######## usb_fs_tx_arb ########
===== src/rtl/usbdev_pkg.sv =====
// Shared types and USB PID constants for the full-speed transmit arbiter.
package usbdev_pkg;

   typedef enum logic [1:0] {Idle, Start, Active, Gap} arb_state_e;
   typedef enum logic [1:0] {GrantNone, GrantHs, GrantIn} arb_grant_e;

   localparam logic [3:0] PidAck   = 4'b0010;
   localparam logic [3:0] PidNak   = 4'b1010;
   localparam logic [3:0] PidStall = 4'b1110;
   localparam logic [3:0] PidData0 = 4'b0011;
   localparam logic [3:0] PidData1 = 4'b1011;

endpackage


===== src/rtl/usb_fs_tx_arb.sv =====
// Grants the full-speed transmitter to the handshake or IN-data path, sequences
// start/active/gap and muxes the byte-pull handshake of the granted requester.
module usb_fs_tx_arb
   import usbdev_pkg::*;
#(
   parameter int unsigned GapCycles     = 8,
   parameter int unsigned TimeoutCycles = 4096
) (
   input  logic       clk_i,
   input  logic       rst_ni,
   input  logic       link_reset_i,
   input  logic       hs_req_i,
   input  logic [3:0] hs_pid_i,
   output logic       hs_done_o,
   input  logic       in_req_i,
   input  logic [3:0] in_pid_i,
   input  logic       in_data_avail_i,
   input  logic [7:0] in_data_i,
   output logic       in_data_get_o,
   output logic       in_done_o,
   output logic       tx_pkt_start_o,
   output logic [3:0] tx_pid_o,
   output logic       tx_data_avail_o,
   output logic [7:0] tx_data_o,
   input  logic       tx_data_get_i,
   input  logic       tx_pkt_end_i,
   output logic       busy_o,
   output logic       timeout_o
);

   localparam int unsigned CntMax = (GapCycles > TimeoutCycles) ? GapCycles : TimeoutCycles;
   localparam int unsigned CntW   = (CntMax > 1) ? $clog2(CntMax) : 1;
   localparam logic [CntW-1:0] GapLoad = CntW'(GapCycles - 1);
   localparam logic [CntW-1:0] ToLast  = CntW'(TimeoutCycles - 1);

   arb_state_e       r_state;
   arb_grant_e       r_grant;
   logic [CntW-1:0]  r_cnt;
   logic [3:0]       r_pid;
   logic             r_hs_req, r_in_req;
   logic             r_start, r_hs_done, r_in_done, r_timeout;
   logic             w_grant_in;

   // Requests are registered only while Idle, so a request pending through
   // the gap is seen one cycle after the return to Idle.
   always_ff @(posedge clk_i or negedge rst_ni) begin
      if (!rst_ni) begin
         r_state   <= Idle;
         r_grant   <= GrantNone;
         r_cnt     <= '0;
         r_pid     <= '0;
         r_hs_req  <= 1'b0;
         r_in_req  <= 1'b0;
         r_start   <= 1'b0;
         r_hs_done <= 1'b0;
         r_in_done <= 1'b0;
         r_timeout <= 1'b0;
      end else if (link_reset_i) begin
         r_state   <= Idle;
         r_grant   <= GrantNone;
         r_cnt     <= '0;
         r_pid     <= '0;
         r_hs_req  <= 1'b0;
         r_in_req  <= 1'b0;
         r_start   <= 1'b0;
         r_hs_done <= 1'b0;
         r_in_done <= 1'b0;
         r_timeout <= 1'b0;
      end else begin
         r_start   <= 1'b0;
         r_hs_done <= 1'b0;
         r_in_done <= 1'b0;
         r_timeout <= 1'b0;
         unique case (r_state)
            Idle: begin
               if (r_hs_req) begin
                  r_grant  <= GrantHs;
                  r_pid    <= hs_pid_i;
                  r_start  <= 1'b1;
                  r_hs_req <= 1'b0;
                  r_in_req <= 1'b0;
                  r_state  <= Start;
               end else if (r_in_req) begin
                  r_grant  <= GrantIn;
                  r_pid    <= in_pid_i;
                  r_start  <= 1'b1;
                  r_in_req <= 1'b0;
                  r_state  <= Start;
               end else begin
                  r_hs_req <= hs_req_i;
                  r_in_req <= in_req_i;
               end
            end
            Start: begin
               r_cnt   <= '0;
               r_state <= Active;
            end
            Active: begin
               // End beats a coincident watchdog expiry.
               if (tx_pkt_end_i) begin
                  r_hs_done <= (r_grant == GrantHs);
                  r_in_done <= (r_grant == GrantIn);
                  r_cnt     <= GapLoad;
                  r_state   <= Gap;
               end else if (r_cnt == ToLast) begin
                  r_timeout <= 1'b1;
                  r_cnt     <= GapLoad;
                  r_state   <= Gap;
               end else begin
                  r_cnt <= r_cnt + CntW'(1);
               end
            end
            Gap: begin
               if (r_cnt == '0) begin
                  r_state <= Idle;
                  r_grant <= GrantNone;
                  r_pid   <= '0;
               end else begin
                  r_cnt <= r_cnt - CntW'(1);
               end
            end
            default: r_state <= Idle;
         endcase
      end
   end

   assign w_grant_in = (r_grant == GrantIn);

   always_comb begin
      tx_data_avail_o = 1'b0;
      tx_data_o       = '0;
      in_data_get_o   = 1'b0;
      if (w_grant_in) begin
         tx_data_avail_o = in_data_avail_i;
         tx_data_o       = in_data_i;
         in_data_get_o   = tx_data_get_i;
      end
   end

   assign tx_pkt_start_o = r_start;
   assign tx_pid_o       = r_pid;
   assign hs_done_o      = r_hs_done;
   assign in_done_o      = r_in_done;
   assign timeout_o      = r_timeout;
   assign busy_o         = (r_state != Idle);

`ifndef SYNTHESIS
   a_state_valid: assert property (@(posedge clk_i) disable iff (!rst_ni)
      r_state inside {Idle, Start, Active, Gap});
   a_start_with_state: assert property (@(posedge clk_i) disable iff (!rst_ni)
      tx_pkt_start_o == (r_state == Start));
   a_done_excl: assert property (@(posedge clk_i) disable iff (!rst_ni)
      !(hs_done_o && in_done_o));
   a_hs_held: assert property (@(posedge clk_i) disable iff (!rst_ni || link_reset_i)
      (r_grant == GrantHs && r_state inside {Start, Active}) |-> hs_req_i);
   a_in_held: assert property (@(posedge clk_i) disable iff (!rst_ni || link_reset_i)
      (r_grant == GrantIn && r_state inside {Start, Active}) |-> in_req_i);
`endif

endmodule


===== config.mk =====
export PLATFORM = sky130hd
export DESIGN_NAME = usb_fs_tx_arb
export DESIGN_NICKNAME = d
export VERILOG_FILES = /design/src/rtl/usbdev_pkg.sv /design/src/rtl/usb_fs_tx_arb.sv
export SDC_FILE = /design/constraint.sdc
export NUM_CORES = 1
export LEC_CHECK = 0
export ABC_AREA = 1
export CORE_UTILIZATION = 51
export DETAILED_ROUTE_END_ITERATION = 10
export GPL_ROUTABILITY_DRIVEN = 0
export PLACE_DENSITY = 0.8
export SYNTH_ARGS = -nofsm -noshare
export SYNTH_HDL_FRONTEND = slang
export SYNTH_SLANG_ARGS = --single-unit

===== constraint.sdc =====
create_clock -name clk_i -period 2 [get_ports clk_i]
set_input_delay 0.3 -clock clk_i [delete_from_list [all_inputs] [get_ports clk_i]]
set_output_delay 0.3 -clock clk_i [all_outputs]
set_load 0.05 [all_outputs]

Figure 1. Placed cells, one color a class (usb_fs_tx_arb).
Bar = 20 microns.
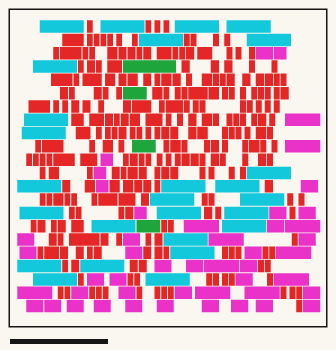
legend:
  magenta:
    class: other buffers and delay cells
    cells: 47
  green:
    class: clock drivers and dummy loads
    cells: 4
  cyan:
    class: flops
    cells: 26
  red:
    class: all other logic
    cells: 269
core region area: 0.00372 sq mm
fin util: 71.1%
Final Cell Area: 0.00264 sq mm
total number of placement rows: 22

Figure 2. Port wiring (usb_fs_tx_arb).
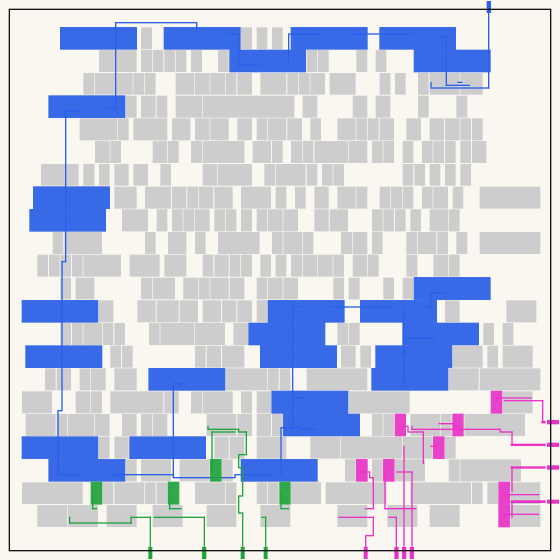
legend:
  blue:
    port: rst_ni
    bits: 1
    direction: input
    end_cells: 26
    wire: 205 microns
  green:
    port: in_pid_i
    bits: 4
    direction: input
    end_cells: 4
    wire: 65.9 microns
  magenta:
    port: in_data_i
    bits: 8
    direction: input
    end_cells: 8
    wire: 114 microns
Port-buffer cells: 42
boundary pin count: 43

==> metrics.sh <==
RUN_STATUS='complete, no violations'
CTS_TREE='built'
FINAL_CELL_COUNT_NO_FILL=394
DIODES=0
PATH_DELAY_FAMILY='buffers and inverters'
TOTALWIRELENGTH_MICRONS=4930
TOOL_WARNINGS=30
WORST_SLEW_PIN_SLEW_NS=0.517
TOP_CELL='nand2_1'
SYNTHESIS.YOSYS.WARNINGS=0
TIMING.FINAL.MAX_SLEW_VIOLATIONS=0
FINALHOLDWORSTSLACK_NS=0.370
CLOCK.LATENCY.LATE_PIN_NS=0.28
HOLD_BUF_COUNT_CTS=0
CTS_MAX_LEVEL=1
SLEW_HEADROOM_PCT=65.4
R2R-START='r_cnt[0]$_DFFE_PN0P_'
SYNTH.YOSYS.NUM_CELLS=302
NET-SWITCHING-POWER_W=0.00144
CLOCK_POWER_SHARE_PCT=14.8
INTPOWER_W=0.00156
YS_TOP_CELLS_BY_COUNT='nand2_1, inv_1, nor2_1'
CLOCK-SINKS=26
POST-ROUTE-DRC-COUNT=0
CELL_TYPES_WITH_THE_LARGEST_AREA_SHARE_AFTER_SYNTHESIS='dfrtp_1, nand2_1, inv_1, nand3_1, nor2_1'
GRT_OVERFLOW_TOTAL=0
CTS_RESIZED=0
TOP_AREA_CELL='dfrtp_1'
YS_SH_MUX_PCT=0
DIE_W_MICRONS=64.6
ROUTEDLENGTHMET1_MICRONS=2220
VIAS=2078
[state kept, by name, summed over array words and instances (netlist names)]
name            flops
r_cnt              12
tx_pid_o            4
r_grant             2
r_state             2
hs_done_o           1
in_done_o           1
r_hs_req            1
r_in_req            1
timeout_o           1
tx_pkt_start_o      1
[cell usage in the layout (no fill, tap or decap), drive strengths merged, types with 4 or more instances in the layout]
cell type,synthesis,layout
nor2,40,40
nand2,100,100
ha,6,6
dfrtp,26,26
a21oi,4,4
nand4,8,8
buf,6,16
o21ai,26,26
nand3,33,33
inv,42,42
clkdlybuf4s50,0,31
[final timing paths]
check,endpoint,slack (ns)
min,r_cnt[9]$_DFFE_PN0P_,0.37
max reg2reg,r_cnt[4]$_DFFE_PN0P_,0.31
min in group clk_i,hs_done_o$_DFF_PN0_,0.47
max in group asynchronous,hs_done_o$_DFF_PN0_,1.36
max,tx_pid_o[1],0.26
min reg2reg,hs_done_o$_DFF_PN0_,0.47
[layout make-up]
cell class | instances | area [sq um]
timing repair buffer | 47 | 568
fill | 309 | 1070
tap | 48 | 60.1
clock buffer | 3 | 41.3
multi-input combinational | 227 | 1130
clock inverter | 1 | 30.0
inverter | 42 | 158
sequential | 26 | 651

######## camera_rot_ctrl ########
Figure 3. Routing congestion map (camera_rot_ctrl).
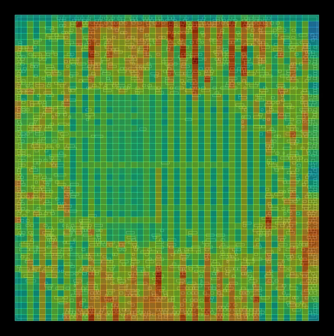
## config.mk

```make
export PLATFORM = sky130hd
export DESIGN_NAME = camera_rot_ctrl
export DESIGN_NICKNAME = d
export VERILOG_FILES = /design/src/rtl/camera_rot_ctrl_pkg.sv /design/src/rtl/camera_rot_ctrl_key_fifo.sv /design/src/rtl/camera_rot_ctrl.sv
export SDC_FILE = /design/constraint.sdc
export NUM_CORES = 1
export LEC_CHECK = 0
export CAP_MARGIN = 20
export CORE_AREA = 2 2 341 343
export CTS_CLUSTER_SIZE = 24
export DETAILED_ROUTE_END_ITERATION = 7
export DIE_AREA = 0 0 343 345
export PLACE_DENSITY_LB_ADDON = 0.08
export SLEW_MARGIN = 0
export SYNTH_ARGS = -nofsm -noshare
export SYNTH_HDL_FRONTEND = slang
export SYNTH_SLANG_ARGS = --single-unit
```

## constraint.sdc

```tcl
create_clock -name clk -period 10.31 [get_ports clk]
set_input_delay 1.031 -clock clk [delete_from_list [all_inputs] [get_ports clk]]
set_output_delay 1.031 -clock clk [all_outputs]
set_load 0.01 [all_outputs]
```

## src/rtl/camera_rot_ctrl_pkg.sv

```systemverilog
// -----------------------------------------------------------------------------
// camera_rot_ctrl_pkg
// Shared types and constants for the camera rotation controller and its
// neighbours (camera_rotator, ray generator).
//   float_t     : IEEE-754 single-precision bit pattern
//   vector_t    : packed {x, y, z} vector of float_t
//   FP_*        : the only component values that occur on the rotation lattice
//   KEY_*       : rotation key codes from the keyboard decoder
//   cam_state_t : controller FSM states
// -----------------------------------------------------------------------------
package camera_rot_ctrl_pkg;

    typedef logic [31:0] float_t;
    typedef logic [3:0]  key_t;

    typedef struct packed {
        float_t x;
        float_t y;
        float_t z;
    } vector_t;

    localparam float_t FP_0   = 32'h0000_0000;
    localparam float_t FP_1   = 32'h3F80_0000;
    localparam float_t FP_N1  = 32'hBF80_0000;
    localparam float_t FP_R2  = 32'h3F35_04F3;  //  1/sqrt(2)
    localparam float_t FP_NR2 = 32'hBF35_04F3;  // -1/sqrt(2)

    localparam key_t KEY_L = 4'd6;
    localparam key_t KEY_J = 4'd7;
    localparam key_t KEY_O = 4'd8;
    localparam key_t KEY_U = 4'd9;
    localparam key_t KEY_I = 4'd10;
    localparam key_t KEY_K = 4'd11;

    localparam vector_t U_INIT = {FP_1, FP_0, FP_0};
    localparam vector_t V_INIT = {FP_0, FP_1, FP_0};
    localparam vector_t W_INIT = {FP_0, FP_0, FP_1};

    typedef enum logic [1:0] {
        IDLE  = 2'd0,
        ROT   = 2'd1,
        FRAME = 2'd2
    } cam_state_t;

    // Rotation keys occupy the contiguous range L..K; everything else is a
    // translation key handled elsewhere.
    function automatic logic is_rot_key(key_t k);
        return (k >= KEY_L) && (k <= KEY_K);
    endfunction

    // The rotator signals an off-lattice result by returning an all-zero vector.
    function automatic logic is_zero_vec(vector_t v);
        return (v.x == FP_0) && (v.y == FP_0) && (v.z == FP_0);
    endfunction

endpackage

```

## src/rtl/camera_rot_ctrl_key_fifo.sv

```systemverilog
// -----------------------------------------------------------------------------
// key_fifo
// Small FIFO holding rotation key codes until the controller can serve them.
//   clk, rst   : clock, asynchronous active-high reset
//   push_i     : write data_i (ignored when full unless a pop happens too)
//   pop_i      : remove the head entry (ignored when empty)
//   data_i     : key code to enqueue
//   data_o     : key code at the head of the queue
//   full_o     : DEPTH entries held
//   empty_o    : no entries held
// DEPTH must be a power of two so the pointers wrap by plain overflow.
// -----------------------------------------------------------------------------
module key_fifo
    import camera_rot_ctrl_pkg::*;
#(
    parameter int DEPTH = 4
) (
    input  logic clk,
    input  logic rst,
    input  logic push_i,
    input  logic pop_i,
    input  key_t data_i,
    output key_t data_o,
    output logic full_o,
    output logic empty_o
);

    localparam int AW = (DEPTH > 1) ? $clog2(DEPTH) : 1;
    localparam int CW = AW + 1;
    localparam logic [AW-1:0] PTR_ONE  = AW'(1);
    localparam logic [CW-1:0] CNT_ONE  = CW'(1);
    localparam logic [CW-1:0] CNT_FULL = CW'(DEPTH);

    key_t          mem_q [DEPTH];
    logic [AW-1:0] wr_ptr_q, wr_ptr_d;
    logic [AW-1:0] rd_ptr_q, rd_ptr_d;
    logic [CW-1:0] count_q, count_d;
    logic          do_push, do_pop;

    assign empty_o = (count_q == '0);
    assign full_o  = (count_q == CNT_FULL);
    assign data_o  = mem_q[rd_ptr_q];

    // A pop in the same cycle frees the slot, so a push into a full queue is
    // still accepted then.
    assign do_pop  = pop_i && !empty_o;
    assign do_push = push_i && (!full_o || do_pop);

    // NOTE: every variable assigned in a combinational block gets a default
    // first, otherwise a path that skips the assignment infers a latch.
    always_comb begin
        wr_ptr_d = wr_ptr_q;
        rd_ptr_d = rd_ptr_q;
        count_d  = count_q;
        if (do_push) wr_ptr_d = wr_ptr_q + PTR_ONE;
        if (do_pop)  rd_ptr_d = rd_ptr_q + PTR_ONE;
        case ({do_push, do_pop})
            2'b10:   count_d = count_q + CNT_ONE;
            2'b01:   count_d = count_q - CNT_ONE;
            default: count_d = count_q;
        endcase
    end

    // NOTE: state registers use non-blocking assignments so every flop samples
    // the pre-edge values regardless of block evaluation order.
    always_ff @(posedge clk or posedge rst) begin
        if (rst) begin
            wr_ptr_q <= '0;
            rd_ptr_q <= '0;
            count_q  <= '0;
        end else begin
            wr_ptr_q <= wr_ptr_d;
            rd_ptr_q <= rd_ptr_d;
            count_q  <= count_d;
        end
    end

    // NOTE: storage is deliberately left out of reset; an entry is only ever
    // read after it has been written, and the count register guards that.
    always_ff @(posedge clk) begin
        if (do_push) mem_q[wr_ptr_q] <= data_i;
    end

endmodule

```

## src/rtl/camera_rot_ctrl.sv

```systemverilog
// -----------------------------------------------------------------------------
// camera_rot_ctrl
// Owns the committed camera basis U/V/W, queues rotation keys, drives one key
// at a time into the external camera_rotator and commits its result only
// between frames. Also grants frame starts to the ray generator.
//   clk, rst                  : clock, asynchronous active-high reset
//   key, key_valid            : key code + one-cycle strobe from the decoder
//   frame_req                 : level request from the renderer
//   frame_done                : one-cycle pulse, current frame finished
//   rot_valid, rot_{U,V,W}_n  : result from camera_rotator
//   rot_key, rot_{U,V,W}      : operands driven into camera_rotator
//   U, V, W                   : committed basis for the ray generator
//   frame_gnt                 : one-cycle grant, frame starts next cycle
//   in_frame                  : frame in progress
//   cam_update/key_drop/rot_err : one-cycle status pulses
// -----------------------------------------------------------------------------
module camera_rot_ctrl
    import camera_rot_ctrl_pkg::*;
#(
    parameter int KQ_DEPTH = 4
) (
    input  logic    clk,
    input  logic    rst,
    input  key_t    key,
    input  logic    key_valid,
    input  logic    frame_req,
    input  logic    frame_done,
    input  logic    rot_valid,
    input  vector_t rot_U_n,
    input  vector_t rot_V_n,
    input  vector_t rot_W_n,
    output key_t    rot_key,
    output vector_t rot_U,
    output vector_t rot_V,
    output vector_t rot_W,
    output vector_t U,
    output vector_t V,
    output vector_t W,
    output logic    frame_gnt,
    output logic    in_frame,
    output logic    cam_update,
    output logic    key_drop,
    output logic    rot_err
);

    cam_state_t state_q, state_d;
    vector_t    u_q, u_d, v_q, v_d, w_q, w_d;
    key_t       rot_key_q, rot_key_d;
    logic       after_rot_q;
    logic       cam_update_q, key_drop_q, rot_err_q;

    logic       key_accept, fifo_pop, fifo_full, fifo_empty;
    key_t       fifo_head;
    logic       take_rot, rot_ok, rot_commit, rot_reject;

    assign key_accept = key_valid && is_rot_key(key);

    key_fifo #(
        .DEPTH (KQ_DEPTH)
    ) u_key_fifo (
        .clk     (clk),
        .rst     (rst),
        .push_i  (key_accept),
        .pop_i   (fifo_pop),
        .data_i  (key),
        .data_o  (fifo_head),
        .full_o  (fifo_full),
        .empty_o (fifo_empty)
    );

    // Keys normally win over frames, except on the IDLE cycle right after a
    // rotation: a waiting frame goes first so rotations cannot starve frames.
    assign take_rot = !fifo_empty && !(frame_req && after_rot_q);

    assign rot_ok = rot_valid && !is_zero_vec(rot_U_n)
                              && !is_zero_vec(rot_V_n)
                              && !is_zero_vec(rot_W_n);

    // ---------------- state register ----------------
    always_ff @(posedge clk or posedge rst) begin
        if (rst) state_q <= IDLE;
        else     state_q <= state_d;
    end

    // ---------------- next-state logic ----------------
    always_comb begin
        state_d = state_q;
        case (state_q)
            IDLE: begin
                if (take_rot)       state_d = ROT;
                else if (frame_req) state_d = FRAME;
            end
            ROT:     state_d = IDLE;
            FRAME:   if (frame_done) state_d = IDLE;
            default: state_d = IDLE;
        endcase
    end

    // ---------------- output / control decode ----------------
    always_comb begin
        fifo_pop   = 1'b0;
        frame_gnt  = 1'b0;
        in_frame   = 1'b0;
        rot_commit = 1'b0;
        rot_reject = 1'b0;
        case (state_q)
            IDLE: begin
                fifo_pop  = take_rot;
                frame_gnt = !take_rot && frame_req;
            end
            ROT: begin
                rot_commit = rot_ok;
                rot_reject = !rot_ok;
            end
            FRAME:   in_frame = 1'b1;
            default: ;
        endcase
    end

    // ---------------- datapath ----------------
    always_comb begin
        u_d       = rot_commit ? rot_U_n : u_q;
        v_d       = rot_commit ? rot_V_n : v_q;
        w_d       = rot_commit ? rot_W_n : w_q;
        // Non-zero only during ROT, which always follows the popping IDLE cycle.
        rot_key_d = fifo_pop ? fifo_head : 4'd0;
    end

    always_ff @(posedge clk or posedge rst) begin
        if (rst) begin
            u_q          <= U_INIT;
            v_q          <= V_INIT;
            w_q          <= W_INIT;
            rot_key_q    <= 4'd0;
            after_rot_q  <= 1'b0;
            cam_update_q <= 1'b0;
            key_drop_q   <= 1'b0;
            rot_err_q    <= 1'b0;
        end else begin
            u_q          <= u_d;
            v_q          <= v_d;
            w_q          <= w_d;
            rot_key_q    <= rot_key_d;
            after_rot_q  <= (state_q == ROT);
            cam_update_q <= rot_commit;
            key_drop_q   <= key_accept && fifo_full && !fifo_pop;
            rot_err_q    <= rot_reject;
        end
    end

    assign rot_key    = rot_key_q;
    assign rot_U      = u_q;
    assign rot_V      = v_q;
    assign rot_W      = w_q;
    assign U          = u_q;
    assign V          = v_q;
    assign W          = w_q;
    assign cam_update = cam_update_q;
    assign key_drop   = key_drop_q;
    assign rot_err    = rot_err_q;

endmodule

```

==> metrics.sh <==
RUN_STATUS='complete, no violations'
FLOP_LATCH_POWER_W=0.00266
TIMING.FINAL.MAX_SLEW_VIOLATIONS=0
WP_DATA_ARRIVAL_NS=5.08
FINISH.INSTANCE_AREA_SQ_MM=0.0247
FLOPS=321
MAXIMUM_CLOCK_INSERTION_BUFFER_COUNT=3
SLEW_HEADROOM_PCT=20.1
MET2_WIRELENGTH_MICRONS=39000
WORST_PATH_CLK_SLEW_NS=0.05
DRTITER0DRC=302
DPL.CELL_COUNT=3177
GRT.MET2_USAGE_PCT=22.3
CORE_AREA_SQ_MM=0.115
DPL_WORST_SLACK_NS=4.85
HOLD_PATH.STARTPOINT='U[32]$_DFFE_PP0P_'
SYN_AREA_PER_CELL_SQ_UM=13.8
## Picture notes: Figure 3
detailed-route wire length per cell: 21.6 microns
global-route layer with the greatest usage: met2

-- synthesized netlist by cell type --
master and n:
o311ai_1 1, mux4_2 4, edfxtp_1 16, inv_1 8
ha_1 4, fa_1 1, a21o_1 1, xnor2_1 4
buf_6 22, nor2b_1 7, a31oi_1 1, buf_8 2
mux2_2 266, dfstp_2 21, nand2_1 8, clkbuf_1 1
o21ai_0 3, buf_4 296, o31a_1 1, and2_1 5
nand3_1 3, and3_1 1, and3b_1 1, nand4_1 19
o31ai_1 1, xor2_1 1, nor4_1 74, nor2_1 5
mux2i_1 1, or4_1 1, mux2_1 22, dfrtp_1 284
-- worst max-delay path, cell delays in order --
cell,delay (ns)
clkdlybuf4s50_1,0.43
nor4_1,0.56
nand4_1,0.22
or4_1,0.54
o31a_1,0.32
nand4_1,0.14
buf_12,0.52
buf_12,0.56
mux2_2,0.41
-- registers in the layout (all words and copies together) (netlist names) --
register	flops
V	96
rot_key	4
u_key_fifo.mem_q	16
state_q	2
u_key_fifo.wr_ptr_q	2
cam_update	1
u_key_fifo.count_q	3
W	96
key_drop	1
U	96
u_key_fifo.rd_ptr_q	2
after_rot_q	1
rot_err	1

######## alu_md ########
--- src/rtl/alu_pkg.sv ---
// Shared definitions for the EX-stage ALU / M-extension unit.
package alu_pkg;

  localparam int WORD_SIZE = 32;

  // Base integer ops (md = 0)
  localparam logic [2:0] F3_ADD  = 3'b000;
  localparam logic [2:0] F3_SLL  = 3'b001;
  localparam logic [2:0] F3_SLT  = 3'b010;
  localparam logic [2:0] F3_SLTU = 3'b011;
  localparam logic [2:0] F3_XOR  = 3'b100;
  localparam logic [2:0] F3_SRL  = 3'b101;
  localparam logic [2:0] F3_OR   = 3'b110;
  localparam logic [2:0] F3_AND  = 3'b111;

  // M-extension ops (md = 1)
  localparam logic [2:0] F3_MUL    = 3'b000;
  localparam logic [2:0] F3_MULH   = 3'b001;
  localparam logic [2:0] F3_MULHSU = 3'b010;
  localparam logic [2:0] F3_MULHU  = 3'b011;
  localparam logic [2:0] F3_DIV    = 3'b100;
  localparam logic [2:0] F3_DIVU   = 3'b101;
  localparam logic [2:0] F3_REM    = 3'b110;
  localparam logic [2:0] F3_REMU   = 3'b111;

  typedef enum logic [2:0] {IDLE, MUL, DIV, FIX, HOLD} alu_state_t;

endpackage

--- src/rtl/alu_div_iter.sv ---
// Restoring unsigned divider: one quotient bit per cycle, XLEN cycles per divide.
module alu_div_iter #(
  parameter int XLEN = 32
) (
  input  logic            clk,
  input  logic            rst,
  input  logic            start_i,
  input  logic [XLEN-1:0] dividend_i,
  input  logic [XLEN-1:0] divisor_i,
  output logic [XLEN-1:0] quotient_o,
  output logic [XLEN-1:0] remainder_o,
  output logic            last_o,
  output logic            done_o
);

  localparam int CW = $clog2(XLEN) + 1;

  logic [XLEN-1:0] rem_q, quo_q, dsr_q, rem_d;
  logic [CW-1:0]   cnt_q;
  logic            done_q;
  logic [XLEN:0]   shifted;
  logic            ge;

  always_comb begin
    shifted = {rem_q, quo_q[XLEN-1]};
    ge      = shifted >= {1'b0, dsr_q};
    rem_d   = ge ? XLEN'(shifted - {1'b0, dsr_q}) : shifted[XLEN-1:0];
  end

  always_ff @(posedge clk) begin
    if (!rst) begin
      rem_q  <= '0;
      quo_q  <= '0;
      dsr_q  <= '0;
      cnt_q  <= '0;
      done_q <= 1'b0;
    end else if (start_i) begin
      rem_q  <= '0;
      quo_q  <= dividend_i;
      dsr_q  <= divisor_i;
      cnt_q  <= CW'(XLEN);
      done_q <= 1'b0;
    end else if (cnt_q != '0) begin
      rem_q  <= rem_d;
      quo_q  <= {quo_q[XLEN-2:0], ge};
      cnt_q  <= cnt_q - 1'b1;
      done_q <= (cnt_q == CW'(1));
    end
  end

  // last_o marks the cycle whose edge retires the final iteration
  assign last_o      = (cnt_q == CW'(1));
  assign done_o      = done_q;
  assign quotient_o  = quo_q;
  assign remainder_o = rem_q;

endmodule

--- src/rtl/alu_md.sv ---
// EX-stage execute unit: single-cycle integer ALU plus multi-cycle MUL/DIV behind valid/ready.
module alu_md
  import alu_pkg::*;
#(
  parameter int XLEN = WORD_SIZE,
  localparam int SHW = $clog2(XLEN)
) (
  input  logic            CLK,
  input  logic            rst,
  input  logic            in_valid,
  output logic            in_ready,
  input  logic [2:0]      funct3,
  input  logic            alt,
  input  logic            md,
  input  logic [XLEN-1:0] r1,
  input  logic [XLEN-1:0] r2,
  output logic            out_valid,
  input  logic            out_ready,
  output logic [XLEN-1:0] alu_out,
  output logic            busy
);

  localparam logic [XLEN-1:0] XMIN = {1'b1, {(XLEN-1){1'b0}}};

  alu_state_t        state_q;
  logic [XLEN-1:0]   alu_out_q;
  logic [2*XLEN-1:0] prod_q;
  logic [2:0]        f3_q;
  logic              neg_quo_q, neg_rem_q;

  logic              accept, div_start, div_last, div_done;
  logic [XLEN-1:0]   base_res, special_res, abs1, abs2, quo, rem;
  logic signed [XLEN:0]     ma, mb;
  logic signed [2*XLEN-1:0] mfull;
  logic              div_signed, r1_neg, r2_neg, div_special;

  assign in_ready  = (state_q == IDLE) || (state_q == HOLD && out_ready);
  assign accept    = in_valid && in_ready;
  assign out_valid = (state_q == HOLD);
  assign busy      = (state_q == MUL) || (state_q == DIV) || (state_q == FIX);
  assign alu_out   = alu_out_q;

  always_comb begin
    base_res = '0;
    case (funct3)
      F3_ADD:  base_res = alt ? (r1 - r2) : (r1 + r2);
      F3_SLL:  base_res = r1 << r2[SHW-1:0];
      F3_SLT:  base_res = {{(XLEN-1){1'b0}}, $signed(r1) < $signed(r2)};
      F3_SLTU: base_res = {{(XLEN-1){1'b0}}, r1 < r2};
      F3_XOR:  base_res = r1 ^ r2;
      F3_SRL: begin
        if (alt) base_res = XLEN'($signed(r1) >>> r2[SHW-1:0]);
        else     base_res = r1 >> r2[SHW-1:0];
      end
      F3_OR:   base_res = r1 | r2;
      F3_AND:  base_res = r1 & r2;
      default: base_res = '0;
    endcase
  end

  // Sign-extend to XLEN+1 bits so one signed multiplier covers all four variants
  always_comb begin
    ma    = {(funct3 != F3_MULHU) & r1[XLEN-1], r1};
    mb    = {((funct3 == F3_MUL) || (funct3 == F3_MULH)) & r2[XLEN-1], r2};
    mfull = ma * mb;
  end

  always_comb begin
    div_signed  = !funct3[0];
    r1_neg      = div_signed & r1[XLEN-1];
    r2_neg      = div_signed & r2[XLEN-1];
    abs1        = r1_neg ? -r1 : r1;
    abs2        = r2_neg ? -r2 : r2;
    div_special = 1'b0;
    special_res = '0;
    if (r2 == '0) begin
      div_special = 1'b1;
      special_res = funct3[1] ? r1 : '1;
    end else if (div_signed && r1 == XMIN && r2 == '1) begin
      div_special = 1'b1;
      special_res = funct3[1] ? '0 : XMIN;
    end
  end

  assign div_start = accept && md && funct3[2] && !div_special;

  alu_div_iter #(.XLEN(XLEN)) u_div (
    .clk        (CLK),
    .rst        (rst),
    .start_i    (div_start),
    .dividend_i (abs1),
    .divisor_i  (abs2),
    .quotient_o (quo),
    .remainder_o(rem),
    .last_o     (div_last),
    .done_o     (div_done)
  );

  always_ff @(posedge CLK) begin
    if (!rst) begin
      state_q   <= IDLE;
      alu_out_q <= '0;
      prod_q    <= '0;
      f3_q      <= '0;
      neg_quo_q <= 1'b0;
      neg_rem_q <= 1'b0;
    end else if (accept) begin
      f3_q <= funct3;
      if (!md) begin
        alu_out_q <= base_res;
        state_q   <= HOLD;
      end else if (!funct3[2]) begin
        prod_q  <= mfull;
        state_q <= MUL;
      end else if (div_special) begin
        alu_out_q <= special_res;
        state_q   <= HOLD;
      end else begin
        neg_quo_q <= r1_neg ^ r2_neg;
        neg_rem_q <= r1_neg;
        state_q   <= DIV;
      end
    end else begin
      case (state_q)
        MUL: begin
          alu_out_q <= (f3_q == F3_MUL) ? prod_q[XLEN-1:0] : prod_q[2*XLEN-1:XLEN];
          state_q   <= HOLD;
        end
        DIV: if (div_last) state_q <= FIX;
        FIX: if (div_done) begin
          if (f3_q[1]) alu_out_q <= neg_rem_q ? -rem : rem;
          else         alu_out_q <= neg_quo_q ? -quo : quo;
          state_q <= HOLD;
        end
        HOLD:    if (out_ready) state_q <= IDLE;
        default: state_q <= IDLE;
      endcase
    end
  end

endmodule

--- config.mk ---
export PLATFORM = sky130hd
export DESIGN_NAME = alu_md
export DESIGN_NICKNAME = d
export VERILOG_FILES = /design/src/rtl/alu_pkg.sv /design/src/rtl/alu_div_iter.sv /design/src/rtl/alu_md.sv
export SDC_FILE = /design/constraint.sdc
export NUM_CORES = 2
export LEC_CHECK = 0
export CORE_ASPECT_RATIO = 0.9
export CORE_MARGIN = 2
export CORE_UTILIZATION = 50
export DETAILED_ROUTE_END_ITERATION = 16
export PLACE_DENSITY = 0.76
export RECOVER_POWER = 100
export SLEW_MARGIN = 10
export SYNTH_ARGS = -nofsm -noshare
export SYNTH_HDL_FRONTEND = slang
export SYNTH_SLANG_ARGS = --single-unit
export TNS_END_PERCENT = 100
--- constraint.sdc ---
create_clock -name CLK -period 11.4 [get_ports CLK]
set_input_delay 1.71 -clock CLK [delete_from_list [all_inputs] [get_ports CLK]]
set_output_delay 1.71 -clock CLK [all_outputs]
set_load 0.01 [all_outputs]
Figure 4. Placed cells, one color a class (alu_md).
Bar = 100 microns.
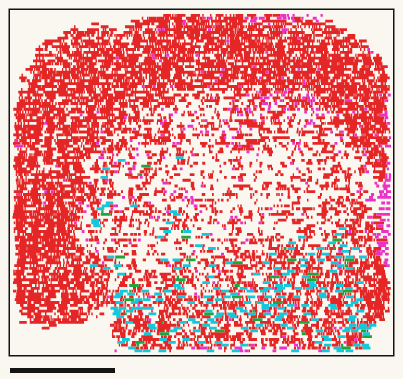
legend:
  cyan:
    class: flops
    cells: 207
  green:
    class: clock drivers and dummy loads
    cells: 44
  magenta:
    class: other buffers and delay cells
    cells: 385
  red:
    class: all other logic
    cells: 6627

Figure 5. Routing congestion map (alu_md).
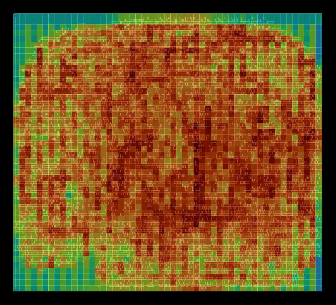
met2 usage: 64.2%
detailed-route wire length per cell: 30.5 microns
global-route track usage on met3: 14.6%
Total Routing Usage GR: 44.4%
met1 Resource Use GR: 58.5%

==> metrics.sh <==
CRITPATHSLOWESTCELL='clkbuf_2'
CTS_RESIZED=0
FF2FF_SETUP_SLACK_NS=5.67
WORST-PATH-STAGES=28
TOP_CELL='inv_1'
MAX_CAP_VIOL_COUNT=9
TRITONCTS.NUM_BUFFERS=25
PATH_DELAY_FAMILY='adder cells'
CLOCK-SINKS=207
NUMBER_OF_SYNTHESIZED_FLOPS_WITH_AN_ENABLE_PIN=0
SETUP_SLACK_NS=0.691
FINISH.INSTANCE_AREA_SQ_MM=0.0630
TIMING.FINAL.MAX_SLEW_VIOLATIONS=401
PLACE.GP.CONGESTION=1.10
R2R-START='state_q[0]$_SDFFE_PN0P_'
DIE_HEIGHT_MICRONS=330
CRIT_PATH_MAX_FANOUT=26
TOTALWIRELENGTH_MICRONS=270000
PLACED_AREA_SQ_MM=0.0623
HOLD_PATH_DEPTH=2
SYNTH_AREA_SQ_MM=0.0591
SYNTH-COMPOUND-AREA-SHARE_PCT=12.6
FIN_CRIT_SH_PCT=93.9
CP-START-KIND='primary input'
CRIT_PATH_FREQUENT_CELL='fa_1'
CELL_TYPES_WITH_THE_LARGEST_AREA_SHARE_AFTER_SYNTHESIS='fa_1, inv_1, ha_1, nand2_1, dfxtp_1'
POST_ROUTE_CELLS_DRIVE_ABOVE_1_SHARE_PCT=6.28
VIOLATIONS='capacitance limit, slew limit'
SHARE_OF_SYNTHESIZED_AREA_OCCUPIED_BY_FLIP_FLOPS_AND_LATCHES_PCT=7.01
VIAS_PER_CELL=6.33
RUN_STATUS='finished, violations left'
TOTAL_AREA_OF_SEQUENTIAL_CELLS_SQ_MM=0.00414
DETAILROUTE.WIRELENGTH.MET3_MICRONS=36400
WP_DATA_ARRIVAL_NS=10.94
TIMING.HOLD.WORST.CLASS='reg -> reg'
MAXIMUM_CLOCK_INSERTION_BUFFER_COUNT=3
DIE_W_MICRONS=366
-- placed cells by master, fill, tap and decap left out, types with 31 or more instances in the layout --
cell	synthesis	layout
nand4_1	45	45
a21oi_1	363	361
nor2_1	694	691
a21o_1	47	47
xor2_1	63	63
fa_1	1128	1128
o21ai_0	260	264
a311oi_1	32	32
buf_4	6	245
mux4_2	62	62
o211ai_1	34	34
nand2_1	1125	1124
mux2i_1	59	59
nand3_1	63	62
xnor2_1	171	171
a31oi_1	63	63
dfxtp_1	207	207
o31ai_1	42	42
inv_1	1323	1322
clkbuf_1	332	32
buf_2	43	36
ha_1	348	348
dlygate4sd3_1	0	36
clkdlybuf4s50_1	0	31
a211oi_1	97	97
nor3_1	108	105
-- registers in the layout (all words and copies together), names as in the netlist, 3 cells and up --
signal / flops
alu_out: 32
f3_q: 3
state_q: 3
prod_q: 64
u_div.dsr_q: 32
u_div.quotient_o: 32
u_div.cnt_q: 6
u_div.remainder_o: 32

######## dac_stream_tx ########
## config.mk

```make
export PLATFORM = sky130hd
export DESIGN_NAME = dac_stream_tx
export DESIGN_NICKNAME = d
export VERILOG_FILES = /design/src/rtl/dac_stream_tx.sv
export SDC_FILE = /design/constraint.sdc
export NUM_CORES = 1
export LEC_CHECK = 0
export CAP_MARGIN = 10
export CORE_MARGIN = 2
export CORE_UTILIZATION = 53
export DETAILED_ROUTE_END_ITERATION = 10
export HOLD_SLACK_MARGIN = 0.05
export PLACE_DENSITY = 0.79
export SKIP_LAST_GASP = 1
export SYNTH_ARGS = -nofsm -noshare
export SYNTH_HDL_FRONTEND = slang
export SYNTH_SLANG_ARGS = --single-unit
```

## constraint.sdc

```tcl
create_clock -name clk -period 8.1 [get_ports clk]
set_input_delay 0.81 -clock clk [delete_from_list [all_inputs] [get_ports clk]]
set_output_delay 0.81 -clock clk [all_outputs]
set_load 0.01 [all_outputs]
```

## src/rtl/dac_stream_tx.sv

```systemverilog
// AXI-Stream DAC transmitter: saturates filter words to DAC codes, buffers them, emits one beat per pacing tick.
// Optional offset-binary output format selected by defining DAC_OFFSET_BINARY_EN.

// Generic synchronous FIFO with a combinational head read.
// Latency: a pushed word is visible at the head the cycle after the push.
// Backpressure: o_full blocks pushes; pushes while full and pops while empty are ignored.
module dac_stream_fifo #(
    parameter int W     = 14,
    parameter int DEPTH = 8
) (
    input  logic                       clk,
    input  logic                       rst,
    input  logic                       i_push_vld,
    input  logic [W-1:0]               i_push_dat,
    input  logic                       i_pop,
    output logic [W-1:0]               o_head_dat,
    output logic [$clog2(DEPTH):0]     o_level,
    output logic                       o_full,
    output logic                       o_empty
);
    localparam int AW = $clog2(DEPTH);
    localparam int LW = AW + 1;

    logic [W-1:0]  r_mem [DEPTH];
    logic [AW-1:0] r_wr_ptr;
    logic [AW-1:0] r_rd_ptr;
    logic [LW-1:0] r_level;
    logic          w_do_push;
    logic          w_do_pop;

    assign o_full     = (r_level == LW'(DEPTH));
    assign o_empty    = (r_level == '0);
    assign o_level    = r_level;
    assign o_head_dat = r_mem[r_rd_ptr];
    assign w_do_push  = i_push_vld && !o_full;
    assign w_do_pop   = i_pop && !o_empty;

    always_ff @(posedge clk) begin
        if (w_do_push) begin
            r_mem[r_wr_ptr] <= i_push_dat;
        end
    end

    // Power-of-2 depth lets the pointers wrap naturally.
    always_ff @(posedge clk) begin
        if (rst) begin
            r_wr_ptr <= '0;
            r_rd_ptr <= '0;
            r_level  <= '0;
        end else begin
            if (w_do_push) begin
                r_wr_ptr <= r_wr_ptr + 1'b1;
            end
            if (w_do_pop) begin
                r_rd_ptr <= r_rd_ptr + 1'b1;
            end
            case ({w_do_push, w_do_pop})
                2'b10:   r_level <= r_level + 1'b1;
                2'b01:   r_level <= r_level - 1'b1;
                default: r_level <= r_level;
            endcase
        end
    end
endmodule

// Paced DAC stream transmitter.
// Latency: accepted sample reaches tdata one cycle after the next pacing tick.
// Backpressure: in_ready drops when the FIFO is full; a tick while a beat is pending is counted in miss_cnt.
module dac_stream_tx #(
    parameter int ADC_WIDTH        = 14,
    parameter int AXIS_TDATA_WIDTH = 32,
    parameter int IN_WIDTH         = 32,
    parameter int FRAC_SHIFT       = 16,
    parameter int FIFO_DEPTH       = 8,
    parameter int COUNT_WIDTH      = 32,
    parameter int RATE_DIV         = 1024
) (
    input  logic                            clk,
    input  logic                            rst,
    input  logic [IN_WIDTH-1:0]             in_data,
    input  logic                            in_valid,
    output logic                            in_ready,
    output logic [AXIS_TDATA_WIDTH-1:0]     M_AXIS_OUT_tdata,
    output logic                            M_AXIS_OUT_tvalid,
    input  logic                            M_AXIS_OUT_tready,
    output logic [$clog2(FIFO_DEPTH):0]     fifo_level,
    output logic [15:0]                     sat_cnt,
    output logic [15:0]                     miss_cnt
);
    localparam int EXT_W = AXIS_TDATA_WIDTH - ADC_WIDTH;
    localparam logic signed [IN_WIDTH-1:0] C_MAX = IN_WIDTH'((1 <<< (ADC_WIDTH - 1)) - 1);
    localparam logic signed [IN_WIDTH-1:0] C_MIN = IN_WIDTH'(-(1 <<< (ADC_WIDTH - 1)));

    logic [COUNT_WIDTH-1:0]      r_cnt;
    logic [ADC_WIDTH-1:0]        r_held;
    logic                        r_tvalid;
    logic [AXIS_TDATA_WIDTH-1:0] r_tdata;
    logic [15:0]                 r_sat_cnt;
    logic [15:0]                 r_miss_cnt;

    logic signed [IN_WIDTH-1:0]  w_shifted;
    logic                        w_hi;
    logic                        w_lo;
    logic [ADC_WIDTH-1:0]        w_code;
    logic                        w_accept;
    logic                        w_tick;
    logic                        w_serve;
    logic                        w_miss;
    logic                        w_pop;
    logic [ADC_WIDTH-1:0]        w_head;
    logic [ADC_WIDTH-1:0]        w_next_code;
    logic                        w_full;
    logic                        w_empty;

    function automatic logic [AXIS_TDATA_WIDTH-1:0] fmt_code(input logic [ADC_WIDTH-1:0] c);
`ifdef DAC_OFFSET_BINARY_EN
        return {{EXT_W{1'b0}}, ~c[ADC_WIDTH-1], c[ADC_WIDTH-2:0]};
`else
        return {{EXT_W{c[ADC_WIDTH-1]}}, c};
`endif
    endfunction

    assign w_shifted = $signed(in_data) >>> FRAC_SHIFT;
    assign w_hi      = (w_shifted > C_MAX);
    assign w_lo      = (w_shifted < C_MIN);
    assign w_code    = w_hi ? C_MAX[ADC_WIDTH-1:0] :
                       w_lo ? C_MIN[ADC_WIDTH-1:0] : w_shifted[ADC_WIDTH-1:0];

    assign in_ready  = !w_full;
    assign w_accept  = in_valid && !w_full;

    assign w_tick    = (r_cnt == COUNT_WIDTH'(RATE_DIV - 1));
    assign w_serve   = w_tick && (!r_tvalid || M_AXIS_OUT_tready);
    assign w_miss    = w_tick && r_tvalid && !M_AXIS_OUT_tready;
    assign w_pop     = w_serve && !w_empty;
    // An empty FIFO at a tick repeats the previously emitted code.
    assign w_next_code = w_empty ? r_held : w_head;

    dac_stream_fifo #(
        .W     (ADC_WIDTH),
        .DEPTH (FIFO_DEPTH)
    ) u_fifo (
        .clk        (clk),
        .rst        (rst),
        .i_push_vld (w_accept),
        .i_push_dat (w_code),
        .i_pop      (w_pop),
        .o_head_dat (w_head),
        .o_level    (fifo_level),
        .o_full     (w_full),
        .o_empty    (w_empty)
    );

    always_ff @(posedge clk) begin
        if (rst) begin
            r_cnt <= '0;
        end else if (w_tick) begin
            r_cnt <= '0;
        end else begin
            r_cnt <= r_cnt + 1'b1;
        end
    end

    always_ff @(posedge clk) begin
        if (rst) begin
            r_held   <= '0;
            r_tvalid <= 1'b0;
            r_tdata  <= '0;
        end else if (w_serve) begin
            r_held   <= w_next_code;
            r_tvalid <= 1'b1;
            r_tdata  <= fmt_code(w_next_code);
        end else if (r_tvalid && M_AXIS_OUT_tready) begin
            r_tvalid <= 1'b0;
        end
    end

    always_ff @(posedge clk) begin
        if (rst) begin
            r_sat_cnt  <= '0;
            r_miss_cnt <= '0;
        end else begin
            if (w_accept && (w_hi || w_lo) && (r_sat_cnt != 16'hFFFF)) begin
                r_sat_cnt <= r_sat_cnt + 16'd1;
            end
            if (w_miss && (r_miss_cnt != 16'hFFFF)) begin
                r_miss_cnt <= r_miss_cnt + 16'd1;
            end
        end
    end

    assign M_AXIS_OUT_tdata  = r_tdata;
    assign M_AXIS_OUT_tvalid = r_tvalid;
    assign sat_cnt           = r_sat_cnt;
    assign miss_cnt          = r_miss_cnt;
endmodule

```

Figure 6. Wiring heat map (dac_stream_tx).
Bar = 50 microns. The die is cut into 27 by 27 equal tiles; dark purple is low, yellow is high, scaled to the fullest tile. Values are wire area over tile area, all layers added.
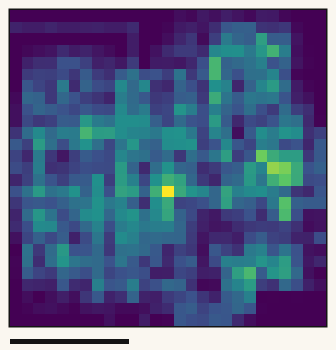
densest ninth of the die: center
emptiest ninth of the die: north-west
tiles over half the peak: 8.6%
mean over tiles: 0.17
nearly empty tiles: 13%
fullest tile: 0.69
Total Routing Usage GR: 21.0%
total vias in the final route: 6002
detailed-route wire length per cell: 17.8 microns
total routed wirelength: 18500 microns

Figure 7. Placed cells, one color a class (dac_stream_tx).
Bar = 50 microns.
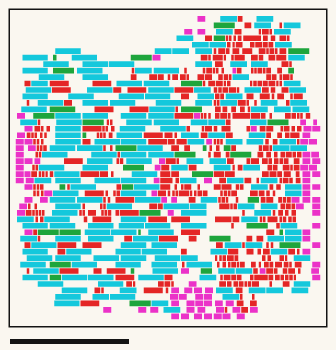
legend:
  cyan:
    class: flops
    cells: 201
  magenta:
    class: other buffers and delay cells
    cells: 104
  green:
    class: clock drivers and dummy loads
    cells: 37
  red:
    class: all other logic
    cells: 476
fin util: 64.1%
total number of placement rows: 47

Figure 8. Port wiring (dac_stream_tx).
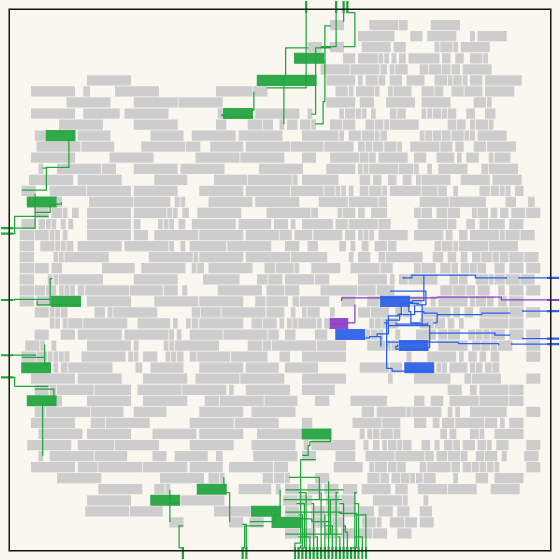
legend:
  blue:
    port: fifo_level
    bits: 4
    direction: output
    end_cells: 4
    wire: 266 microns
  green:
    port: M_AXIS_OUT_tdata
    bits: 32
    direction: output
    end_cells: 14
    wire: 667 microns
  purple:
    port: in_valid
    bits: 1
    direction: input
    end_cells: 2
    wire: 63.1 microns
Port-buffer cells: 89
boundary pin count: 106

==> metrics.sh <==
TOP_AREA_CELL='edfxtp_1'
RSZ_0062_RAISED_AFTER_GLOBAL_ROUTING='no'
FINALCRITICALPERIOD_NS=3.12
FMAX_MHz=320
POWER.IR.VDD_WORST_uV=217
CORE_AREA_SQ_MM=0.0164
SYN_AREA_PER_CELL_SQ_UM=12.0
YS_TOP_CELLS_BY_COUNT='nor2_1, edfxtp_1, dfxtp_1'
CRITICAL_PATH.CELL_CHAIN='or4b_2 > and2_1 > inv_1 > ha_1 > ha_1 > a21o_1 > a21oi_1 > xnor2_1 > or3_1 > a21oi_1'
CTS_RESIZED=0
HOLD_PATH_DEPTH=1
SYNTH.LIB_CELLS_USED.DISTINCT=54
REG_TOP3='u_fifo.r_mem: 112 flops, r_cnt: 32 flops'
CELL_TYPES_WITH_THE_LARGEST_AREA_SHARE_AFTER_SYNTHESIS='edfxtp_1, dfxtp_1, mux4_2, nor2_1, xnor2_1'
FIN_WORST_SKEW_NS=0.00693
HOLD_PATH.STARTPOINT='r_cnt[0]$_SDFF_PP0_'
NUMBER_OF_SYNTHESIZED_FLOPS_WITH_AN_ENABLE_PIN=112
SYNTH_AREA_SQ_MM=0.00881
ANTENNA_VIOLATIONS_BEFORE_REPAIR=0
SETUP_VIOL=0
WP_DATA_ARRIVAL_NS=3.54
GRT_FIRST_PASS_WIRELENGTH_MICRONS=29800
YOSYS_REGISTER_BITS=201
TIMING.HOLD.WORST_ENDPOINT='r_cnt[0]$_SDFF_PP0_'
DIE_W_MICRONS=133
SYNTHESIS.YOSYS.WARNINGS=0
YS_SH_MUX_PCT=9.36
WORST_SLEW_PIN_SLEW_NS=1.16
FINAL_CELL_COUNT_NO_FILL=1038
MAXIMUM_CLOCK_INSERTION_BUFFER_COUNT=3
NETS=849
CRITICAL_PATH.ENDPOINT='u_fifo.o_level[3]$_SDFFE_PP0P_'
AREAGROWTHSYNTHTOFINISH_PCT=19.4
ANTENNA_LEFT=0
CRITPATHSLOWESTCELL='or4b_2'
CRIT_PATH_MAX_INCR_DELAY_NS=0.76
END_KIND='flop'
LAUNCH_POINT_OF_THE_WORST_PATH='u_fifo.o_level[0]$_SDFFE_PP0P_'
RUN_STATUS='complete, no violations'
SLEW_HEADROOM_PCT=22.9
SYNTH.YOSYS.NUM_CELLS=735
DIE_HEIGHT_MICRONS=133
FLOORPLANUTILIZATION_PCT=53.7
FF_TYPE='edfxtp_1'
YOSYS.AREA_SHARE.SIMPLE_PCT=17.3
CRITPATHKIND='reg -> reg'
LOGIC_FAMILY='simple AND/OR/NAND/NOR gates'
R2R-END='u_fifo.o_level[3]$_SDFFE_PP0P_'
SYNTHESIS.INSTANCES=735
SYNTH-COMPOUND-AREA-SHARE_PCT=4.32
CLOCK.LATENCY.LATE_PIN_NS=0.49
GRT_OVERFLOW_TOTAL=0
ADDER_SHARE_PCT=1.36
FF2FF_SETUP_SLACK_NS=4.98
TIMING.HOLD.WORST.CLASS='reg -> reg'
CTS_TREE='built'
VIA_COUNT_OF_THE_FIRST_GLOBAL_ROUTING_PASS=5849
## placed cells by master (no fill, tap or decap), types with 21 or more instances in the layout
master             n
clkbuf_16         22
clkdlybuf4s50_1   88
dfxtp_1           88
nand4_1           25
edfxtp_1         112
nand3_1           21
nor2_1           120
nand2_1           39
a21oi_1           31
xnor2_1           30
xor2_1            22
mux4_2            28
## metal layers
layer  global-route usage, %  routed length, microns
met5                       0                       0
met4                    6.03                     429
met3                    3.37                    1140
met2                    35.4                    9090
met1                    28.3                    7850
## area by class of cell
cell class / count / area, sq um
fillers: 1199 / 5890
repair buffers: 104 / 996
multi-input cells: 467 / 3360
flip-flops and latches: 201 / 5150
inverters: 9 / 33.8
clock buffers: 28 / 623
well taps: 220 / 275
clock inverters: 9 / 78.8
## where the power goes
group           total, W  internal (W)  leakage, nW  switching [W]
Sequential       0.00111       0.00110         1.74      0.0000115
Clock           0.000950      0.000573        0.347       0.000378
Combinational  0.0000922     0.0000350         1.31      0.0000571
Total            0.00216       0.00171         3.40       0.000446
## through the flow
step | area [sq um] | total power [W]
finish | 10500 | 0.00216
global route | 10500 | 0.00222
CTS | 10500 | 0.00217
detailed placement | 9810 | 0.00123
global placement | 9810 | 0.00122
floorplan | 8810 | 0.00119

######## arith_req_scheduler ########
Figure 9. Cell sizes after repair (arith_req_scheduler).
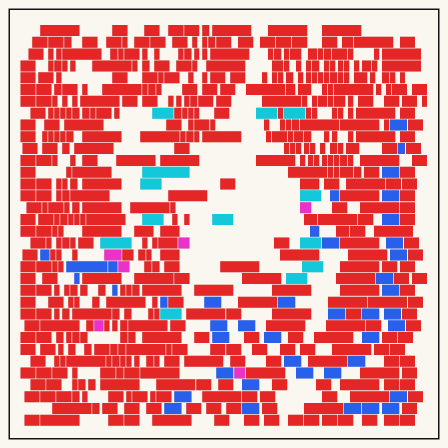
Figure 10. Routing congestion map (arith_req_scheduler).
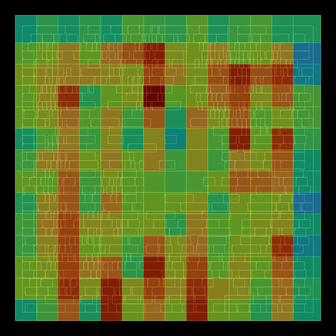
### config.mk
export PLATFORM = sky130hd
export DESIGN_NAME = arith_req_scheduler
export DESIGN_NICKNAME = d
export VERILOG_FILES = /design/src/rtl/arith_req_scheduler.sv
export SDC_FILE = /design/constraint.sdc
export NUM_CORES = 1
export LEC_CHECK = 0
export ABC_AREA = 1
export CAP_MARGIN = 10
export CORE_MARGIN = 2
export CORE_UTILIZATION = 43
export DETAILED_ROUTE_END_ITERATION = 7
export PLACE_DENSITY = 0.93
export SYNTH_ARGS = -nofsm -noshare
export SYNTH_HDL_FRONTEND = slang
export SYNTH_SLANG_ARGS = --single-unit
### constraint.sdc
create_clock -name CLK -period 4.8 [get_ports CLK]
set_input_delay 0.72 -clock CLK [delete_from_list [all_inputs] [get_ports CLK]]
set_output_delay 0.72 -clock CLK [all_outputs]
set_load 0.005 [all_outputs]
### src/rtl/arith_req_scheduler.sv
// ============================================================================
// Module   : arith_req_scheduler
// Function : Round-robin two-port request scheduler in front of a registered
//            add/sub/mul/div unit. One operation in flight at a time. Results
//            return over a valid/ready channel tagged with the requester ID.
// Options  : DIV_ZERO_CHECK_EN - short-circuit divide-by-zero to an error
//            response without issuing it to the unit.
// Revision : 1.0 - initial release
// ============================================================================
`default_nettype none

module arith_req_scheduler #(
    parameter int IN_DATA_WIDTH  = 16,
    parameter int OUT_DATA_WIDTH = 2*IN_DATA_WIDTH
) (
    input  logic                      CLK,
    input  logic                      RST,

    input  logic                      req0_valid,
    output logic                      req0_ready,
    input  logic [IN_DATA_WIDTH-1:0]  req0_a,
    input  logic [IN_DATA_WIDTH-1:0]  req0_b,
    input  logic [1:0]                req0_func,

    input  logic                      req1_valid,
    output logic                      req1_ready,
    input  logic [IN_DATA_WIDTH-1:0]  req1_a,
    input  logic [IN_DATA_WIDTH-1:0]  req1_b,
    input  logic [1:0]                req1_func,

    output logic [IN_DATA_WIDTH-1:0]  A,
    output logic [IN_DATA_WIDTH-1:0]  B,
    output logic [1:0]                ALU_FUNC,
    output logic                      Arith_Enable,
    input  logic [OUT_DATA_WIDTH-1:0] Arith_OUT,
    input  logic                      Carry_OUT,

    output logic                      rsp_valid,
    input  logic                      rsp_ready,
    output logic                      rsp_id,
    output logic [OUT_DATA_WIDTH-1:0] rsp_data,
    output logic                      rsp_carry,
    output logic                      rsp_err,
    output logic [15:0]               ops_done
);

    typedef enum logic [1:0] {
        ST_IDLE    = 2'd0,
        ST_ISSUE   = 2'd1,
        ST_CAPTURE = 2'd2,
        ST_RESP    = 2'd3
    } state_t;

    localparam logic [1:0] FUNC_DIV = 2'b11;

    state_t                      state_q,      state_d;
    logic                        last_grant_q, last_grant_d;
    logic [IN_DATA_WIDTH-1:0]    op_a_q,       op_a_d;
    logic [IN_DATA_WIDTH-1:0]    op_b_q,       op_b_d;
    logic [1:0]                  op_func_q,    op_func_d;
    logic                        op_id_q,      op_id_d;
    logic [OUT_DATA_WIDTH-1:0]   rsp_data_q,   rsp_data_d;
    logic                        rsp_carry_q,  rsp_carry_d;
    logic                        rsp_err_q,    rsp_err_d;
    logic [15:0]                 ops_done_q,   ops_done_d;

    logic                        w_any_valid;
    logic                        w_grant_id;
    logic [IN_DATA_WIDTH-1:0]    w_sel_a;
    logic [IN_DATA_WIDTH-1:0]    w_sel_b;
    logic [1:0]                  w_sel_func;
    logic                        w_div_zero;

    // On a tie the requester that did not win last time is served.
    assign w_any_valid = req0_valid | req1_valid;
    assign w_grant_id  = (req0_valid && req1_valid) ? ~last_grant_q : req1_valid;
    assign w_sel_a     = w_grant_id ? req1_a    : req0_a;
    assign w_sel_b     = w_grant_id ? req1_b    : req0_b;
    assign w_sel_func  = w_grant_id ? req1_func : req0_func;

`ifdef DIV_ZERO_CHECK_EN
    assign w_div_zero = (w_sel_func == FUNC_DIV) && (w_sel_b == '0);
`else
    assign w_div_zero = 1'b0;
`endif

    always_comb begin
        state_d      = state_q;
        last_grant_d = last_grant_q;
        op_a_d       = op_a_q;
        op_b_d       = op_b_q;
        op_func_d    = op_func_q;
        op_id_d      = op_id_q;
        rsp_data_d   = rsp_data_q;
        rsp_carry_d  = rsp_carry_q;
        rsp_err_d    = rsp_err_q;
        ops_done_d   = ops_done_q;
        req0_ready   = 1'b0;
        req1_ready   = 1'b0;
        Arith_Enable = 1'b0;
        rsp_valid    = 1'b0;

        case (state_q)
            ST_IDLE: begin
                if (w_any_valid) begin
                    req0_ready   = ~w_grant_id;
                    req1_ready   = w_grant_id;
                    op_a_d       = w_sel_a;
                    op_b_d       = w_sel_b;
                    op_func_d    = w_sel_func;
                    op_id_d      = w_grant_id;
                    last_grant_d = w_grant_id;
                    if (w_div_zero) begin
                        // Error response is produced locally; the unit is never enabled.
                        rsp_data_d  = '0;
                        rsp_carry_d = 1'b0;
                        rsp_err_d   = 1'b1;
                        state_d     = ST_RESP;
                    end else begin
                        state_d     = ST_ISSUE;
                    end
                end
            end
            ST_ISSUE: begin
                Arith_Enable = 1'b1;
                state_d      = ST_CAPTURE;
            end
            ST_CAPTURE: begin
                rsp_data_d  = Arith_OUT;
                rsp_carry_d = Carry_OUT;
                rsp_err_d   = 1'b0;
                state_d     = ST_RESP;
            end
            ST_RESP: begin
                rsp_valid = 1'b1;
                if (rsp_ready) begin
                    ops_done_d = ops_done_q + 16'd1;
                    state_d    = ST_IDLE;
                end
            end
            default: begin
                state_d = ST_IDLE;
            end
        endcase
    end

    always_ff @(posedge CLK or posedge RST) begin
        if (RST) begin
            state_q      <= ST_IDLE;
            last_grant_q <= 1'b1;
            op_a_q       <= '0;
            op_b_q       <= '0;
            op_func_q    <= 2'b00;
            op_id_q      <= 1'b0;
            rsp_data_q   <= '0;
            rsp_carry_q  <= 1'b0;
            rsp_err_q    <= 1'b0;
            ops_done_q   <= 16'd0;
        end else begin
            state_q      <= state_d;
            last_grant_q <= last_grant_d;
            op_a_q       <= op_a_d;
            op_b_q       <= op_b_d;
            op_func_q    <= op_func_d;
            op_id_q      <= op_id_d;
            rsp_data_q   <= rsp_data_d;
            rsp_carry_q  <= rsp_carry_d;
            rsp_err_q    <= rsp_err_d;
            ops_done_q   <= ops_done_d;
        end
    end

    assign A         = op_a_q;
    assign B         = op_b_q;
    assign ALU_FUNC  = op_func_q;
    assign rsp_id    = op_id_q;
    assign rsp_data  = rsp_data_q;
    assign rsp_carry = rsp_carry_q;
    assign rsp_err   = rsp_err_q;
    assign ops_done  = ops_done_q;

endmodule

`default_nettype wire

==> metrics.sh <==
FIRSTDRTPASSITERS=4
CELL_TYPES_WITH_THE_LARGEST_AREA_SHARE_AFTER_SYNTHESIS='dfrtp_1, nand2_1, mux2_2, nand3_1, o21ai_0'
SYNTH.YOSYS.NUM_CELLS=394
GRT_START_MAX_NET_PINS=56
LARGEST_REG_FLOPS=32
TOOL_WARNINGS=29
NONCLKBUFAREAFRAC_PCT=32.4
CP-START-KIND='primary input'
ROWS=34
FINALCRITICALPERIOD_NS=3.39
COMB_POWER_SHARE_PCT=46.2
VIAS=3469
CTS_RESIZED=0
FILLERS=676
NETS=697
CLOCK_POWER_SHARE_PCT=15.5
DIE_AREA_SQ_MM=0.00971
POWER.DENSITY_CELL_AREA_mW_PER_MM2=545
MAXIMUM_CLOCK_INSERTION_BUFFER_COUNT=2
IO-PIN-COUNT=195
DETAILROUTE.WIRELENGTH.MET3_MICRONS=695
GRT_OVERFLOW_TOTAL=0
FLOPS=87
RUN_STATUS='complete, no violations'
VIAS_PER_CELL=4.97
CRITICAL_PATH.CELL_CHAIN='clkdlybuf4s50_1 > nor2_1 > nor2_4 > inv_4 > nor2_8 > clkdlybuf4s50_1'
CLOCK-SINKS=87
FLOORPLAN.TAPCELLS=108
CLOCK.LATENCY.LATE_PIN_NS=0.34
SYNTH_CHIP_AREA_SQ_MM=0.00384
MULTI_INPUT_COMB_AREA_SQ_MM=0.00146
NNONCLKINVERTERS=26
FMAX_MHz=295
## Picture notes: Figure 9
legend:
  cyan:
    size: drive 6 and up
    cells: 13
    share: 2.2%
  blue:
    size: drive 2
    cells: 42
    share: 7.1%
  magenta:
    size: drive 3 to 4
    cells: 6
    share: 1.0%
  red:
    size: drive 1 or less
    cells: 529
    share: 90%
area growth from synthesis to layout: 56.8%
worst setup margin: 1.41 ns

## Picture notes: Figure 10
detailed-route wire length per cell: 15.1 microns
met2 usage: 39.1%
global-route layer with the greatest usage: met2
fin util: 69.5%

through the flow:
| stage | total power, W | std cells | area, sq um | util (%) | setup slack, ns |
|---|---|---|---|---|---|
| 2_1_floorplan | 0.00192 | 394 | 3840 | - | 1.83 |
| 3_3_place_gp | 0.00272 | 683 | 5830 | 67.2 | 1.48 |
| 3_5_place_dp | 0.00281 | 683 | 5830 | 67.2 | 1.42 |
| 4_1_cts | 0.00332 | 698 | 6030 | 69.5 | 1.42 |
| 5_1_grt | 0.00351 | 698 | 6030 | 69.5 | 1.27 |
| 6_report | 0.00329 | 698 | 6030 | 69.5 | 1.41 |
worst max-delay path, delay by kind of cell:
| family | cells | cell delay [ns] |
|---|---|---|
| simple gates | 3 | 0.65 |
| buf+inv | 3 | 1.28 |
power groups by stage:
stage	Clock, W	Combinational [W]	Sequential, W
finish	0.000508	0.00152	0.00126
detailed placement	0	0.00154	0.00127
floorplan	0	0.000653	0.00127
CTS	0.000521	0.00154	0.00126
global placement	0	0.00147	0.00125
global route	0.000552	0.00165	0.00131

######## codec_dac_tx ########
Figure 11. Cell sizes after repair (codec_dac_tx).
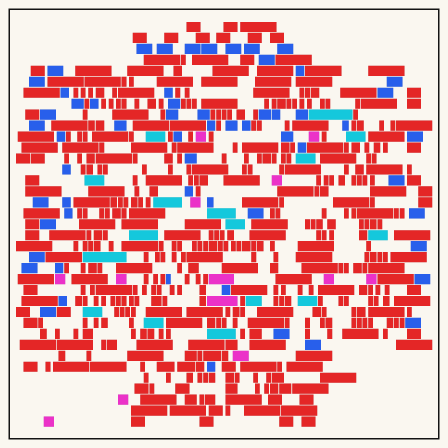
Figure 12. Routing congestion map (codec_dac_tx).
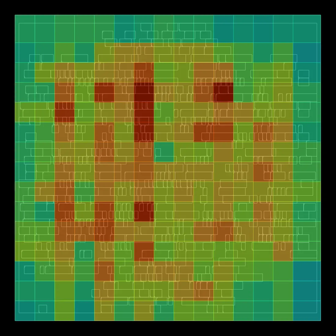
## src/rtl/codec_dac_tx.sv

```systemverilog
// codec_dac_tx: left-justified stereo serializer for the codec DAC.
// One-deep sample buffer, internal MCLK/SCLK/LRCLK, repeat on underrun.
module codec_dac_tx #(
  parameter int DIV_LOG2 = 5,
  parameter int DATA_W   = 16
) (
  input  logic              clk,
  input  logic              rst_n,
  input  logic [DATA_W-1:0] lft_out,
  input  logic [DATA_W-1:0] rht_out,
  input  logic              smpl_vld,
  output logic              smpl_rdy,
  output logic              MCLK,
  output logic              SCLK,
  output logic              LRCLK,
  output logic              SDout,
  output logic              underrun
);

  localparam int CW = DIV_LOG2 + 5;
  localparam int FW = 2 * DATA_W;
  localparam logic [CW-1:0] PRE_END = {{(CW-1){1'b1}}, 1'b0};

  typedef enum logic {
    IDLE,
    RUN
  } state_t;

  state_t          state;
  logic [CW-1:0]   cnt;
  logic [FW-1:0]   shift_reg;
  logic [FW-1:0]   last_frm;
  logic [FW-1:0]   hold;
  logic            full;
  logic            underrun_q;
  logic            frame_end;
  logic            bit_end;
  logic            acc;

  assign frame_end = &cnt;
  assign bit_end   = &cnt[DIV_LOG2-1:0];
  assign acc       = smpl_vld & ~full;

  assign smpl_rdy = ~full;
  assign MCLK     = cnt[1];
  assign SCLK     = cnt[DIV_LOG2-1];
  assign LRCLK    = cnt[DIV_LOG2+4];
  assign SDout    = shift_reg[FW-1];
  assign underrun = underrun_q;

  // Free-running frame counter; all codec clocks are taps of it.
  always_ff @(posedge clk or negedge rst_n) begin
    if (!rst_n) cnt <= '0;
    else        cnt <= cnt + CW'(1);
  end

  // Hold buffer: filled on handshake, drained by the frame load.
  always_ff @(posedge clk or negedge rst_n) begin
    if (!rst_n) begin
      hold <= '0;
      full <= 1'b0;
    end else if (acc) begin
      hold <= {lft_out, rht_out};
      full <= 1'b1;
    end else if (frame_end) begin
      full <= 1'b0;
    end
  end

  // Frame FSM: load or repeat at frame end, shift on SCLK falls.
  always_ff @(posedge clk or negedge rst_n) begin
    if (!rst_n) begin
      state     <= IDLE;
      shift_reg <= '0;
      last_frm  <= '0;
    end else begin
      unique case (state)
        IDLE: begin
          if (frame_end && full) begin
            state     <= RUN;
            shift_reg <= hold;
            last_frm  <= hold;
          end
        end
        RUN: begin
          unique case (1'b1)
            frame_end && full: begin
              shift_reg <= hold;
              last_frm  <= hold;
            end
            frame_end && !full: begin
              shift_reg <= last_frm;
            end
            bit_end && !frame_end: begin
              shift_reg <= {shift_reg[FW-2:0], 1'b0};
            end
            default: ;
          endcase
        end
        default: state <= IDLE;
      endcase
    end
  end

  // Underrun flag is high during the last clk of a frame that will repeat.
  always_ff @(posedge clk or negedge rst_n) begin
    if (!rst_n) underrun_q <= 1'b0;
    else        underrun_q <= (state == RUN) && (cnt == PRE_END) && !(full || acc);
  end

endmodule
```

## config.mk

```make
export PLATFORM = sky130hd
export DESIGN_NAME = codec_dac_tx
export DESIGN_NICKNAME = d
export VERILOG_FILES = /design/src/rtl/codec_dac_tx.sv
export SDC_FILE = /design/constraint.sdc
export NUM_CORES = 1
export LEC_CHECK = 0
export ABC_AREA = 1
export CORE_UTILIZATION = 45
export DETAILED_ROUTE_END_ITERATION = 8
export PLACE_DENSITY = 0.64
export SETUP_SLACK_MARGIN = 0.5
export SLEW_MARGIN = 25
export SYNTH_ARGS = -nofsm -noshare
export SYNTH_HDL_FRONTEND = slang
export SYNTH_SLANG_ARGS = --single-unit
```

## constraint.sdc

```tcl
create_clock -name clk -period 2.7 [get_ports clk]
set_input_delay 0.27 -clock clk [delete_from_list [all_inputs] [get_ports clk]]
set_output_delay 0.27 -clock clk [all_outputs]
set_load 0.05 [all_outputs]
```

==> metrics.sh <==
STATIC-LEAKAGE-POWER_nW=2.94
SYNTH.LIB_CELLS_USED.DISTINCT=33
DIE_W_MICRONS=106
CP-START-KIND='flop'
POST-ROUTE-DRC-COUNT=0
YS_SH_MUX_PCT=6.45
HOLD_BUF_COUNT_CTS=0
HOLD_VIOL_FINAL=1
RSZ_0062_RAISED_AFTER_GLOBAL_ROUTING='no'
INTPOWER_W=0.00220
CORE_AREA_SQ_MM=0.0104
VIOLATIONS='hold timing'
END_KIND='flop'
YOSYS.AREA_SHARE.SIMPLE_PCT=20.0
DIODES=0
CRITPATHKIND='reg -> reg'
DIE_HEIGHT_MICRONS=106
FINALHOLDWORSTSLACK_NS=-0.00242
MAX_CAP_VIOL_COUNT=0
RUN_STATUS='finished, violations left'
SYNTHESIS.INSTANCES=521
FIRSTDRTPASSITERS=4
PLACE.PORT_BUFFERS=40
Notes on Figure 11 above:
legend:
  cyan:
    size: drive 6 and up
    cells: 16
    share: 2.8%
  blue:
    size: drive 2
    cells: 59
    share: 10%
  red:
    size: drive 1 or less
    cells: 475
    share: 84%
  magenta:
    size: drive 3 to 4
    cells: 13
    share: 2.3%
worst setup margin: 0.653 ns
area growth from synthesis to layout: 15.4%
Final Cell Area: 0.00564 sq mm
non-clock buffer count: 52

Notes on Figure 12 above:
fin util: 54.2%
detailed-route wire length per cell: 13.7 microns
global-route layer with the greatest usage: met2
Total Routing Usage GR: 19.0%

[synth_stat cells (all sizes together)]
library cell / number / share of area (%)
inv: 51 / 3.9
nor2: 43 / 3.8
clkinv: 1 / 0.10
a31oi: 28 / 3.6
a21oi: 6 / 0.61
nand3: 5 / 0.61
or2: 1 / 0.13
xor2: 4 / 0.72
ha: 3 / 0.77
nor3: 1 / 0.10
clkbuf: 4 / 0.31
o21a: 4 / 0.61
nand4: 4 / 0.82
buf: 22 / 3.0
nand2: 174 / 14
dfrtp: 109 / 56
xnor2: 3 / 0.54
nor3b: 1 / 0.15
o21ai: 28 / 3.6
nor4: 1 / 0.13
mux2: 28 / 6.5
[power by group through the flow]
stage	combinational, W	clock [W]	sequential [W]
final	0.0000829	0.00106	0.00163
after global routing	0.0000944	0.00115	0.00163
after CTS	0.0000874	0.00109	0.00163
after detailed placement	0.0000869	0	0.00166
after global placement	0.0000859	0	0.00166
after floorplan	0.000000906	0	0.00166
[worst max-delay path, stage by stage, from the launching register on]
cell      delay [ns]
dfrtp_1         0.40
ha_1            0.19
inv_1           0.11
nor2_8          0.16
nand4_4         0.26
clkinv_2        0.25
buf_4           0.30
nand2_2         0.11
o21ai_2         0.07
nand2_1         0.06
nand2_1         0.08

######## coproc_seq ########
File: config.mk
export PLATFORM = sky130hd
export DESIGN_NAME = coproc_seq
export DESIGN_NICKNAME = d
export VERILOG_FILES = /design/src/rtl/coproc_seq.sv
export SDC_FILE = /design/constraint.sdc
export NUM_CORES = 1
export LEC_CHECK = 0
export CAP_MARGIN = 40
export CORE_MARGIN = 2
export CORE_UTILIZATION = 40
export DETAILED_ROUTE_END_ITERATION = 12
export GPL_TIMING_DRIVEN = 0
export PLACE_DENSITY = 0.77
export REMOVE_ABC_BUFFERS = 1
export SYNTH_ARGS = -nofsm -noshare
export SYNTH_HDL_FRONTEND = slang
export SYNTH_SLANG_ARGS = --single-unit
File: constraint.sdc
create_clock -name clk -period 1.5 [get_ports clk]
set_input_delay 0.375 -clock clk [delete_from_list [all_inputs] [get_ports clk]]
set_output_delay 0.375 -clock clk [all_outputs]
set_load 0.005 [all_outputs]
File: src/rtl/coproc_seq.sv
// Command sequencer for the multiply/divide/shift coprocessor: launches one command, polls
// busy, reads back the result cells and status, and returns them as a single response.
module coproc_seq #(
  parameter int unsigned WIDTH   = 16,
  parameter int unsigned MAXPOLL = 255
) (
  input  logic             clk,
  input  logic             arstn,
  input  logic             req_valid,
  output logic             req_ready,
  input  logic [1:0]       req_op,
  input  logic [1:0]       req_fmt,
  input  logic [WIDTH-1:0] req_a,
  input  logic [WIDTH-1:0] req_b,
  input  logic [WIDTH-1:0] req_c,
  output logic             rsp_valid,
  input  logic             rsp_ready,
  output logic [WIDTH-1:0] rsp_hi,
  output logic [WIDTH-1:0] rsp_lo,
  output logic             rsp_ovf,
  output logic             rsp_err,
  output logic [10:0]      cp_sel,
  output logic             cp_go,
  output logic [WIDTH-1:0] cp_a,
  output logic [WIDTH-1:0] cp_b,
  output logic [WIDTH-1:0] cp_c,
  input  logic [WIDTH-1:0] cp_y
);

  if (MAXPOLL < 1 || MAXPOLL > 255) begin : g_bad_maxpoll
    $error("coproc_seq: MAXPOLL must be in 1..255");
  end
  if (WIDTH < 9) begin : g_bad_width
    $error("coproc_seq: WIDTH must cover the status overflow bit 8");
  end

  localparam logic [7:0] MaxPoll = 8'(MAXPOLL);

  localparam logic [1:0] OpMul  = 2'd0;
  localparam logic [1:0] OpDiv  = 2'd1;
  localparam logic [1:0] OpRsvd = 2'd3;

  typedef enum logic [3:0] {
    StIdle,
    StLaunch,
    StPoll,
    StCheck,
    StRdHi,
    StRdLo,
    StRdSt,
    StCap,
    StDone
  } state_e;

  state_e           state_q;
  logic [1:0]       op_q;
  logic [WIDTH-1:0] a_q, b_q, c_q;
  logic [7:0]       poll_cnt_q;
  logic             req_ready_q;
  logic             rsp_valid_q;
  logic [WIDTH-1:0] rsp_hi_q, rsp_lo_q;
  logic             rsp_ovf_q, rsp_err_q;
  logic [10:0]      cp_sel_q;
  logic             cp_go_q;

  // Trigger select: function code 8/9/A in [3:0], shift format in [7:6].
  function automatic logic [10:0] launch_sel(input logic [1:0] op, input logic [1:0] fmt);
    return {3'b000, fmt, 2'b00, 2'b10, op};
  endfunction

  // Result read selects: hi cell at 2/4/6, lo cell one above.
  function automatic logic [10:0] rd_sel(input logic [1:0] op, input logic lo);
    return {8'd0, 2'(op + 2'd1), lo};
  endfunction

  // Outputs are registered: each transition also loads the outputs of the state being entered.
  always_ff @(posedge clk or negedge arstn) begin
    if (!arstn) begin
      state_q     <= StIdle;
      op_q        <= '0;
      a_q         <= '0;
      b_q         <= '0;
      c_q         <= '0;
      poll_cnt_q  <= '0;
      req_ready_q <= 1'b0;
      rsp_valid_q <= 1'b0;
      rsp_hi_q    <= '0;
      rsp_lo_q    <= '0;
      rsp_ovf_q   <= 1'b0;
      rsp_err_q   <= 1'b0;
      cp_sel_q    <= '0;
      cp_go_q     <= 1'b0;
    end else begin
      cp_go_q  <= 1'b0;
      cp_sel_q <= '0;
      unique case (state_q)
        StIdle: begin
          if (req_ready_q && req_valid) begin
            req_ready_q <= 1'b0;
            op_q        <= req_op;
            a_q         <= req_a;
            b_q         <= req_b;
            c_q         <= req_c;
            poll_cnt_q  <= '0;
            rsp_hi_q    <= '0;
            rsp_lo_q    <= '0;
            rsp_ovf_q   <= 1'b0;
            if (req_op == OpRsvd) begin
              rsp_err_q   <= 1'b1;
              rsp_valid_q <= 1'b1;
              state_q     <= StDone;
            end else begin
              rsp_err_q <= 1'b0;
              cp_go_q   <= 1'b1;
              cp_sel_q  <= launch_sel(req_op, req_fmt);
              state_q   <= StLaunch;
            end
          end else begin
            req_ready_q <= 1'b1;
          end
        end
        StLaunch: begin
          cp_go_q <= 1'b1;
          state_q <= StPoll;
        end
        StPoll: begin
          poll_cnt_q <= poll_cnt_q + 8'd1;
          state_q    <= StCheck;
        end
        StCheck: begin
          if (cp_y == '0) begin
            cp_go_q  <= 1'b1;
            cp_sel_q <= rd_sel(op_q, 1'b0);
            state_q  <= StRdHi;
          end else if (poll_cnt_q < MaxPoll) begin
            cp_go_q <= 1'b1;
            state_q <= StPoll;
          end else begin
            rsp_err_q   <= 1'b1;
            rsp_valid_q <= 1'b1;
            state_q     <= StDone;
          end
        end
        StRdHi: begin
          cp_go_q  <= 1'b1;
          cp_sel_q <= rd_sel(op_q, 1'b1);
          state_q  <= StRdLo;
        end
        StRdLo: begin
          rsp_hi_q <= cp_y;
          cp_go_q  <= 1'b1;
          cp_sel_q <= 11'd1;
          state_q  <= StRdSt;
        end
        StRdSt: begin
          rsp_lo_q <= cp_y;
          state_q  <= StCap;
        end
        StCap: begin
          rsp_ovf_q   <= (op_q == OpDiv) ? cp_y[8] : 1'b0;
          rsp_valid_q <= 1'b1;
          state_q     <= StDone;
        end
        StDone: begin
          if (rsp_ready) begin
            rsp_valid_q <= 1'b0;
            req_ready_q <= 1'b1;
            state_q     <= StIdle;
          end
        end
        default: state_q <= StIdle;
      endcase
    end
  end

  // op_q only distinguishes divide at capture time; mul code kept for readability of rd_sel.
  logic unused_op;
  assign unused_op = (op_q == OpMul);

  assign req_ready = req_ready_q;
  assign rsp_valid = rsp_valid_q;
  assign rsp_hi    = rsp_hi_q;
  assign rsp_lo    = rsp_lo_q;
  assign rsp_ovf   = rsp_ovf_q;
  assign rsp_err   = rsp_err_q;
  assign cp_sel    = cp_sel_q;
  assign cp_go     = cp_go_q;
  assign cp_a      = a_q;
  assign cp_b      = b_q;
  assign cp_c      = c_q;

endmodule

Figure 13. Placed cells, one color a class (coproc_seq).
Bar = 20 microns.
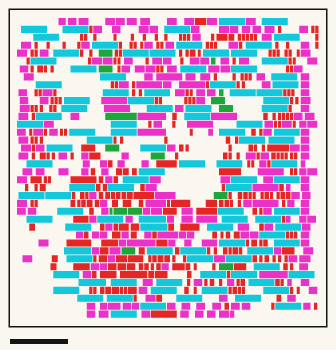
legend:
  cyan:
    class: flops
    cells: 105
  green:
    class: clock drivers and dummy loads
    cells: 15
  red:
    class: all other logic
    cells: 346
  magenta:
    class: other buffers and delay cells
    cells: 231
sequential portion of the cell area: 36.5%
fin util: 67.0%
core region area: 0.0107 sq mm
total number of placement rows: 38
Final Cell Area: 0.00720 sq mm

==> metrics.sh <==
MAXIMUM_CLOCK_INSERTION_BUFFER_COUNT=2
RUN_STATUS='finished, violations left'
FINALCRITICALPERIOD_NS=1.58
MOSTFREQUENTLAYOUTCELL='nand2_1'
TOP_CELL='nand2_1'
NETS=767
SYN_AREA_PER_CELL_SQ_UM=9.23
GRT_OVERFLOW_TOTAL=0
LAUNCH_POINT_OF_THE_WORST_PATH='state_q[0]$_DFFE_PN0P_'
POWER.DENSITY_CELL_AREA_mW_PER_MM2=1510
SYNTH.YOSYS.NUM_CELLS=475
TOTALWIRELENGTH_MICRONS=14400
SHARE_OF_SYNTHESIZED_AREA_OCCUPIED_BY_FLIP_FLOPS_AND_LATCHES_PCT=59.9
SYNTHESIS.INSTANCES=475
CELL_TYPES_WITH_THE_LARGEST_AREA_SHARE_AFTER_SYNTHESIS='dfrtp_1, nand2_1, o21ai_0, buf_2, a21oi_1'
DIODES=0
FINAL.SETUP.TNS_NS=-1.96
STATIC-LEAKAGE-POWER_nW=3.70
DIE_HEIGHT_MICRONS=109
CLOCK-SINKS=105
WORST_PATH_CLK_SLEW_NS=0.10
YOSYS.AREA_SHARE.SIMPLE_PCT=26.1
GR-USAGE-ALL-LAYERS_PCT=21.6
ANTENNA_VIOLATIONS_BEFORE_REPAIR=0
VIOLATIONS='setup timing'
NUMBER_OF_SYNTHESIZED_FLOPS_WITH_AN_ENABLE_PIN=0
GRT_FIRST_PASS_WIRELENGTH_MICRONS=20000
DP_HPWL_MICRONS=7930
SETUP_SLACK_NS=-0.0763
MAX_CAP_VIOL_COUNT=0
DPL.CELL_COUNT=755
ASYNCSETRESETFLOPFRACSYNTH_PCT=100
AREAGROWTHSYNTHTOFINISH_PCT=64.3
END_KIND='flop'
WP_DATA_ARRIVAL_NS=1.87
CTS_TREE='built'
YS_TOP_CELLS_BY_COUNT='nand2_1, dfrtp_1, o21ai_0'
VIA_COUNT_OF_THE_FIRST_GLOBAL_ROUTING_PASS=3981
SYNTH_AREA_SQ_MM=0.00438
FIN_CRIT_SH_PCT=105
POST-CTS-SETUP-BUFFER-COUNT=37
SLEW_HEADROOM_PCT=56.9
POWER.IR.VDD_WORST_uV=881
ANTENNA_LEFT=0
CRIT_PATH_MAX_FANOUT=12
DIE_AREA_SQ_MM=0.0118
IO-PIN-COUNT=168
SYNTHESIS.YOSYS.WARNINGS=0
WORST_SLEW_PIN_SLEW_NS=0.647
YOSYS_REGISTER_BITS=105
TIMING.HOLD.WORST.CLASS='in -> async'
MULTI_INPUT_COMB_AREA_SQ_MM=0.00185
SETUP_VIOL=71
FINALHOLDWORSTSLACK_NS=0.0325
FLOORPLANUTILIZATION_PCT=40.8
TOOL_WARNINGS=27
Figure 14. Routing congestion map (coproc_seq).
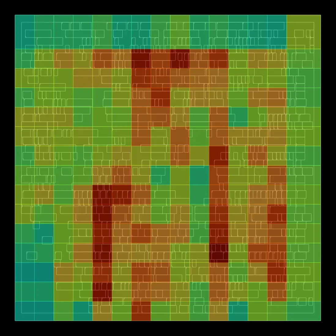
global-route track usage on met3: 3.89%
global-route layer with the greatest usage: met2
detailed-route wire length per cell: 17.2 microns

==> power breakdown <==
| group | total, W | internal, W | switching, W |
|---|---|---|---|
| Combinational | 0.00488 | 0.00256 | 0.00233 |
| Sequential | 0.00424 | 0.00372 | 0.000522 |
| Clock | 0.00177 | 0.000851 | 0.000919 |
| Total | 0.0109 | 0.00713 | 0.00377 |
==> metal layers <==
metal / track usage (%) / part of all wire [%]
met1: 27.8 / 42
met5: 0 / 0
met2: 36.6 / 49
met3: 3.89 / 6.4
met4: 7.88 / 2.1
==> layout make-up <==
cell class	instances	share of cell area [%]
flip-flops and latches	105	36.5
repair buffers	231	32.5
multi-input cells	343	25.7
well taps	140	2.43
clock buffers	12	2.15
clock inverters	3	0.556
inverters	3	0.156
==> cell families (layout without fill, tap and decap cells) <==
kind of cell               count (synthesis)  after routing
and+or+nand+nor                          263            266
DFF                                      105            105
AOI/OAI and AO/OA                         68             68
buffers and inverters                     34            249
adders and majority gates                  2              2
other                                      1              5
xor gates and xnor gates                   1              1
muxes                                      1              1
==> critical path, stage by stage, from the launching register on <==
cell and delay, ns:
dfrtp_2 0.44, and4bb_4 0.42, and2_4 0.29, clkbuf_16 0.21, nand2_1 0.06, nand2_1 0.07

######## mult_div_unit_flat ########
Figure 15. Wiring heat map (mult_div_unit_flat).
Bar = 50 microns. The die is cut into 27 by 27 equal tiles; dark purple is low, yellow is high, scaled to the fullest tile. Values are wire area over tile area, all layers added.
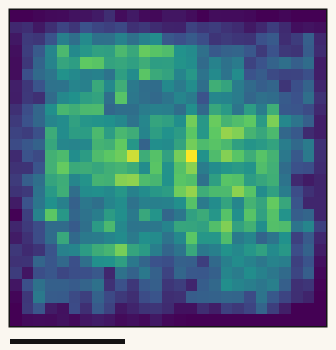
Figure 16. Routing congestion map (mult_div_unit_flat).
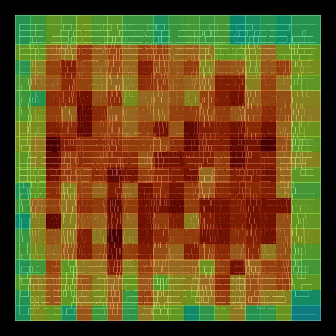
<file path="config.mk">
export PLATFORM = sky130hd
export DESIGN_NAME = mult_div_unit_flat
export DESIGN_NICKNAME = d
export VERILOG_FILES = /design/src/rtl/mult_div_unit_pkg.sv /design/src/rtl/mult_div_unit_if.sv /design/src/rtl/mult_div_unit_sign_fix.sv /design/src/rtl/mult_div_unit.sv /design/src/flat_wrapper.sv
export SDC_FILE = /design/constraint.sdc
export NUM_CORES = 1
export LEC_CHECK = 0
export CORE_MARGIN = 1.5
export CORE_UTILIZATION = 55
export DETAILED_ROUTE_END_ITERATION = 12
export GPL_TIMING_DRIVEN = 0
export PLACE_DENSITY = 0.76
export SLEW_MARGIN = 10
export SYNTH_ARGS = -nofsm -noshare
export SYNTH_HDL_FRONTEND = slang
export SYNTH_SLANG_ARGS = --single-unit
</file>
<file path="constraint.sdc">
create_clock -name clk -period 4.6 [get_ports clk]
set_input_delay 1.38 -clock clk [delete_from_list [all_inputs] [get_ports clk]]
set_output_delay 1.38 -clock clk [all_outputs]
set_load 0.02 [all_outputs]
</file>
<file path="src/rtl/mult_div_unit_pkg.sv">
// Shared encodings and helpers for the iterative signed multiply/divide engine.
// Imported by the engine and by anything that drives it.
package mult_div_unit_pkg;

  localparam logic [1:0] MD_MUL = 2'b01;
  localparam logic [1:0] MD_DIV = 2'b10;

  // Quotient reported when the divisor is zero (all ones).
  localparam logic [15:0] DIV0_QUOT = 16'hFFFF;

  typedef enum logic [1:0] {
    S_IDLE = 2'd0,
    S_RUN  = 2'd1,
    S_DONE = 2'd2
  } stateT;

  function automatic logic isLegalOp(input logic [1:0] opSel);
    return (opSel == MD_MUL) || (opSel == MD_DIV);
  endfunction

endpackage

</file>
<file path="src/rtl/mult_div_unit_if.sv">
// Issue/result bundle between the control unit (master) and the
// multiply/divide engine (slave).
interface mult_div_unit_if #(
  parameter int WIDTH = 16
);

  logic             start;
  logic [1:0]       op_sel;
  logic [WIDTH-1:0] op_a;
  logic [WIDTH-1:0] op_b;
  logic [WIDTH-1:0] result_lo;
  logic [WIDTH-1:0] result_hi;
  logic             busy;
  logic             done;
  logic             div_by_zero;
  logic             stall;

  modport master (
    output start, op_sel, op_a, op_b,
    input  result_lo, result_hi, busy, done, div_by_zero, stall
  );

  modport slave (
    input  start, op_sel, op_a, op_b,
    output result_lo, result_hi, busy, done, div_by_zero, stall
  );

endinterface

</file>
<file path="src/rtl/mult_div_unit_sign_fix.sv">
// Conditional two's complement: result = neg ? -value : value.
// Used for operand magnitudes at capture and for sign-correcting results.
module mult_div_unit_sign_fix #(
  parameter int W = 16
) (
  input  logic [W-1:0] value,
  input  logic         neg,
  output logic [W-1:0] result
);

  logic [W-1:0] inverted;

  genvar gi;
  generate
    for (gi = 0; gi < W; gi++) begin : g_inv
      assign inverted[gi] = value[gi] ^ neg;
    end
  endgenerate

  assign result = inverted + {{(W-1){1'b0}}, neg};

endmodule

</file>
<file path="src/rtl/mult_div_unit.sv">
// Iterative signed WIDTHxWIDTH multiply / WIDTH/WIDTH divide engine. Works on
// operand magnitudes one bit per cycle and sign-corrects when loading hi/lo.
module mult_div_unit
  import mult_div_unit_pkg::*;
#(
  parameter int WIDTH    = 16,
  parameter int CNT_BITS = 5
) (
  input logic            clk,
  input logic            rst,
  mult_div_unit_if.slave bus
);

  localparam int                  ACC_W    = 2*WIDTH + 1;
  localparam logic [CNT_BITS-1:0] LAST_CNT = CNT_BITS'(WIDTH - 1);
  localparam logic [CNT_BITS-1:0] SAT_CNT  = CNT_BITS'(WIDTH);

  stateT               stateReg, stateNext;
  logic [CNT_BITS-1:0] cntReg;
  logic [ACC_W-1:0]    accReg;
  logic [WIDTH-1:0]    opndReg;
  logic                isMulReg;
  logic                signAReg;
  logic                signBReg;
  logic [WIDTH-1:0]    resultLoReg;
  logic [WIDTH-1:0]    resultHiReg;
  logic                divByZeroReg;

  logic                accept;
  logic                divZero;
  logic                isMulIn;
  logic                lastIter;
  logic [WIDTH-1:0]    absA, absB;
  logic [ACC_W-1:0]    accInit, accNext;
  logic [WIDTH:0]      mulSum;
  logic [ACC_W-1:0]    mulStep;
  logic [ACC_W-1:0]    divShifted;
  logic [WIDTH:0]      divShiftHi, divDiff;
  logic                divFits;
  logic [ACC_W-1:0]    divStep;
  logic [2*WIDTH-1:0]  prodFixed;
  logic [WIDTH-1:0]    quotFixed, remFixed;

  assign isMulIn  = (bus.op_sel == MD_MUL);
  assign accept   = bus.start & isLegalOp(bus.op_sel) & (stateReg != S_RUN);
  assign divZero  = (bus.op_sel == MD_DIV) && (bus.op_b == '0);
  assign lastIter = (cntReg == LAST_CNT);

  mult_div_unit_sign_fix #(.W(WIDTH)) uAbsA (
    .value  (bus.op_a),
    .neg    (bus.op_a[WIDTH-1]),
    .result (absA)
  );

  mult_div_unit_sign_fix #(.W(WIDTH)) uAbsB (
    .value  (bus.op_b),
    .neg    (bus.op_b[WIDTH-1]),
    .result (absB)
  );

  // Low half of the accumulator holds the multiplier (mul) or dividend (div);
  // opndReg holds the multiplicand (mul) or divisor (div).
  assign accInit = {{(WIDTH+1){1'b0}}, (isMulIn ? absB : absA)};

  // Shift-add: conditionally add the multiplicand into the high half, shift right.
  assign mulSum  = accReg[ACC_W-1:WIDTH] +
                   (accReg[0] ? {1'b0, opndReg} : {(WIDTH+1){1'b0}});
  assign mulStep = {1'b0, mulSum, accReg[WIDTH-1:1]};

  // Restoring divide: shift left, trial subtract, keep only when it fits.
  assign divShifted = {accReg[ACC_W-2:0], 1'b0};
  assign divShiftHi = divShifted[ACC_W-1:WIDTH];
  assign divFits    = (divShiftHi >= {1'b0, opndReg});
  assign divDiff    = divShiftHi - {1'b0, opndReg};
  assign divStep    = divFits ? {divDiff, divShifted[WIDTH-1:1], 1'b1} : divShifted;

  assign accNext = isMulReg ? mulStep : divStep;

  // Results are taken from the final step's combinational value so they land
  // on the same edge that leaves RUN.
  mult_div_unit_sign_fix #(.W(2*WIDTH)) uProdFix (
    .value  (mulStep[2*WIDTH-1:0]),
    .neg    (signAReg ^ signBReg),
    .result (prodFixed)
  );

  mult_div_unit_sign_fix #(.W(WIDTH)) uQuotFix (
    .value  (divStep[WIDTH-1:0]),
    .neg    (signAReg ^ signBReg),
    .result (quotFixed)
  );

  mult_div_unit_sign_fix #(.W(WIDTH)) uRemFix (
    .value  (divStep[2*WIDTH-1:WIDTH]),
    .neg    (signAReg),
    .result (remFixed)
  );

  always_comb begin
    stateNext = stateReg;
    case (stateReg)
      S_IDLE: begin
        if (accept) stateNext = divZero ? S_DONE : S_RUN;
      end
      S_RUN: begin
        if (lastIter) stateNext = S_DONE;
      end
      S_DONE: begin
        if (accept) stateNext = divZero ? S_DONE : S_RUN;
        else        stateNext = S_IDLE;
      end
      default: stateNext = S_IDLE;
    endcase
  end

  always_ff @(posedge clk) begin
    if (rst) begin
      stateReg     <= S_IDLE;
      cntReg       <= '0;
      accReg       <= '0;
      opndReg      <= '0;
      isMulReg     <= 1'b0;
      signAReg     <= 1'b0;
      signBReg     <= 1'b0;
      resultLoReg  <= '0;
      resultHiReg  <= '0;
      divByZeroReg <= 1'b0;
    end else begin
      stateReg <= stateNext;
      if (accept) begin
        cntReg       <= '0;
        accReg       <= accInit;
        opndReg      <= isMulIn ? absA : absB;
        isMulReg     <= isMulIn;
        signAReg     <= bus.op_a[WIDTH-1];
        signBReg     <= bus.op_b[WIDTH-1];
        divByZeroReg <= divZero;
        if (divZero) begin
          resultLoReg <= WIDTH'(DIV0_QUOT);
          resultHiReg <= bus.op_a;
        end
      end else if (stateReg == S_RUN) begin
        accReg <= accNext;
        if (cntReg != SAT_CNT) cntReg <= cntReg + CNT_BITS'(1);
        if (lastIter) begin
          resultLoReg <= isMulReg ? prodFixed[WIDTH-1:0]       : quotFixed;
          resultHiReg <= isMulReg ? prodFixed[2*WIDTH-1:WIDTH] : remFixed;
        end
      end
    end
  end

  assign bus.result_lo   = resultLoReg;
  assign bus.result_hi   = resultHiReg;
  assign bus.busy        = (stateReg == S_RUN);
  assign bus.done        = (stateReg == S_DONE);
  assign bus.div_by_zero = divByZeroReg;
  assign bus.stall       = (stateReg == S_RUN) | accept;

endmodule
</file>
<file path="src/flat_wrapper.sv">
// flat-port wrapper written by rule: the top's interface ports become plain ports
module mult_div_unit_flat import mult_div_unit_pkg::*;
#(
  parameter int WIDTH    = 16,
  parameter int CNT_BITS = 5
)
  (clk, rst, bus_start, bus_op_sel, bus_op_a, bus_op_b, bus_result_lo, bus_result_hi, bus_busy, bus_done, bus_div_by_zero, bus_stall);
  mult_div_unit_if #(.WIDTH(WIDTH)) bus_i ();
  input logic clk;
  input logic rst;
  input wire logic [$bits(bus_i.start)-1:0] bus_start;
  input wire logic [$bits(bus_i.op_sel)-1:0] bus_op_sel;
  input wire logic [$bits(bus_i.op_a)-1:0] bus_op_a;
  input wire logic [$bits(bus_i.op_b)-1:0] bus_op_b;
  output wire logic [$bits(bus_i.result_lo)-1:0] bus_result_lo;
  output wire logic [$bits(bus_i.result_hi)-1:0] bus_result_hi;
  output wire logic [$bits(bus_i.busy)-1:0] bus_busy;
  output wire logic [$bits(bus_i.done)-1:0] bus_done;
  output wire logic [$bits(bus_i.div_by_zero)-1:0] bus_div_by_zero;
  output wire logic [$bits(bus_i.stall)-1:0] bus_stall;
  assign bus_i.start = bus_start;
  assign bus_i.op_sel = bus_op_sel;
  assign bus_i.op_a = bus_op_a;
  assign bus_i.op_b = bus_op_b;
  assign bus_result_lo = bus_i.result_lo;
  assign bus_result_hi = bus_i.result_hi;
  assign bus_busy = bus_i.busy;
  assign bus_done = bus_i.done;
  assign bus_div_by_zero = bus_i.div_by_zero;
  assign bus_stall = bus_i.stall;
  mult_div_unit #(.WIDTH(WIDTH), .CNT_BITS(CNT_BITS)) u_core (.clk(clk), .rst(rst), .bus(bus_i));
endmodule
</file>
==> metrics.sh <==
DIE_W_MICRONS=137
POST-CTS-SETUP-BUFFER-COUNT=2
TOTALWIRELENGTH_MICRONS=38800
RUN_STATUS='complete, no violations'
TIMING.HOLD.WORST_ENDPOINT='u_core.bus.result_hi[0]$_SDFFE_PP0P_'
LAYOUT_TOP_CELLS_EXCL_FILL_TAP='nand2_1, nor2_1, a21oi_1'
LOGIC_FAMILY='AND-OR/OR-AND gates'
SYNTHESIS.INSTANCES=1369
VIAS_PER_CELL=6.67
POST-ROUTE-DRC-COUNT=0
SYNTH.YOSYS.NUM_CELLS=1369
SYNTH_AREA_SQ_MM=0.00993
CLOCK-ROOT-BUFFER='clkbuf_16'
XOR_SHARE_PCT=13.1
CRITICAL_PATH.ENDPOINT='bus_stall'
CLOCK.LATENCY.LATE_PIN_NS=0.37
GRT_OVERFLOW_TOTAL=0
TRITONCTS.NUM_BUFFERS=9
IO-PIN-COUNT=73
TOOL_WARNINGS=28
SHARE_OF_SYNTHESIZED_AREA_OCCUPIED_BY_FLIP_FLOPS_AND_LATCHES_PCT=18.5
TIMING.REG2REG.WORST_PATH_DEPTH=15
FINALHOLDWORSTSLACK_NS=0.461
YS_SH_MUX_PCT=4.56
NONCLKBUFAREAFRAC_PCT=10.0
POWER.DENSITY_CELL_AREA_mW_PER_MM2=349
HOLD_PATH.STARTPOINT='u_core.bus.result_hi[0]$_SDFFE_PP0P_'
MAPPEDNETLISTNETS=1455
YOSYS.AREA_SHARE.SIMPLE_PCT=24.6
SYNTHESIS.YOSYS.WARNINGS=0
HOLD_PATH_DEPTH=2
STATIC-LEAKAGE-POWER_nW=4.12
SYNTH.LIB_CELLS_USED.DISTINCT=93
CORE_AREA_SQ_MM=0.0175
NUM-CLOCK-BUFFERS=9
FF2FF_SETUP_SLACK_NS=0.13
SEQUENTIAL_PORTION_OF_THE_CELL_AREA_PCT=16.2
CRITICAL_PATH.CELL_CHAIN='clkdlybuf4s50_1 > inv_1 > ha_1 > nand2b_4 > clkbuf_4 > nand2_1 > clkdlybuf4s15_1'
Notes on Figure 15 above:
fullest tile: 0.99
densest ninth of the die: center
nearly empty tiles: 4.4%
mean over tiles: 0.36
tiles over half the peak: 28%
Total Routing Usage GR: 41.5%
detailed-route wire length per cell: 23.0 microns

Notes on Figure 16 above:
met1 Resource Use GR: 53.6%
global-route layer with the greatest usage: met2
fin util: 65.4%
met2 usage: 62.5%
global-route track usage on met3: 9.60%

[state kept, by name (all words and copies together), names as in the netlist]
register,flops
u_core.stateReg,2
u_core.accReg,33
u_core.isMulReg,1
u_core.signBReg,1
u_core.signAReg,1
u_core.bus.result_lo,16
u_core.bus.div_by_zero,1
u_core.bus.result_hi,16
u_core.opndReg,16
u_core.cntReg,5
[through the flow]
step / util (%) / power [W] / setup slack [ns] / instance area [sq um]
3_5_place_dp: 62.4 / 0.00308 / -1.30 / 10900
6_report: 65.4 / 0.00399 / 0.112 / 11400
2_1_floorplan: - / 0.00245 / 0.677 / 9930
4_1_cts: 64.5 / 0.00386 / 0.00257 / 11300
3_3_place_gp: 62.4 / 0.00307 / -1.29 / 10900
5_1_grt: 65.3 / 0.00417 / 0.00158 / 11400
[report_power, final]
part	switching (W)	leakage, nW	total (W)	internal (W)
Clock	0.000396	0.152	0.000790	0.000394
Combinational	0.00146	3.22	0.00228	0.000821
Sequential	0.0000764	0.752	0.000921	0.000844
Total	0.00193	4.12	0.00399	0.00206
[cells by family after synthesis]
logic type      Yosys count
mux                      41
flops                    92
simple gates            506
xor+xnor                146
compound gates          390
fa+ha+maj                49
buf+inv                 145

######## muldiv_seq ########
Figure 17. Port wiring (muldiv_seq).
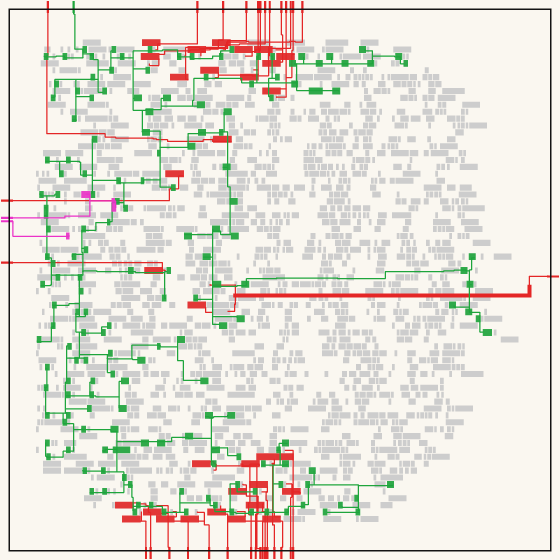
Figure 18. Cell sizes after repair (muldiv_seq).
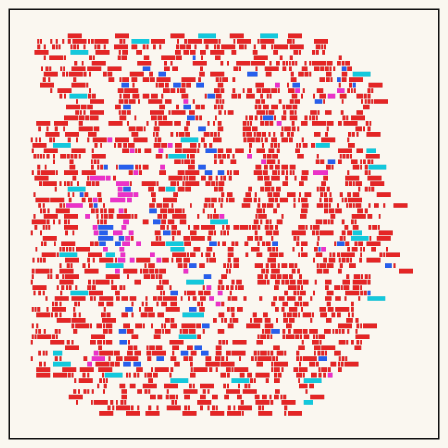
[src/rtl/muldiv_pkg.sv]
// muldiv_pkg: shared encodings for the sequential HI/LO multiply/divide unit.
// Operation codes follow the op[1:0] field driven by the decoder.
package muldiv_pkg;

    localparam int WIDTH_DEF = 32;

    typedef enum logic [1:0] {
        OP_MULTU = 2'b00,
        OP_MULT  = 2'b01,
        OP_DIVU  = 2'b10,
        OP_DIV   = 2'b11
    } op_e;

    typedef enum logic [2:0] {
        S_IDLE = 3'd0,
        S_PREP = 3'd1,
        S_RUN  = 3'd2,
        S_FIX  = 3'd3,
        S_DONE = 3'd4
    } state_e;

endpackage

[src/rtl/muldiv_addsub.sv]
// muldiv_addsub: the one (WIDTH+1)-bit add/subtract shared by every
// phase of the multiply/divide sequence.
module muldiv_addsub #(
    parameter int W = 33
) (
    input  logic [W-1:0] i_x,
    input  logic [W-1:0] i_y,
    input  logic         i_sub,
    output logic [W-1:0] o_sum
);

    assign o_sum = i_sub ? (i_x - i_y) : (i_x + i_y);

endmodule

[src/rtl/muldiv_seq.sv]
// muldiv_seq: multi-cycle MULT/MULTU/DIV/DIVU unit owning HI/LO.
// Shift-add multiply and restoring divide over WIDTH iterations.
module muldiv_seq
    import muldiv_pkg::*;
#(
    parameter int WIDTH = WIDTH_DEF
) (
    input  logic             i_clk,
    input  logic             i_rst,
    input  logic             i_start,
    input  logic [1:0]       i_op,
    input  logic [WIDTH-1:0] i_a,
    input  logic [WIDTH-1:0] i_b,
    input  logic             i_abort,
    input  logic             i_hi_we,
    input  logic             i_lo_we,
    input  logic [WIDTH-1:0] i_wdata,
    output logic [WIDTH-1:0] o_hi,
    output logic [WIDTH-1:0] o_lo,
    output logic             o_busy,
    output logic             o_done,
    output logic             o_div_zero
);

    localparam int CW = $clog2(WIDTH);
    localparam logic [CW-1:0] LAST = CW'(WIDTH - 1);

    state_e           r_state, w_next;
    op_e              r_op;
    logic [WIDTH-1:0] r_a, r_b, r_hi, r_lo;
    logic [WIDTH-1:0] r_acc_hi, r_acc_lo;
    logic [CW-1:0]    r_cnt;
    logic             r_na, r_nb, r_sq, r_sr, r_dz;

    logic             w_div, w_signed, w_go, w_bzero;
    logic             w_ina, w_inb;
    logic [WIDTH:0]   w_x, w_y, w_sum;
    logic             w_sub;

    assign w_div    = (r_op == OP_DIVU) || (r_op == OP_DIV);
    assign w_signed = (r_op == OP_MULT) || (r_op == OP_DIV);
    assign w_bzero  = (r_b == '0);
    assign w_go     = i_start && !i_abort &&
                      (r_state == S_IDLE || r_state == S_DONE);
    assign w_ina    = (i_op[0] == 1'b1) && i_a[WIDTH-1];
    assign w_inb    = (i_op[0] == 1'b1) && i_b[WIDTH-1];

    muldiv_addsub #(.W(WIDTH + 1)) u_addsub (
        .i_x   (w_x),
        .i_y   (w_y),
        .i_sub (w_sub),
        .o_sum (w_sum)
    );

    // b is never made positive: its sign flips add/sub in RUN instead
    always_comb begin
        w_x   = '0;
        w_y   = '0;
        w_sub = 1'b0;
        unique case (r_state)
            S_PREP: begin
                w_y   = {1'b0, r_a};
                w_sub = 1'b1;
            end
            S_RUN: begin
                if (w_div) begin
                    w_x   = {r_acc_hi, r_acc_lo[WIDTH-1]};
                    w_y   = {r_nb, r_b};
                    w_sub = !r_nb;
                end else begin
                    w_x = {w_signed & r_acc_hi[WIDTH-1], r_acc_hi};
                    if (r_acc_lo[0]) begin
                        w_y   = {w_signed & r_b[WIDTH-1], r_b};
                        w_sub = r_na;
                    end
                end
            end
            S_FIX: begin
                w_y   = {1'b0, r_acc_lo};
                w_sub = 1'b1;
            end
            default: ;
        endcase
    end

    always_ff @(posedge i_clk) begin
        if (i_rst) r_state <= S_IDLE;
        else       r_state <= w_next;
    end

    always_comb begin
        w_next = r_state;
        unique case (r_state)
            S_IDLE: if (w_go) w_next = S_PREP;
            S_PREP: begin
                if (i_abort)              w_next = S_IDLE;
                else if (w_div && w_bzero) w_next = S_DONE;
                else                      w_next = S_RUN;
            end
            S_RUN: begin
                if (i_abort)            w_next = S_IDLE;
                else if (r_cnt == LAST) w_next = S_FIX;
            end
            S_FIX:  w_next = i_abort ? S_IDLE : S_DONE;
            S_DONE: w_next = w_go ? S_PREP : S_IDLE;
            default: w_next = S_IDLE;
        endcase
    end

    always_ff @(posedge i_clk) begin
        if (i_rst) begin
            r_op     <= OP_MULTU;
            r_a      <= '0;
            r_b      <= '0;
            r_hi     <= '0;
            r_lo     <= '0;
            r_acc_hi <= '0;
            r_acc_lo <= '0;
            r_cnt    <= '0;
            r_na     <= 1'b0;
            r_nb     <= 1'b0;
            r_sq     <= 1'b0;
            r_sr     <= 1'b0;
            r_dz     <= 1'b0;
        end else begin
            unique case (r_state)
                S_IDLE, S_DONE: begin
                    if (w_go) begin
                        r_op <= op_e'(i_op);
                        r_a  <= i_a;
                        r_b  <= i_b;
                        r_na <= w_ina;
                        r_nb <= w_inb;
                        r_sq <= w_ina ^ w_inb;
                        r_sr <= w_ina;
                        r_dz <= 1'b0;
                    end else begin
                        if (i_hi_we) r_hi <= i_wdata;
                        if (i_lo_we) r_lo <= i_wdata;
                    end
                end
                S_PREP: begin
                    if (!i_abort) begin
                        if (w_div && w_bzero) begin
                            r_hi <= r_a;
                            r_lo <= '1;
                            r_dz <= 1'b1;
                        end else begin
                            r_acc_hi <= '0;
                            r_acc_lo <= r_na ? w_sum[WIDTH-1:0] : r_a;
                            r_cnt    <= '0;
                        end
                    end
                end
                S_RUN: begin
                    r_cnt <= r_cnt + 1'b1;
                    if (!w_div) begin
                        r_acc_hi <= w_sum[WIDTH:1];
                        r_acc_lo <= {w_sum[0], r_acc_lo[WIDTH-1:1]};
                    end else if (!w_sum[WIDTH]) begin
                        r_acc_hi <= w_sum[WIDTH-1:0];
                        r_acc_lo <= {r_acc_lo[WIDTH-2:0], 1'b1};
                    end else begin
                        r_acc_hi <= {r_acc_hi[WIDTH-2:0], r_acc_lo[WIDTH-1]};
                        r_acc_lo <= {r_acc_lo[WIDTH-2:0], 1'b0};
                    end
                end
                S_FIX: begin
                    if (!i_abort) begin
                        if (w_div) begin
                            r_lo <= r_sq ? w_sum[WIDTH-1:0] : r_acc_lo;
                            r_hi <= r_sr ? (~r_acc_hi + 1'b1) : r_acc_hi;
                        end else begin
                            r_hi <= r_acc_hi;
                            r_lo <= r_acc_lo;
                        end
                    end
                end
                default: ;
            endcase
        end
    end

    assign o_hi       = r_hi;
    assign o_lo       = r_lo;
    assign o_busy     = (r_state == S_PREP) || (r_state == S_RUN) ||
                        (r_state == S_FIX);
    assign o_done     = (r_state == S_DONE);
    assign o_div_zero = o_done && r_dz;

endmodule

[config.mk]
export PLATFORM = sky130hd
export DESIGN_NAME = muldiv_seq
export DESIGN_NICKNAME = d
export VERILOG_FILES = /design/src/rtl/muldiv_pkg.sv /design/src/rtl/muldiv_addsub.sv /design/src/rtl/muldiv_seq.sv
export SDC_FILE = /design/constraint.sdc
export NUM_CORES = 1
export LEC_CHECK = 0
export CAP_MARGIN = 20
export CORE_MARGIN = 10
export CORE_UTILIZATION = 38
export DETAILED_ROUTE_END_ITERATION = 10
export DONT_BUFFER_PORTS = 1
export PLACE_DENSITY = 0.5
export SLEW_MARGIN = 0
export SYNTH_ARGS = -nofsm -noshare
export SYNTH_HDL_FRONTEND = slang
export SYNTH_HIERARCHICAL = 1
export SYNTH_SLANG_ARGS = --single-unit
[constraint.sdc]
create_clock -name i_clk -period 6.4 [get_ports i_clk]
set_input_delay 1.28 -clock i_clk [delete_from_list [all_inputs] [get_ports i_clk]]
set_output_delay 1.28 -clock i_clk [all_outputs]
set_load 0.1 [all_outputs]
==> metrics.sh <==
WORST_PATH_CLK_SLEW_NS=0.06
GLOBAL_ROUTE_TRACK_USAGE_ON_MET3_PCT=6.30
NUM-CLOCK-BUFFERS=37
MET2_WIRELENGTH_MICRONS=23000
R2R-START='r_state[2]$_SDFFE_PP0P_'
SEQUENTIAL_PORTION_OF_THE_CELL_AREA_PCT=27.1
YS_TOP_CELLS_BY_COUNT='nand2_1, nor2_1, dfxtp_1'
ANTENNA_VIOLATIONS_BEFORE_REPAIR=1
WP_DATA_ARRIVAL_NS=6.26
FIN_CRIT_SH_PCT=91.5
HOLD_VIOL_FINAL=0
SYNTHESIS.INSTANCES=1858
PLACE.PORT_BUFFERS=0
MAX_CAP_VIOL_COUNT=0
DETAILROUTE.WIRELENGTH.MET3_MICRONS=6000
SYNTH.LIB_CELLS_USED.DISTINCT=80
HOLD_BUF_COUNT_CTS=0
NETS=1906
FIRSTDRTPASSITERS=8
SYNTH.YOSYS.NUM_CELLS=1858
CTS_TREE='built'
HOLD_PATH.STARTPOINT='r_sq$_SDFFE_PP0P_'
DRT-WIRELENGTH-PER-CELL_MICRONS=25.5
DIE_W_MICRONS=213
HOLD_PATH_DEPTH=2
TOOL_WARNINGS=29
TIMING.HOLD.WORST_ENDPOINT='r_sq$_SDFFE_PP0P_'
CRITICAL_PATH.ENDPOINT='r_acc_hi[0]$_SDFFE_PP0P_'
FINAL_CELL_COUNT_NO_FILL=2247
SYN_AREA_PER_CELL_SQ_UM=7.60
ANTENNA_LEFT=0
YOSYS.AREA_SHARE.SIMPLE_PCT=21.3
DIE_HEIGHT_MICRONS=213
ROUTEDLENGTHMET1_MICRONS=26800
GR-USAGE-ALL-LAYERS_PCT=24.5
LARGESTCLASSBYAREA='multi-input combinational cells'
MAPPEDNETLISTNETS=2000
POWER.DENSITY_CELL_AREA_mW_PER_MM2=304
TOP_AREA_SHARE_PCT=29.2
ADDER_SHARE_PCT=3.42
SYNTH_AREA_SQ_MM=0.0141
AREA.SHARE.COMBINATIONAL_PCT=60.4
RUN_STATUS='complete, no violations'
POST_ROUTE_CELLS_DRIVE_ABOVE_1_SHARE_PCT=8.32
SETUP_SLACK_NS=0.545
POWER.IR.VDD_WORST_uV=182
LOGIC_FAMILY='AND-OR/OR-AND gates'
CRITPATHKIND='reg -> reg'
WORST-ENDPOINT-REQUIRED_NS=6.81
WORST_SLEW_PIN_SLEW_NS=1.14
VIAS=14000
POWER_W=0.00464
SHARE_OF_SYNTHESIZED_AREA_OCCUPIED_BY_FLIP_FLOPS_AND_LATCHES_PCT=29.2
FILLERS=3826
Notes on Figure 17 above:
legend:
  magenta:
    port: i_op
    bits: 2
    direction: input
    end_cells: 5
    wire: 84.4 microns
  red:
    port: o_lo
    bits: 32
    direction: output
    end_cells: 32
    wire: 1340 microns
  green:
    port: i_rst
    bits: 1
    direction: input
    end_cells: 172
    wire: 1760 microns

Notes on Figure 18 above:
legend:
  red:
    size: drive 1 or less
    cells: 1631
    share: 92%
  cyan:
    size: drive 6 and up
    cells: 34
    share: 1.9%
  magenta:
    size: drive 3 to 4
    cells: 55
    share: 3.1%
  blue:
    size: drive 2
    cells: 59
    share: 3.3%

-- where the power goes --
group / total [W] / leakage, nW / switching [W] / internal (W)
clock: 0.00141 / 0.384 / 0.000587 / 0.000821
combinational: 0.00148 / 3.61 / 0.000951 / 0.000530
sequential: 0.00175 / 1.68 / 0.000387 / 0.00137
total: 0.00464 / 5.68 / 0.00192 / 0.00272
-- worst max-delay path, stage by stage, from the launching register on --
cell and delay (ns):
dfxtp_2 0.45, nor2b_4 0.06, and2_4 0.26, a222oi_1 0.44
inv_1 0.16, inv_1 0.08, ha_1 0.15, nor3b_1 0.29
nand3_1 0.24, nor2_1 0.25, a21oi_1 0.11, xnor2_1 0.18
ha_1 0.33, a21oi_1 0.18, nand2_1 0.09, a41o_1 0.24
a21oi_1 0.14, o21ai_1 0.13, a41o_1 0.33, or4_1 0.48
nand4_1 0.15, buf_12 0.28, mux2i_1 0.32, nor2_1 0.08
a21oi_1 0.14, o21ai_0 0.08

######## writeback_arbiter ########
==> src/rtl/writeback_arbiter_pkg.sv <==
// Shared types for the writeback arbiter: requester indices, request and write-port structs.
package writeback_arbiter_pkg;

    localparam int WB_DATA_WIDTH    = 19;
    localparam int WB_WIDTH         = 8;
    localparam int WB_VECTOR_SIZE   = 8;
    localparam int WB_ADDRESS_WIDTH = 4;

    localparam int REQ_ALU = 0;
    localparam int REQ_LSU = 1;

    typedef struct packed {
        logic                                 isVector;
        logic [WB_ADDRESS_WIDTH-1:0]          address;
        logic [WB_DATA_WIDTH-1:0]             scalarData;
        logic [WB_VECTOR_SIZE*WB_WIDTH-1:0]   vectorData;
    } wb_req_t;

    typedef struct packed {
        logic                                 enScalar;
        logic                                 enVector;
        logic [WB_ADDRESS_WIDTH-1:0]          address;
        logic [WB_DATA_WIDTH-1:0]             scalarData;
        logic [WB_VECTOR_SIZE*WB_WIDTH-1:0]   vectorData;
    } wb_port_t;

endpackage

==> src/rtl/writeback_arbiter_rr.sv <==
// rr_arbiter2: two-input round-robin arbiter; the pointer names the favoured requester on contention.
module rr_arbiter2
    import writeback_arbiter_pkg::*;
(
    input  logic       clock,
    input  logic       reset,
    input  logic [1:0] req,
    output logic [1:0] grant
);

    logic rrPtr;

    always_comb begin
        grant = 2'b00;
        case (req)
            2'b01:   grant = 2'b01;
            2'b10:   grant = 2'b10;
            2'b11:   grant = rrPtr ? 2'b10 : 2'b01;
            default: grant = 2'b00;
        endcase
    end

    // After a grant the other requester becomes favoured.
    always_ff @(posedge clock or negedge reset) begin
        if (!reset)
            rrPtr <= 1'b0;
        else if (|grant)
            rrPtr <= grant[REQ_ALU];
    end

endmodule

==> src/rtl/writeback_arbiter.sv <==
// Writeback arbiter sharing the decode-stage register-file write port between ALU and load unit.
// Optional pending-write scoreboard with RAW/WAW stall is enabled by defining WB_SCOREBOARD_EN.
module writeback_arbiter
    import writeback_arbiter_pkg::*;
#(
    parameter int DATA_WIDTH    = 19,
    parameter int WIDTH         = 8,
    parameter int VECTOR_SIZE   = 8,
    parameter int REGNUM        = 16,
    parameter int ADDRESS_WIDTH = 4
) (
    input  logic                            clock,
    input  logic                            reset,
    input  logic [1:0]                      reqValid,
    output logic [1:0]                      reqReady,
    input  logic [1:0]                      reqIsVector,
    input  logic [2*ADDRESS_WIDTH-1:0]      reqAddress,
    input  logic [2*DATA_WIDTH-1:0]         reqScalarData,
    input  logic [2*VECTOR_SIZE*WIDTH-1:0]  reqVectorData,
    output logic                            writeEnableScalar,
    output logic                            writeEnableVector,
    output logic [ADDRESS_WIDTH-1:0]        writeAddress,
    output logic [DATA_WIDTH-1:0]           writeScalarData,
    output logic [VECTOR_SIZE*WIDTH-1:0]    writeVectorData,
    input  logic                            issueValid,
    input  logic                            issueIsVector,
    input  logic [ADDRESS_WIDTH-1:0]        issueDest,
    input  logic [ADDRESS_WIDTH-1:0]        issueSrc1,
    input  logic [ADDRESS_WIDTH-1:0]        issueSrc2,
    input  logic                            issueWritesDest,
    output logic                            stall,
    output logic                            issueAccept
);

    wb_req_t  reqs [2];
    wb_req_t  selReq;
    wb_port_t writePort;
    logic     transfer;

    always_comb begin
        for (int i = 0; i < 2; i++) begin
            reqs[i].isVector   = reqIsVector[i];
            reqs[i].address    = reqAddress[i*ADDRESS_WIDTH +: ADDRESS_WIDTH];
            reqs[i].scalarData = reqScalarData[i*DATA_WIDTH +: DATA_WIDTH];
            reqs[i].vectorData = reqVectorData[i*VECTOR_SIZE*WIDTH +: VECTOR_SIZE*WIDTH];
        end
        selReq = reqReady[REQ_LSU] ? reqs[REQ_LSU] : reqs[REQ_ALU];
    end

    rr_arbiter2 u_arbiter (
        .clock (clock),
        .reset (reset),
        .req   (reqValid),
        .grant (reqReady)
    );

    assign transfer = |reqReady;

    // Enables pulse for one cycle per transfer; data and address hold between writes.
    always_ff @(posedge clock or negedge reset) begin
        if (!reset) begin
            writePort <= '0;
        end else begin
            writePort.enScalar <= transfer & ~selReq.isVector;
            writePort.enVector <= transfer &  selReq.isVector;
            if (transfer) begin
                writePort.address    <= selReq.address;
                writePort.scalarData <= selReq.scalarData;
                writePort.vectorData <= selReq.vectorData;
            end
        end
    end

    assign writeEnableScalar = writePort.enScalar;
    assign writeEnableVector = writePort.enVector;
    assign writeAddress      = writePort.address;
    assign writeScalarData   = writePort.scalarData;
    assign writeVectorData   = writePort.vectorData;

`ifdef WB_SCOREBOARD_EN
    logic [REGNUM-1:0] pendScalar, pendVector;
    logic [REGNUM-1:0] pendScalarNext, pendVectorNext;
    logic [REGNUM-1:0] pendSel;

    always_comb begin
        pendSel = issueIsVector ? pendVector : pendScalar;
        stall   = issueValid & (pendSel[issueSrc1] | pendSel[issueSrc2] |
                                (issueWritesDest & pendSel[issueDest]));
        issueAccept = issueValid & ~stall;
    end

    // Clear on write-port load first so that a same-edge set to the same register wins.
    always_comb begin
        pendScalarNext = pendScalar;
        pendVectorNext = pendVector;
        if (transfer) begin
            if (selReq.isVector)
                pendVectorNext[selReq.address] = 1'b0;
            else
                pendScalarNext[selReq.address] = 1'b0;
        end
        if (issueAccept & issueWritesDest) begin
            if (issueIsVector)
                pendVectorNext[issueDest] = 1'b1;
            else
                pendScalarNext[issueDest] = 1'b1;
        end
    end

    always_ff @(posedge clock or negedge reset) begin
        if (!reset) begin
            pendScalar <= '0;
            pendVector <= '0;
        end else begin
            pendScalar <= pendScalarNext;
            pendVector <= pendVectorNext;
        end
    end
`else
    logic unusedIssue;
    assign unusedIssue = ^{issueIsVector, issueDest, issueSrc1, issueSrc2, issueWritesDest};
    assign stall       = 1'b0;
    assign issueAccept = issueValid;
`endif

endmodule

==> config.mk <==
export PLATFORM = sky130hd
export DESIGN_NAME = writeback_arbiter
export DESIGN_NICKNAME = d
export VERILOG_FILES = /design/src/rtl/writeback_arbiter_pkg.sv /design/src/rtl/writeback_arbiter_rr.sv /design/src/rtl/writeback_arbiter.sv
export SDC_FILE = /design/constraint.sdc
export NUM_CORES = 1
export LEC_CHECK = 0
export ABC_AREA = 1
export CAP_MARGIN = 20
export CORE_MARGIN = 4
export CORE_UTILIZATION = 32
export CTS_CLUSTER_SIZE = 24
export DETAILED_ROUTE_END_ITERATION = 6
export PLACE_DENSITY = 0.78
export SLEW_MARGIN = 40
export SYNTH_ARGS = -nofsm -noshare
export SYNTH_HDL_FRONTEND = slang
export SYNTH_SLANG_ARGS = --single-unit
==> constraint.sdc <==
create_clock -name clock -period 1.1 [get_ports clock]
set_input_delay 0.275 -clock clock [delete_from_list [all_inputs] [get_ports clock]]
set_output_delay 0.275 -clock clock [all_outputs]
set_load 0.05 [all_outputs]
==> metrics.sh <==
RUN_STATUS='finished, violations left'
VIOLATIONS='setup timing'
LARGESTCLASSBYAREA='non-clock buffers'
SETUP_VIOL=181
SETUP_SLACK_NS=-0.374
SHARE_OF_SYNTHESIZED_AREA_OCCUPIED_BY_FLIP_FLOPS_AND_LATCHES_PCT=55.2
SYNTH_CHIP_AREA_SQ_MM=0.00408
TIMING.HOLD.WORST.CLASS='in -> reg'
MOSTFREQUENTLAYOUTCELL='nand2_1'
FINALCRITICALPERIOD_NS=1.47
CRITPATHBUFINV=2
YOSYS_REGISTER_BITS=90
TOOL_WARNINGS=43
NUM-CLOCK-BUFFERS=14
FMAX_MHz=678
FIN_CRIT_SH_PCT=134
WORST_PATH_CLK_SLEW_NS=0.07
DIE_W_MICRONS=121
RSZ_0062_RAISED_AFTER_GLOBAL_ROUTING='yes'
MULTI_INPUT_COMB_AREA_SQ_MM=0.00264
CLOCK-ROOT-BUFFER='clkbuf_16'
POWER.IR.VDD_WORST_uV=857
DPL.CELL_COUNT=917
NET-SWITCHING-POWER_W=0.00466
END_KIND='output port'
DRT-WIRELENGTH-PER-CELL_MICRONS=21.8
MULTI_INPUT_COMB_CELLS=363
SYNTHESIS.YOSYS.WARNINGS=0
CLOCK_AREA_SHARE_PCT=2.83
power by group through the flow:
stage               sequential, W  combinational (W)  clock [W]
CTS                       0.00415            0.00516    0.00306
detailed placement        0.00421            0.00479          0
floorplan                 0.00533           0.000707          0
global route              0.00421            0.00606    0.00319
global placement          0.00418            0.00473          0
finish                    0.00418            0.00586    0.00303
sequential cells by signal (all words and copies together) (netlist names):
name / flops
u_arbiter.rrPtr: 1
writeEnableScalar: 1
writeVectorData: 64
writeScalarData: 19
writeEnableVector: 1
writeAddress: 4
routing by layer:
layer / track usage, % / wire length, microns / up-vias
met4: 12.7 / 951 / 0
met3: 6.39 / 1640 / 63
li1: - / - / 2295
met5: 0 / 0 / -
met2: 41.9 / 11600 / 281
met1: 26.6 / 7420 / 2579
kinds of logic after synthesis:
logic type	Yosys count	share of synthesized area, %
AOI/OAI and AO/OA	1	0.123
buffers and inverters	45	5.65
DFF	90	55.2
other	1	0.0920
and+or+nand+nor	361	38.9
cells in the mapped netlist:
cell and count:
inv_4 1, nor2_1 2, conb_1 1, clkbuf_1 10
nand2_1 181, dfrtp_1 90, o21ai_0 1, buf_2 23
nand3_1 176, nand2_2 1, buf_4 2, nand2_4 1
inv_1 5, buf_6 3, inv_2 1
Figure 19. Placed cells, one color a class (writeback_arbiter).
Bar = 20 microns.
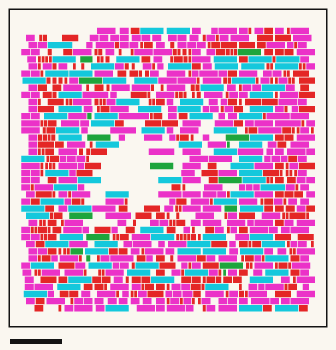
legend:
  red:
    class: all other logic
    cells: 370
  cyan:
    class: flops
    cells: 90
  magenta:
    class: other buffers and delay cells
    cells: 347
  green:
    class: clock drivers and dummy loads
    cells: 16



==> layout pictures side by side <==
Wiring heat map.
shot_01.png
Bar = 100 microns. The die is cut into 34 by 34 equal tiles; dark purple is low, yellow is high, scaled to the fullest tile. Values are wire area over tile area, all layers added.
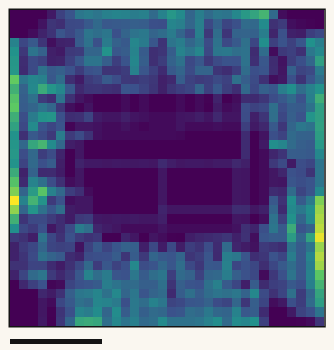
shot_02.png
Bar = 100 microns. The die is cut into 37 by 33 equal tiles; dark purple is low, yellow is high, scaled to the fullest tile. Values are wire area over tile area, all layers added.
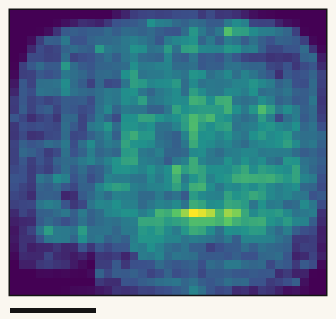
shot_03.png
Bar = 50 microns. The die is cut into 21 by 21 equal tiles; dark purple is low, yellow is high, scaled to the fullest tile. Values are wire area over tile area, all layers added.
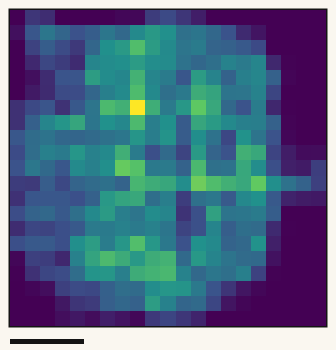
shot_04.png
Bar = 20 microns. The die is cut into 20 by 20 equal tiles; dark purple is low, yellow is high, scaled to the fullest tile. Values are wire area over tile area, all layers added.
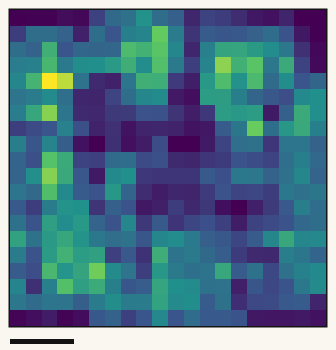
shot_05.png
Bar = 20 microns. The die is cut into 24 by 24 equal tiles; dark purple is low, yellow is high, scaled to the fullest tile. Values are wire area over tile area, all layers added.
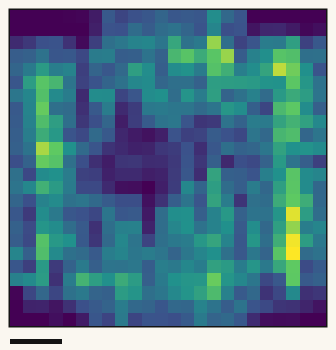
shot_06.png
Bar = 20 microns. The die is cut into 13 by 13 equal tiles; dark purple is low, yellow is high, scaled to the fullest tile. Values are wire area over tile area, all layers added.
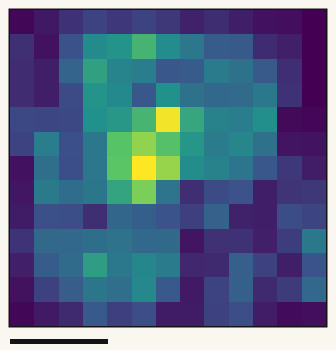
writeback_arbiter: shot_05.png
muldiv_seq: shot_03.png
usb_fs_tx_arb: shot_06.png
arith_req_scheduler: shot_04.png
alu_md: shot_02.png
camera_rot_ctrl: shot_01.png
Of these, smallest die: shot_06.png

Key to shot_04.png:
nearly empty tiles: 3.0%
tiles over half the peak: 17%
emptiest ninth of the die: center
mean over tiles: 0.17
fullest tile: 0.53


## Gallery

Cell sizes after repair.
image #1
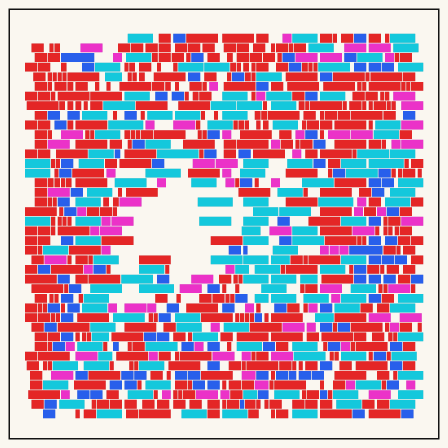
image #2
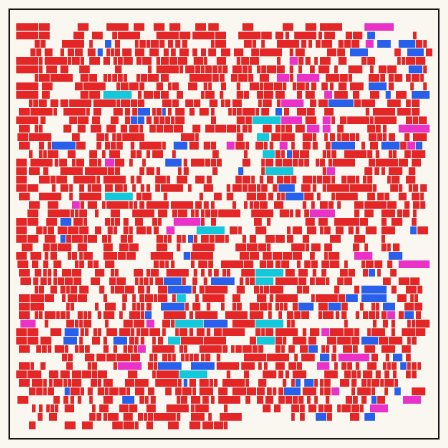
image #3
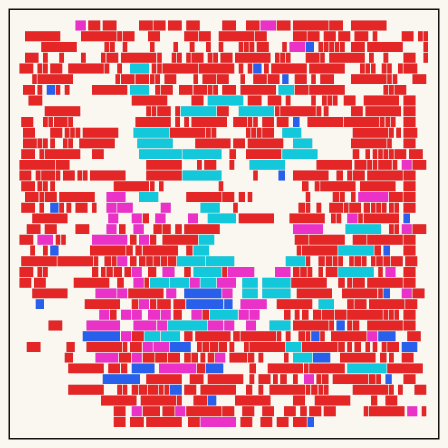
image #4
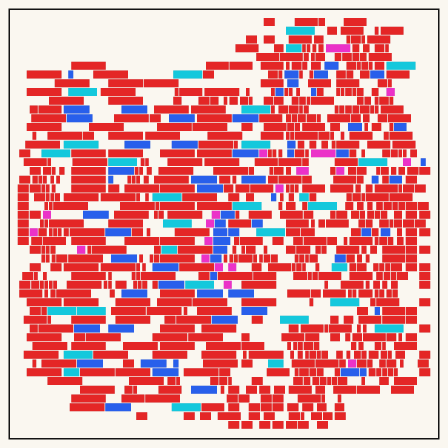
image #5
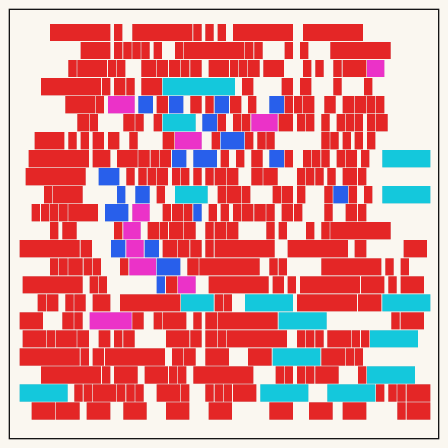
- most cells: image #2
image #3 -> coproc_seq
image #1 -> writeback_arbiter
image #2 -> mult_div_unit_flat
image #4 -> dac_stream_tx
image #5 -> usb_fs_tx_arb

Key to image #2:
legend:
  cyan:
    size: drive 6 and up
    cells: 15
    share: 1.0%
  magenta:
    size: drive 3 to 4
    cells: 34
    share: 2.3%
  red:
    size: drive 1 or less
    cells: 1345
    share: 92%
  blue:
    size: drive 2
    cells: 67
    share: 4.6%

Power is estimated from default activity; no workload was simulated.
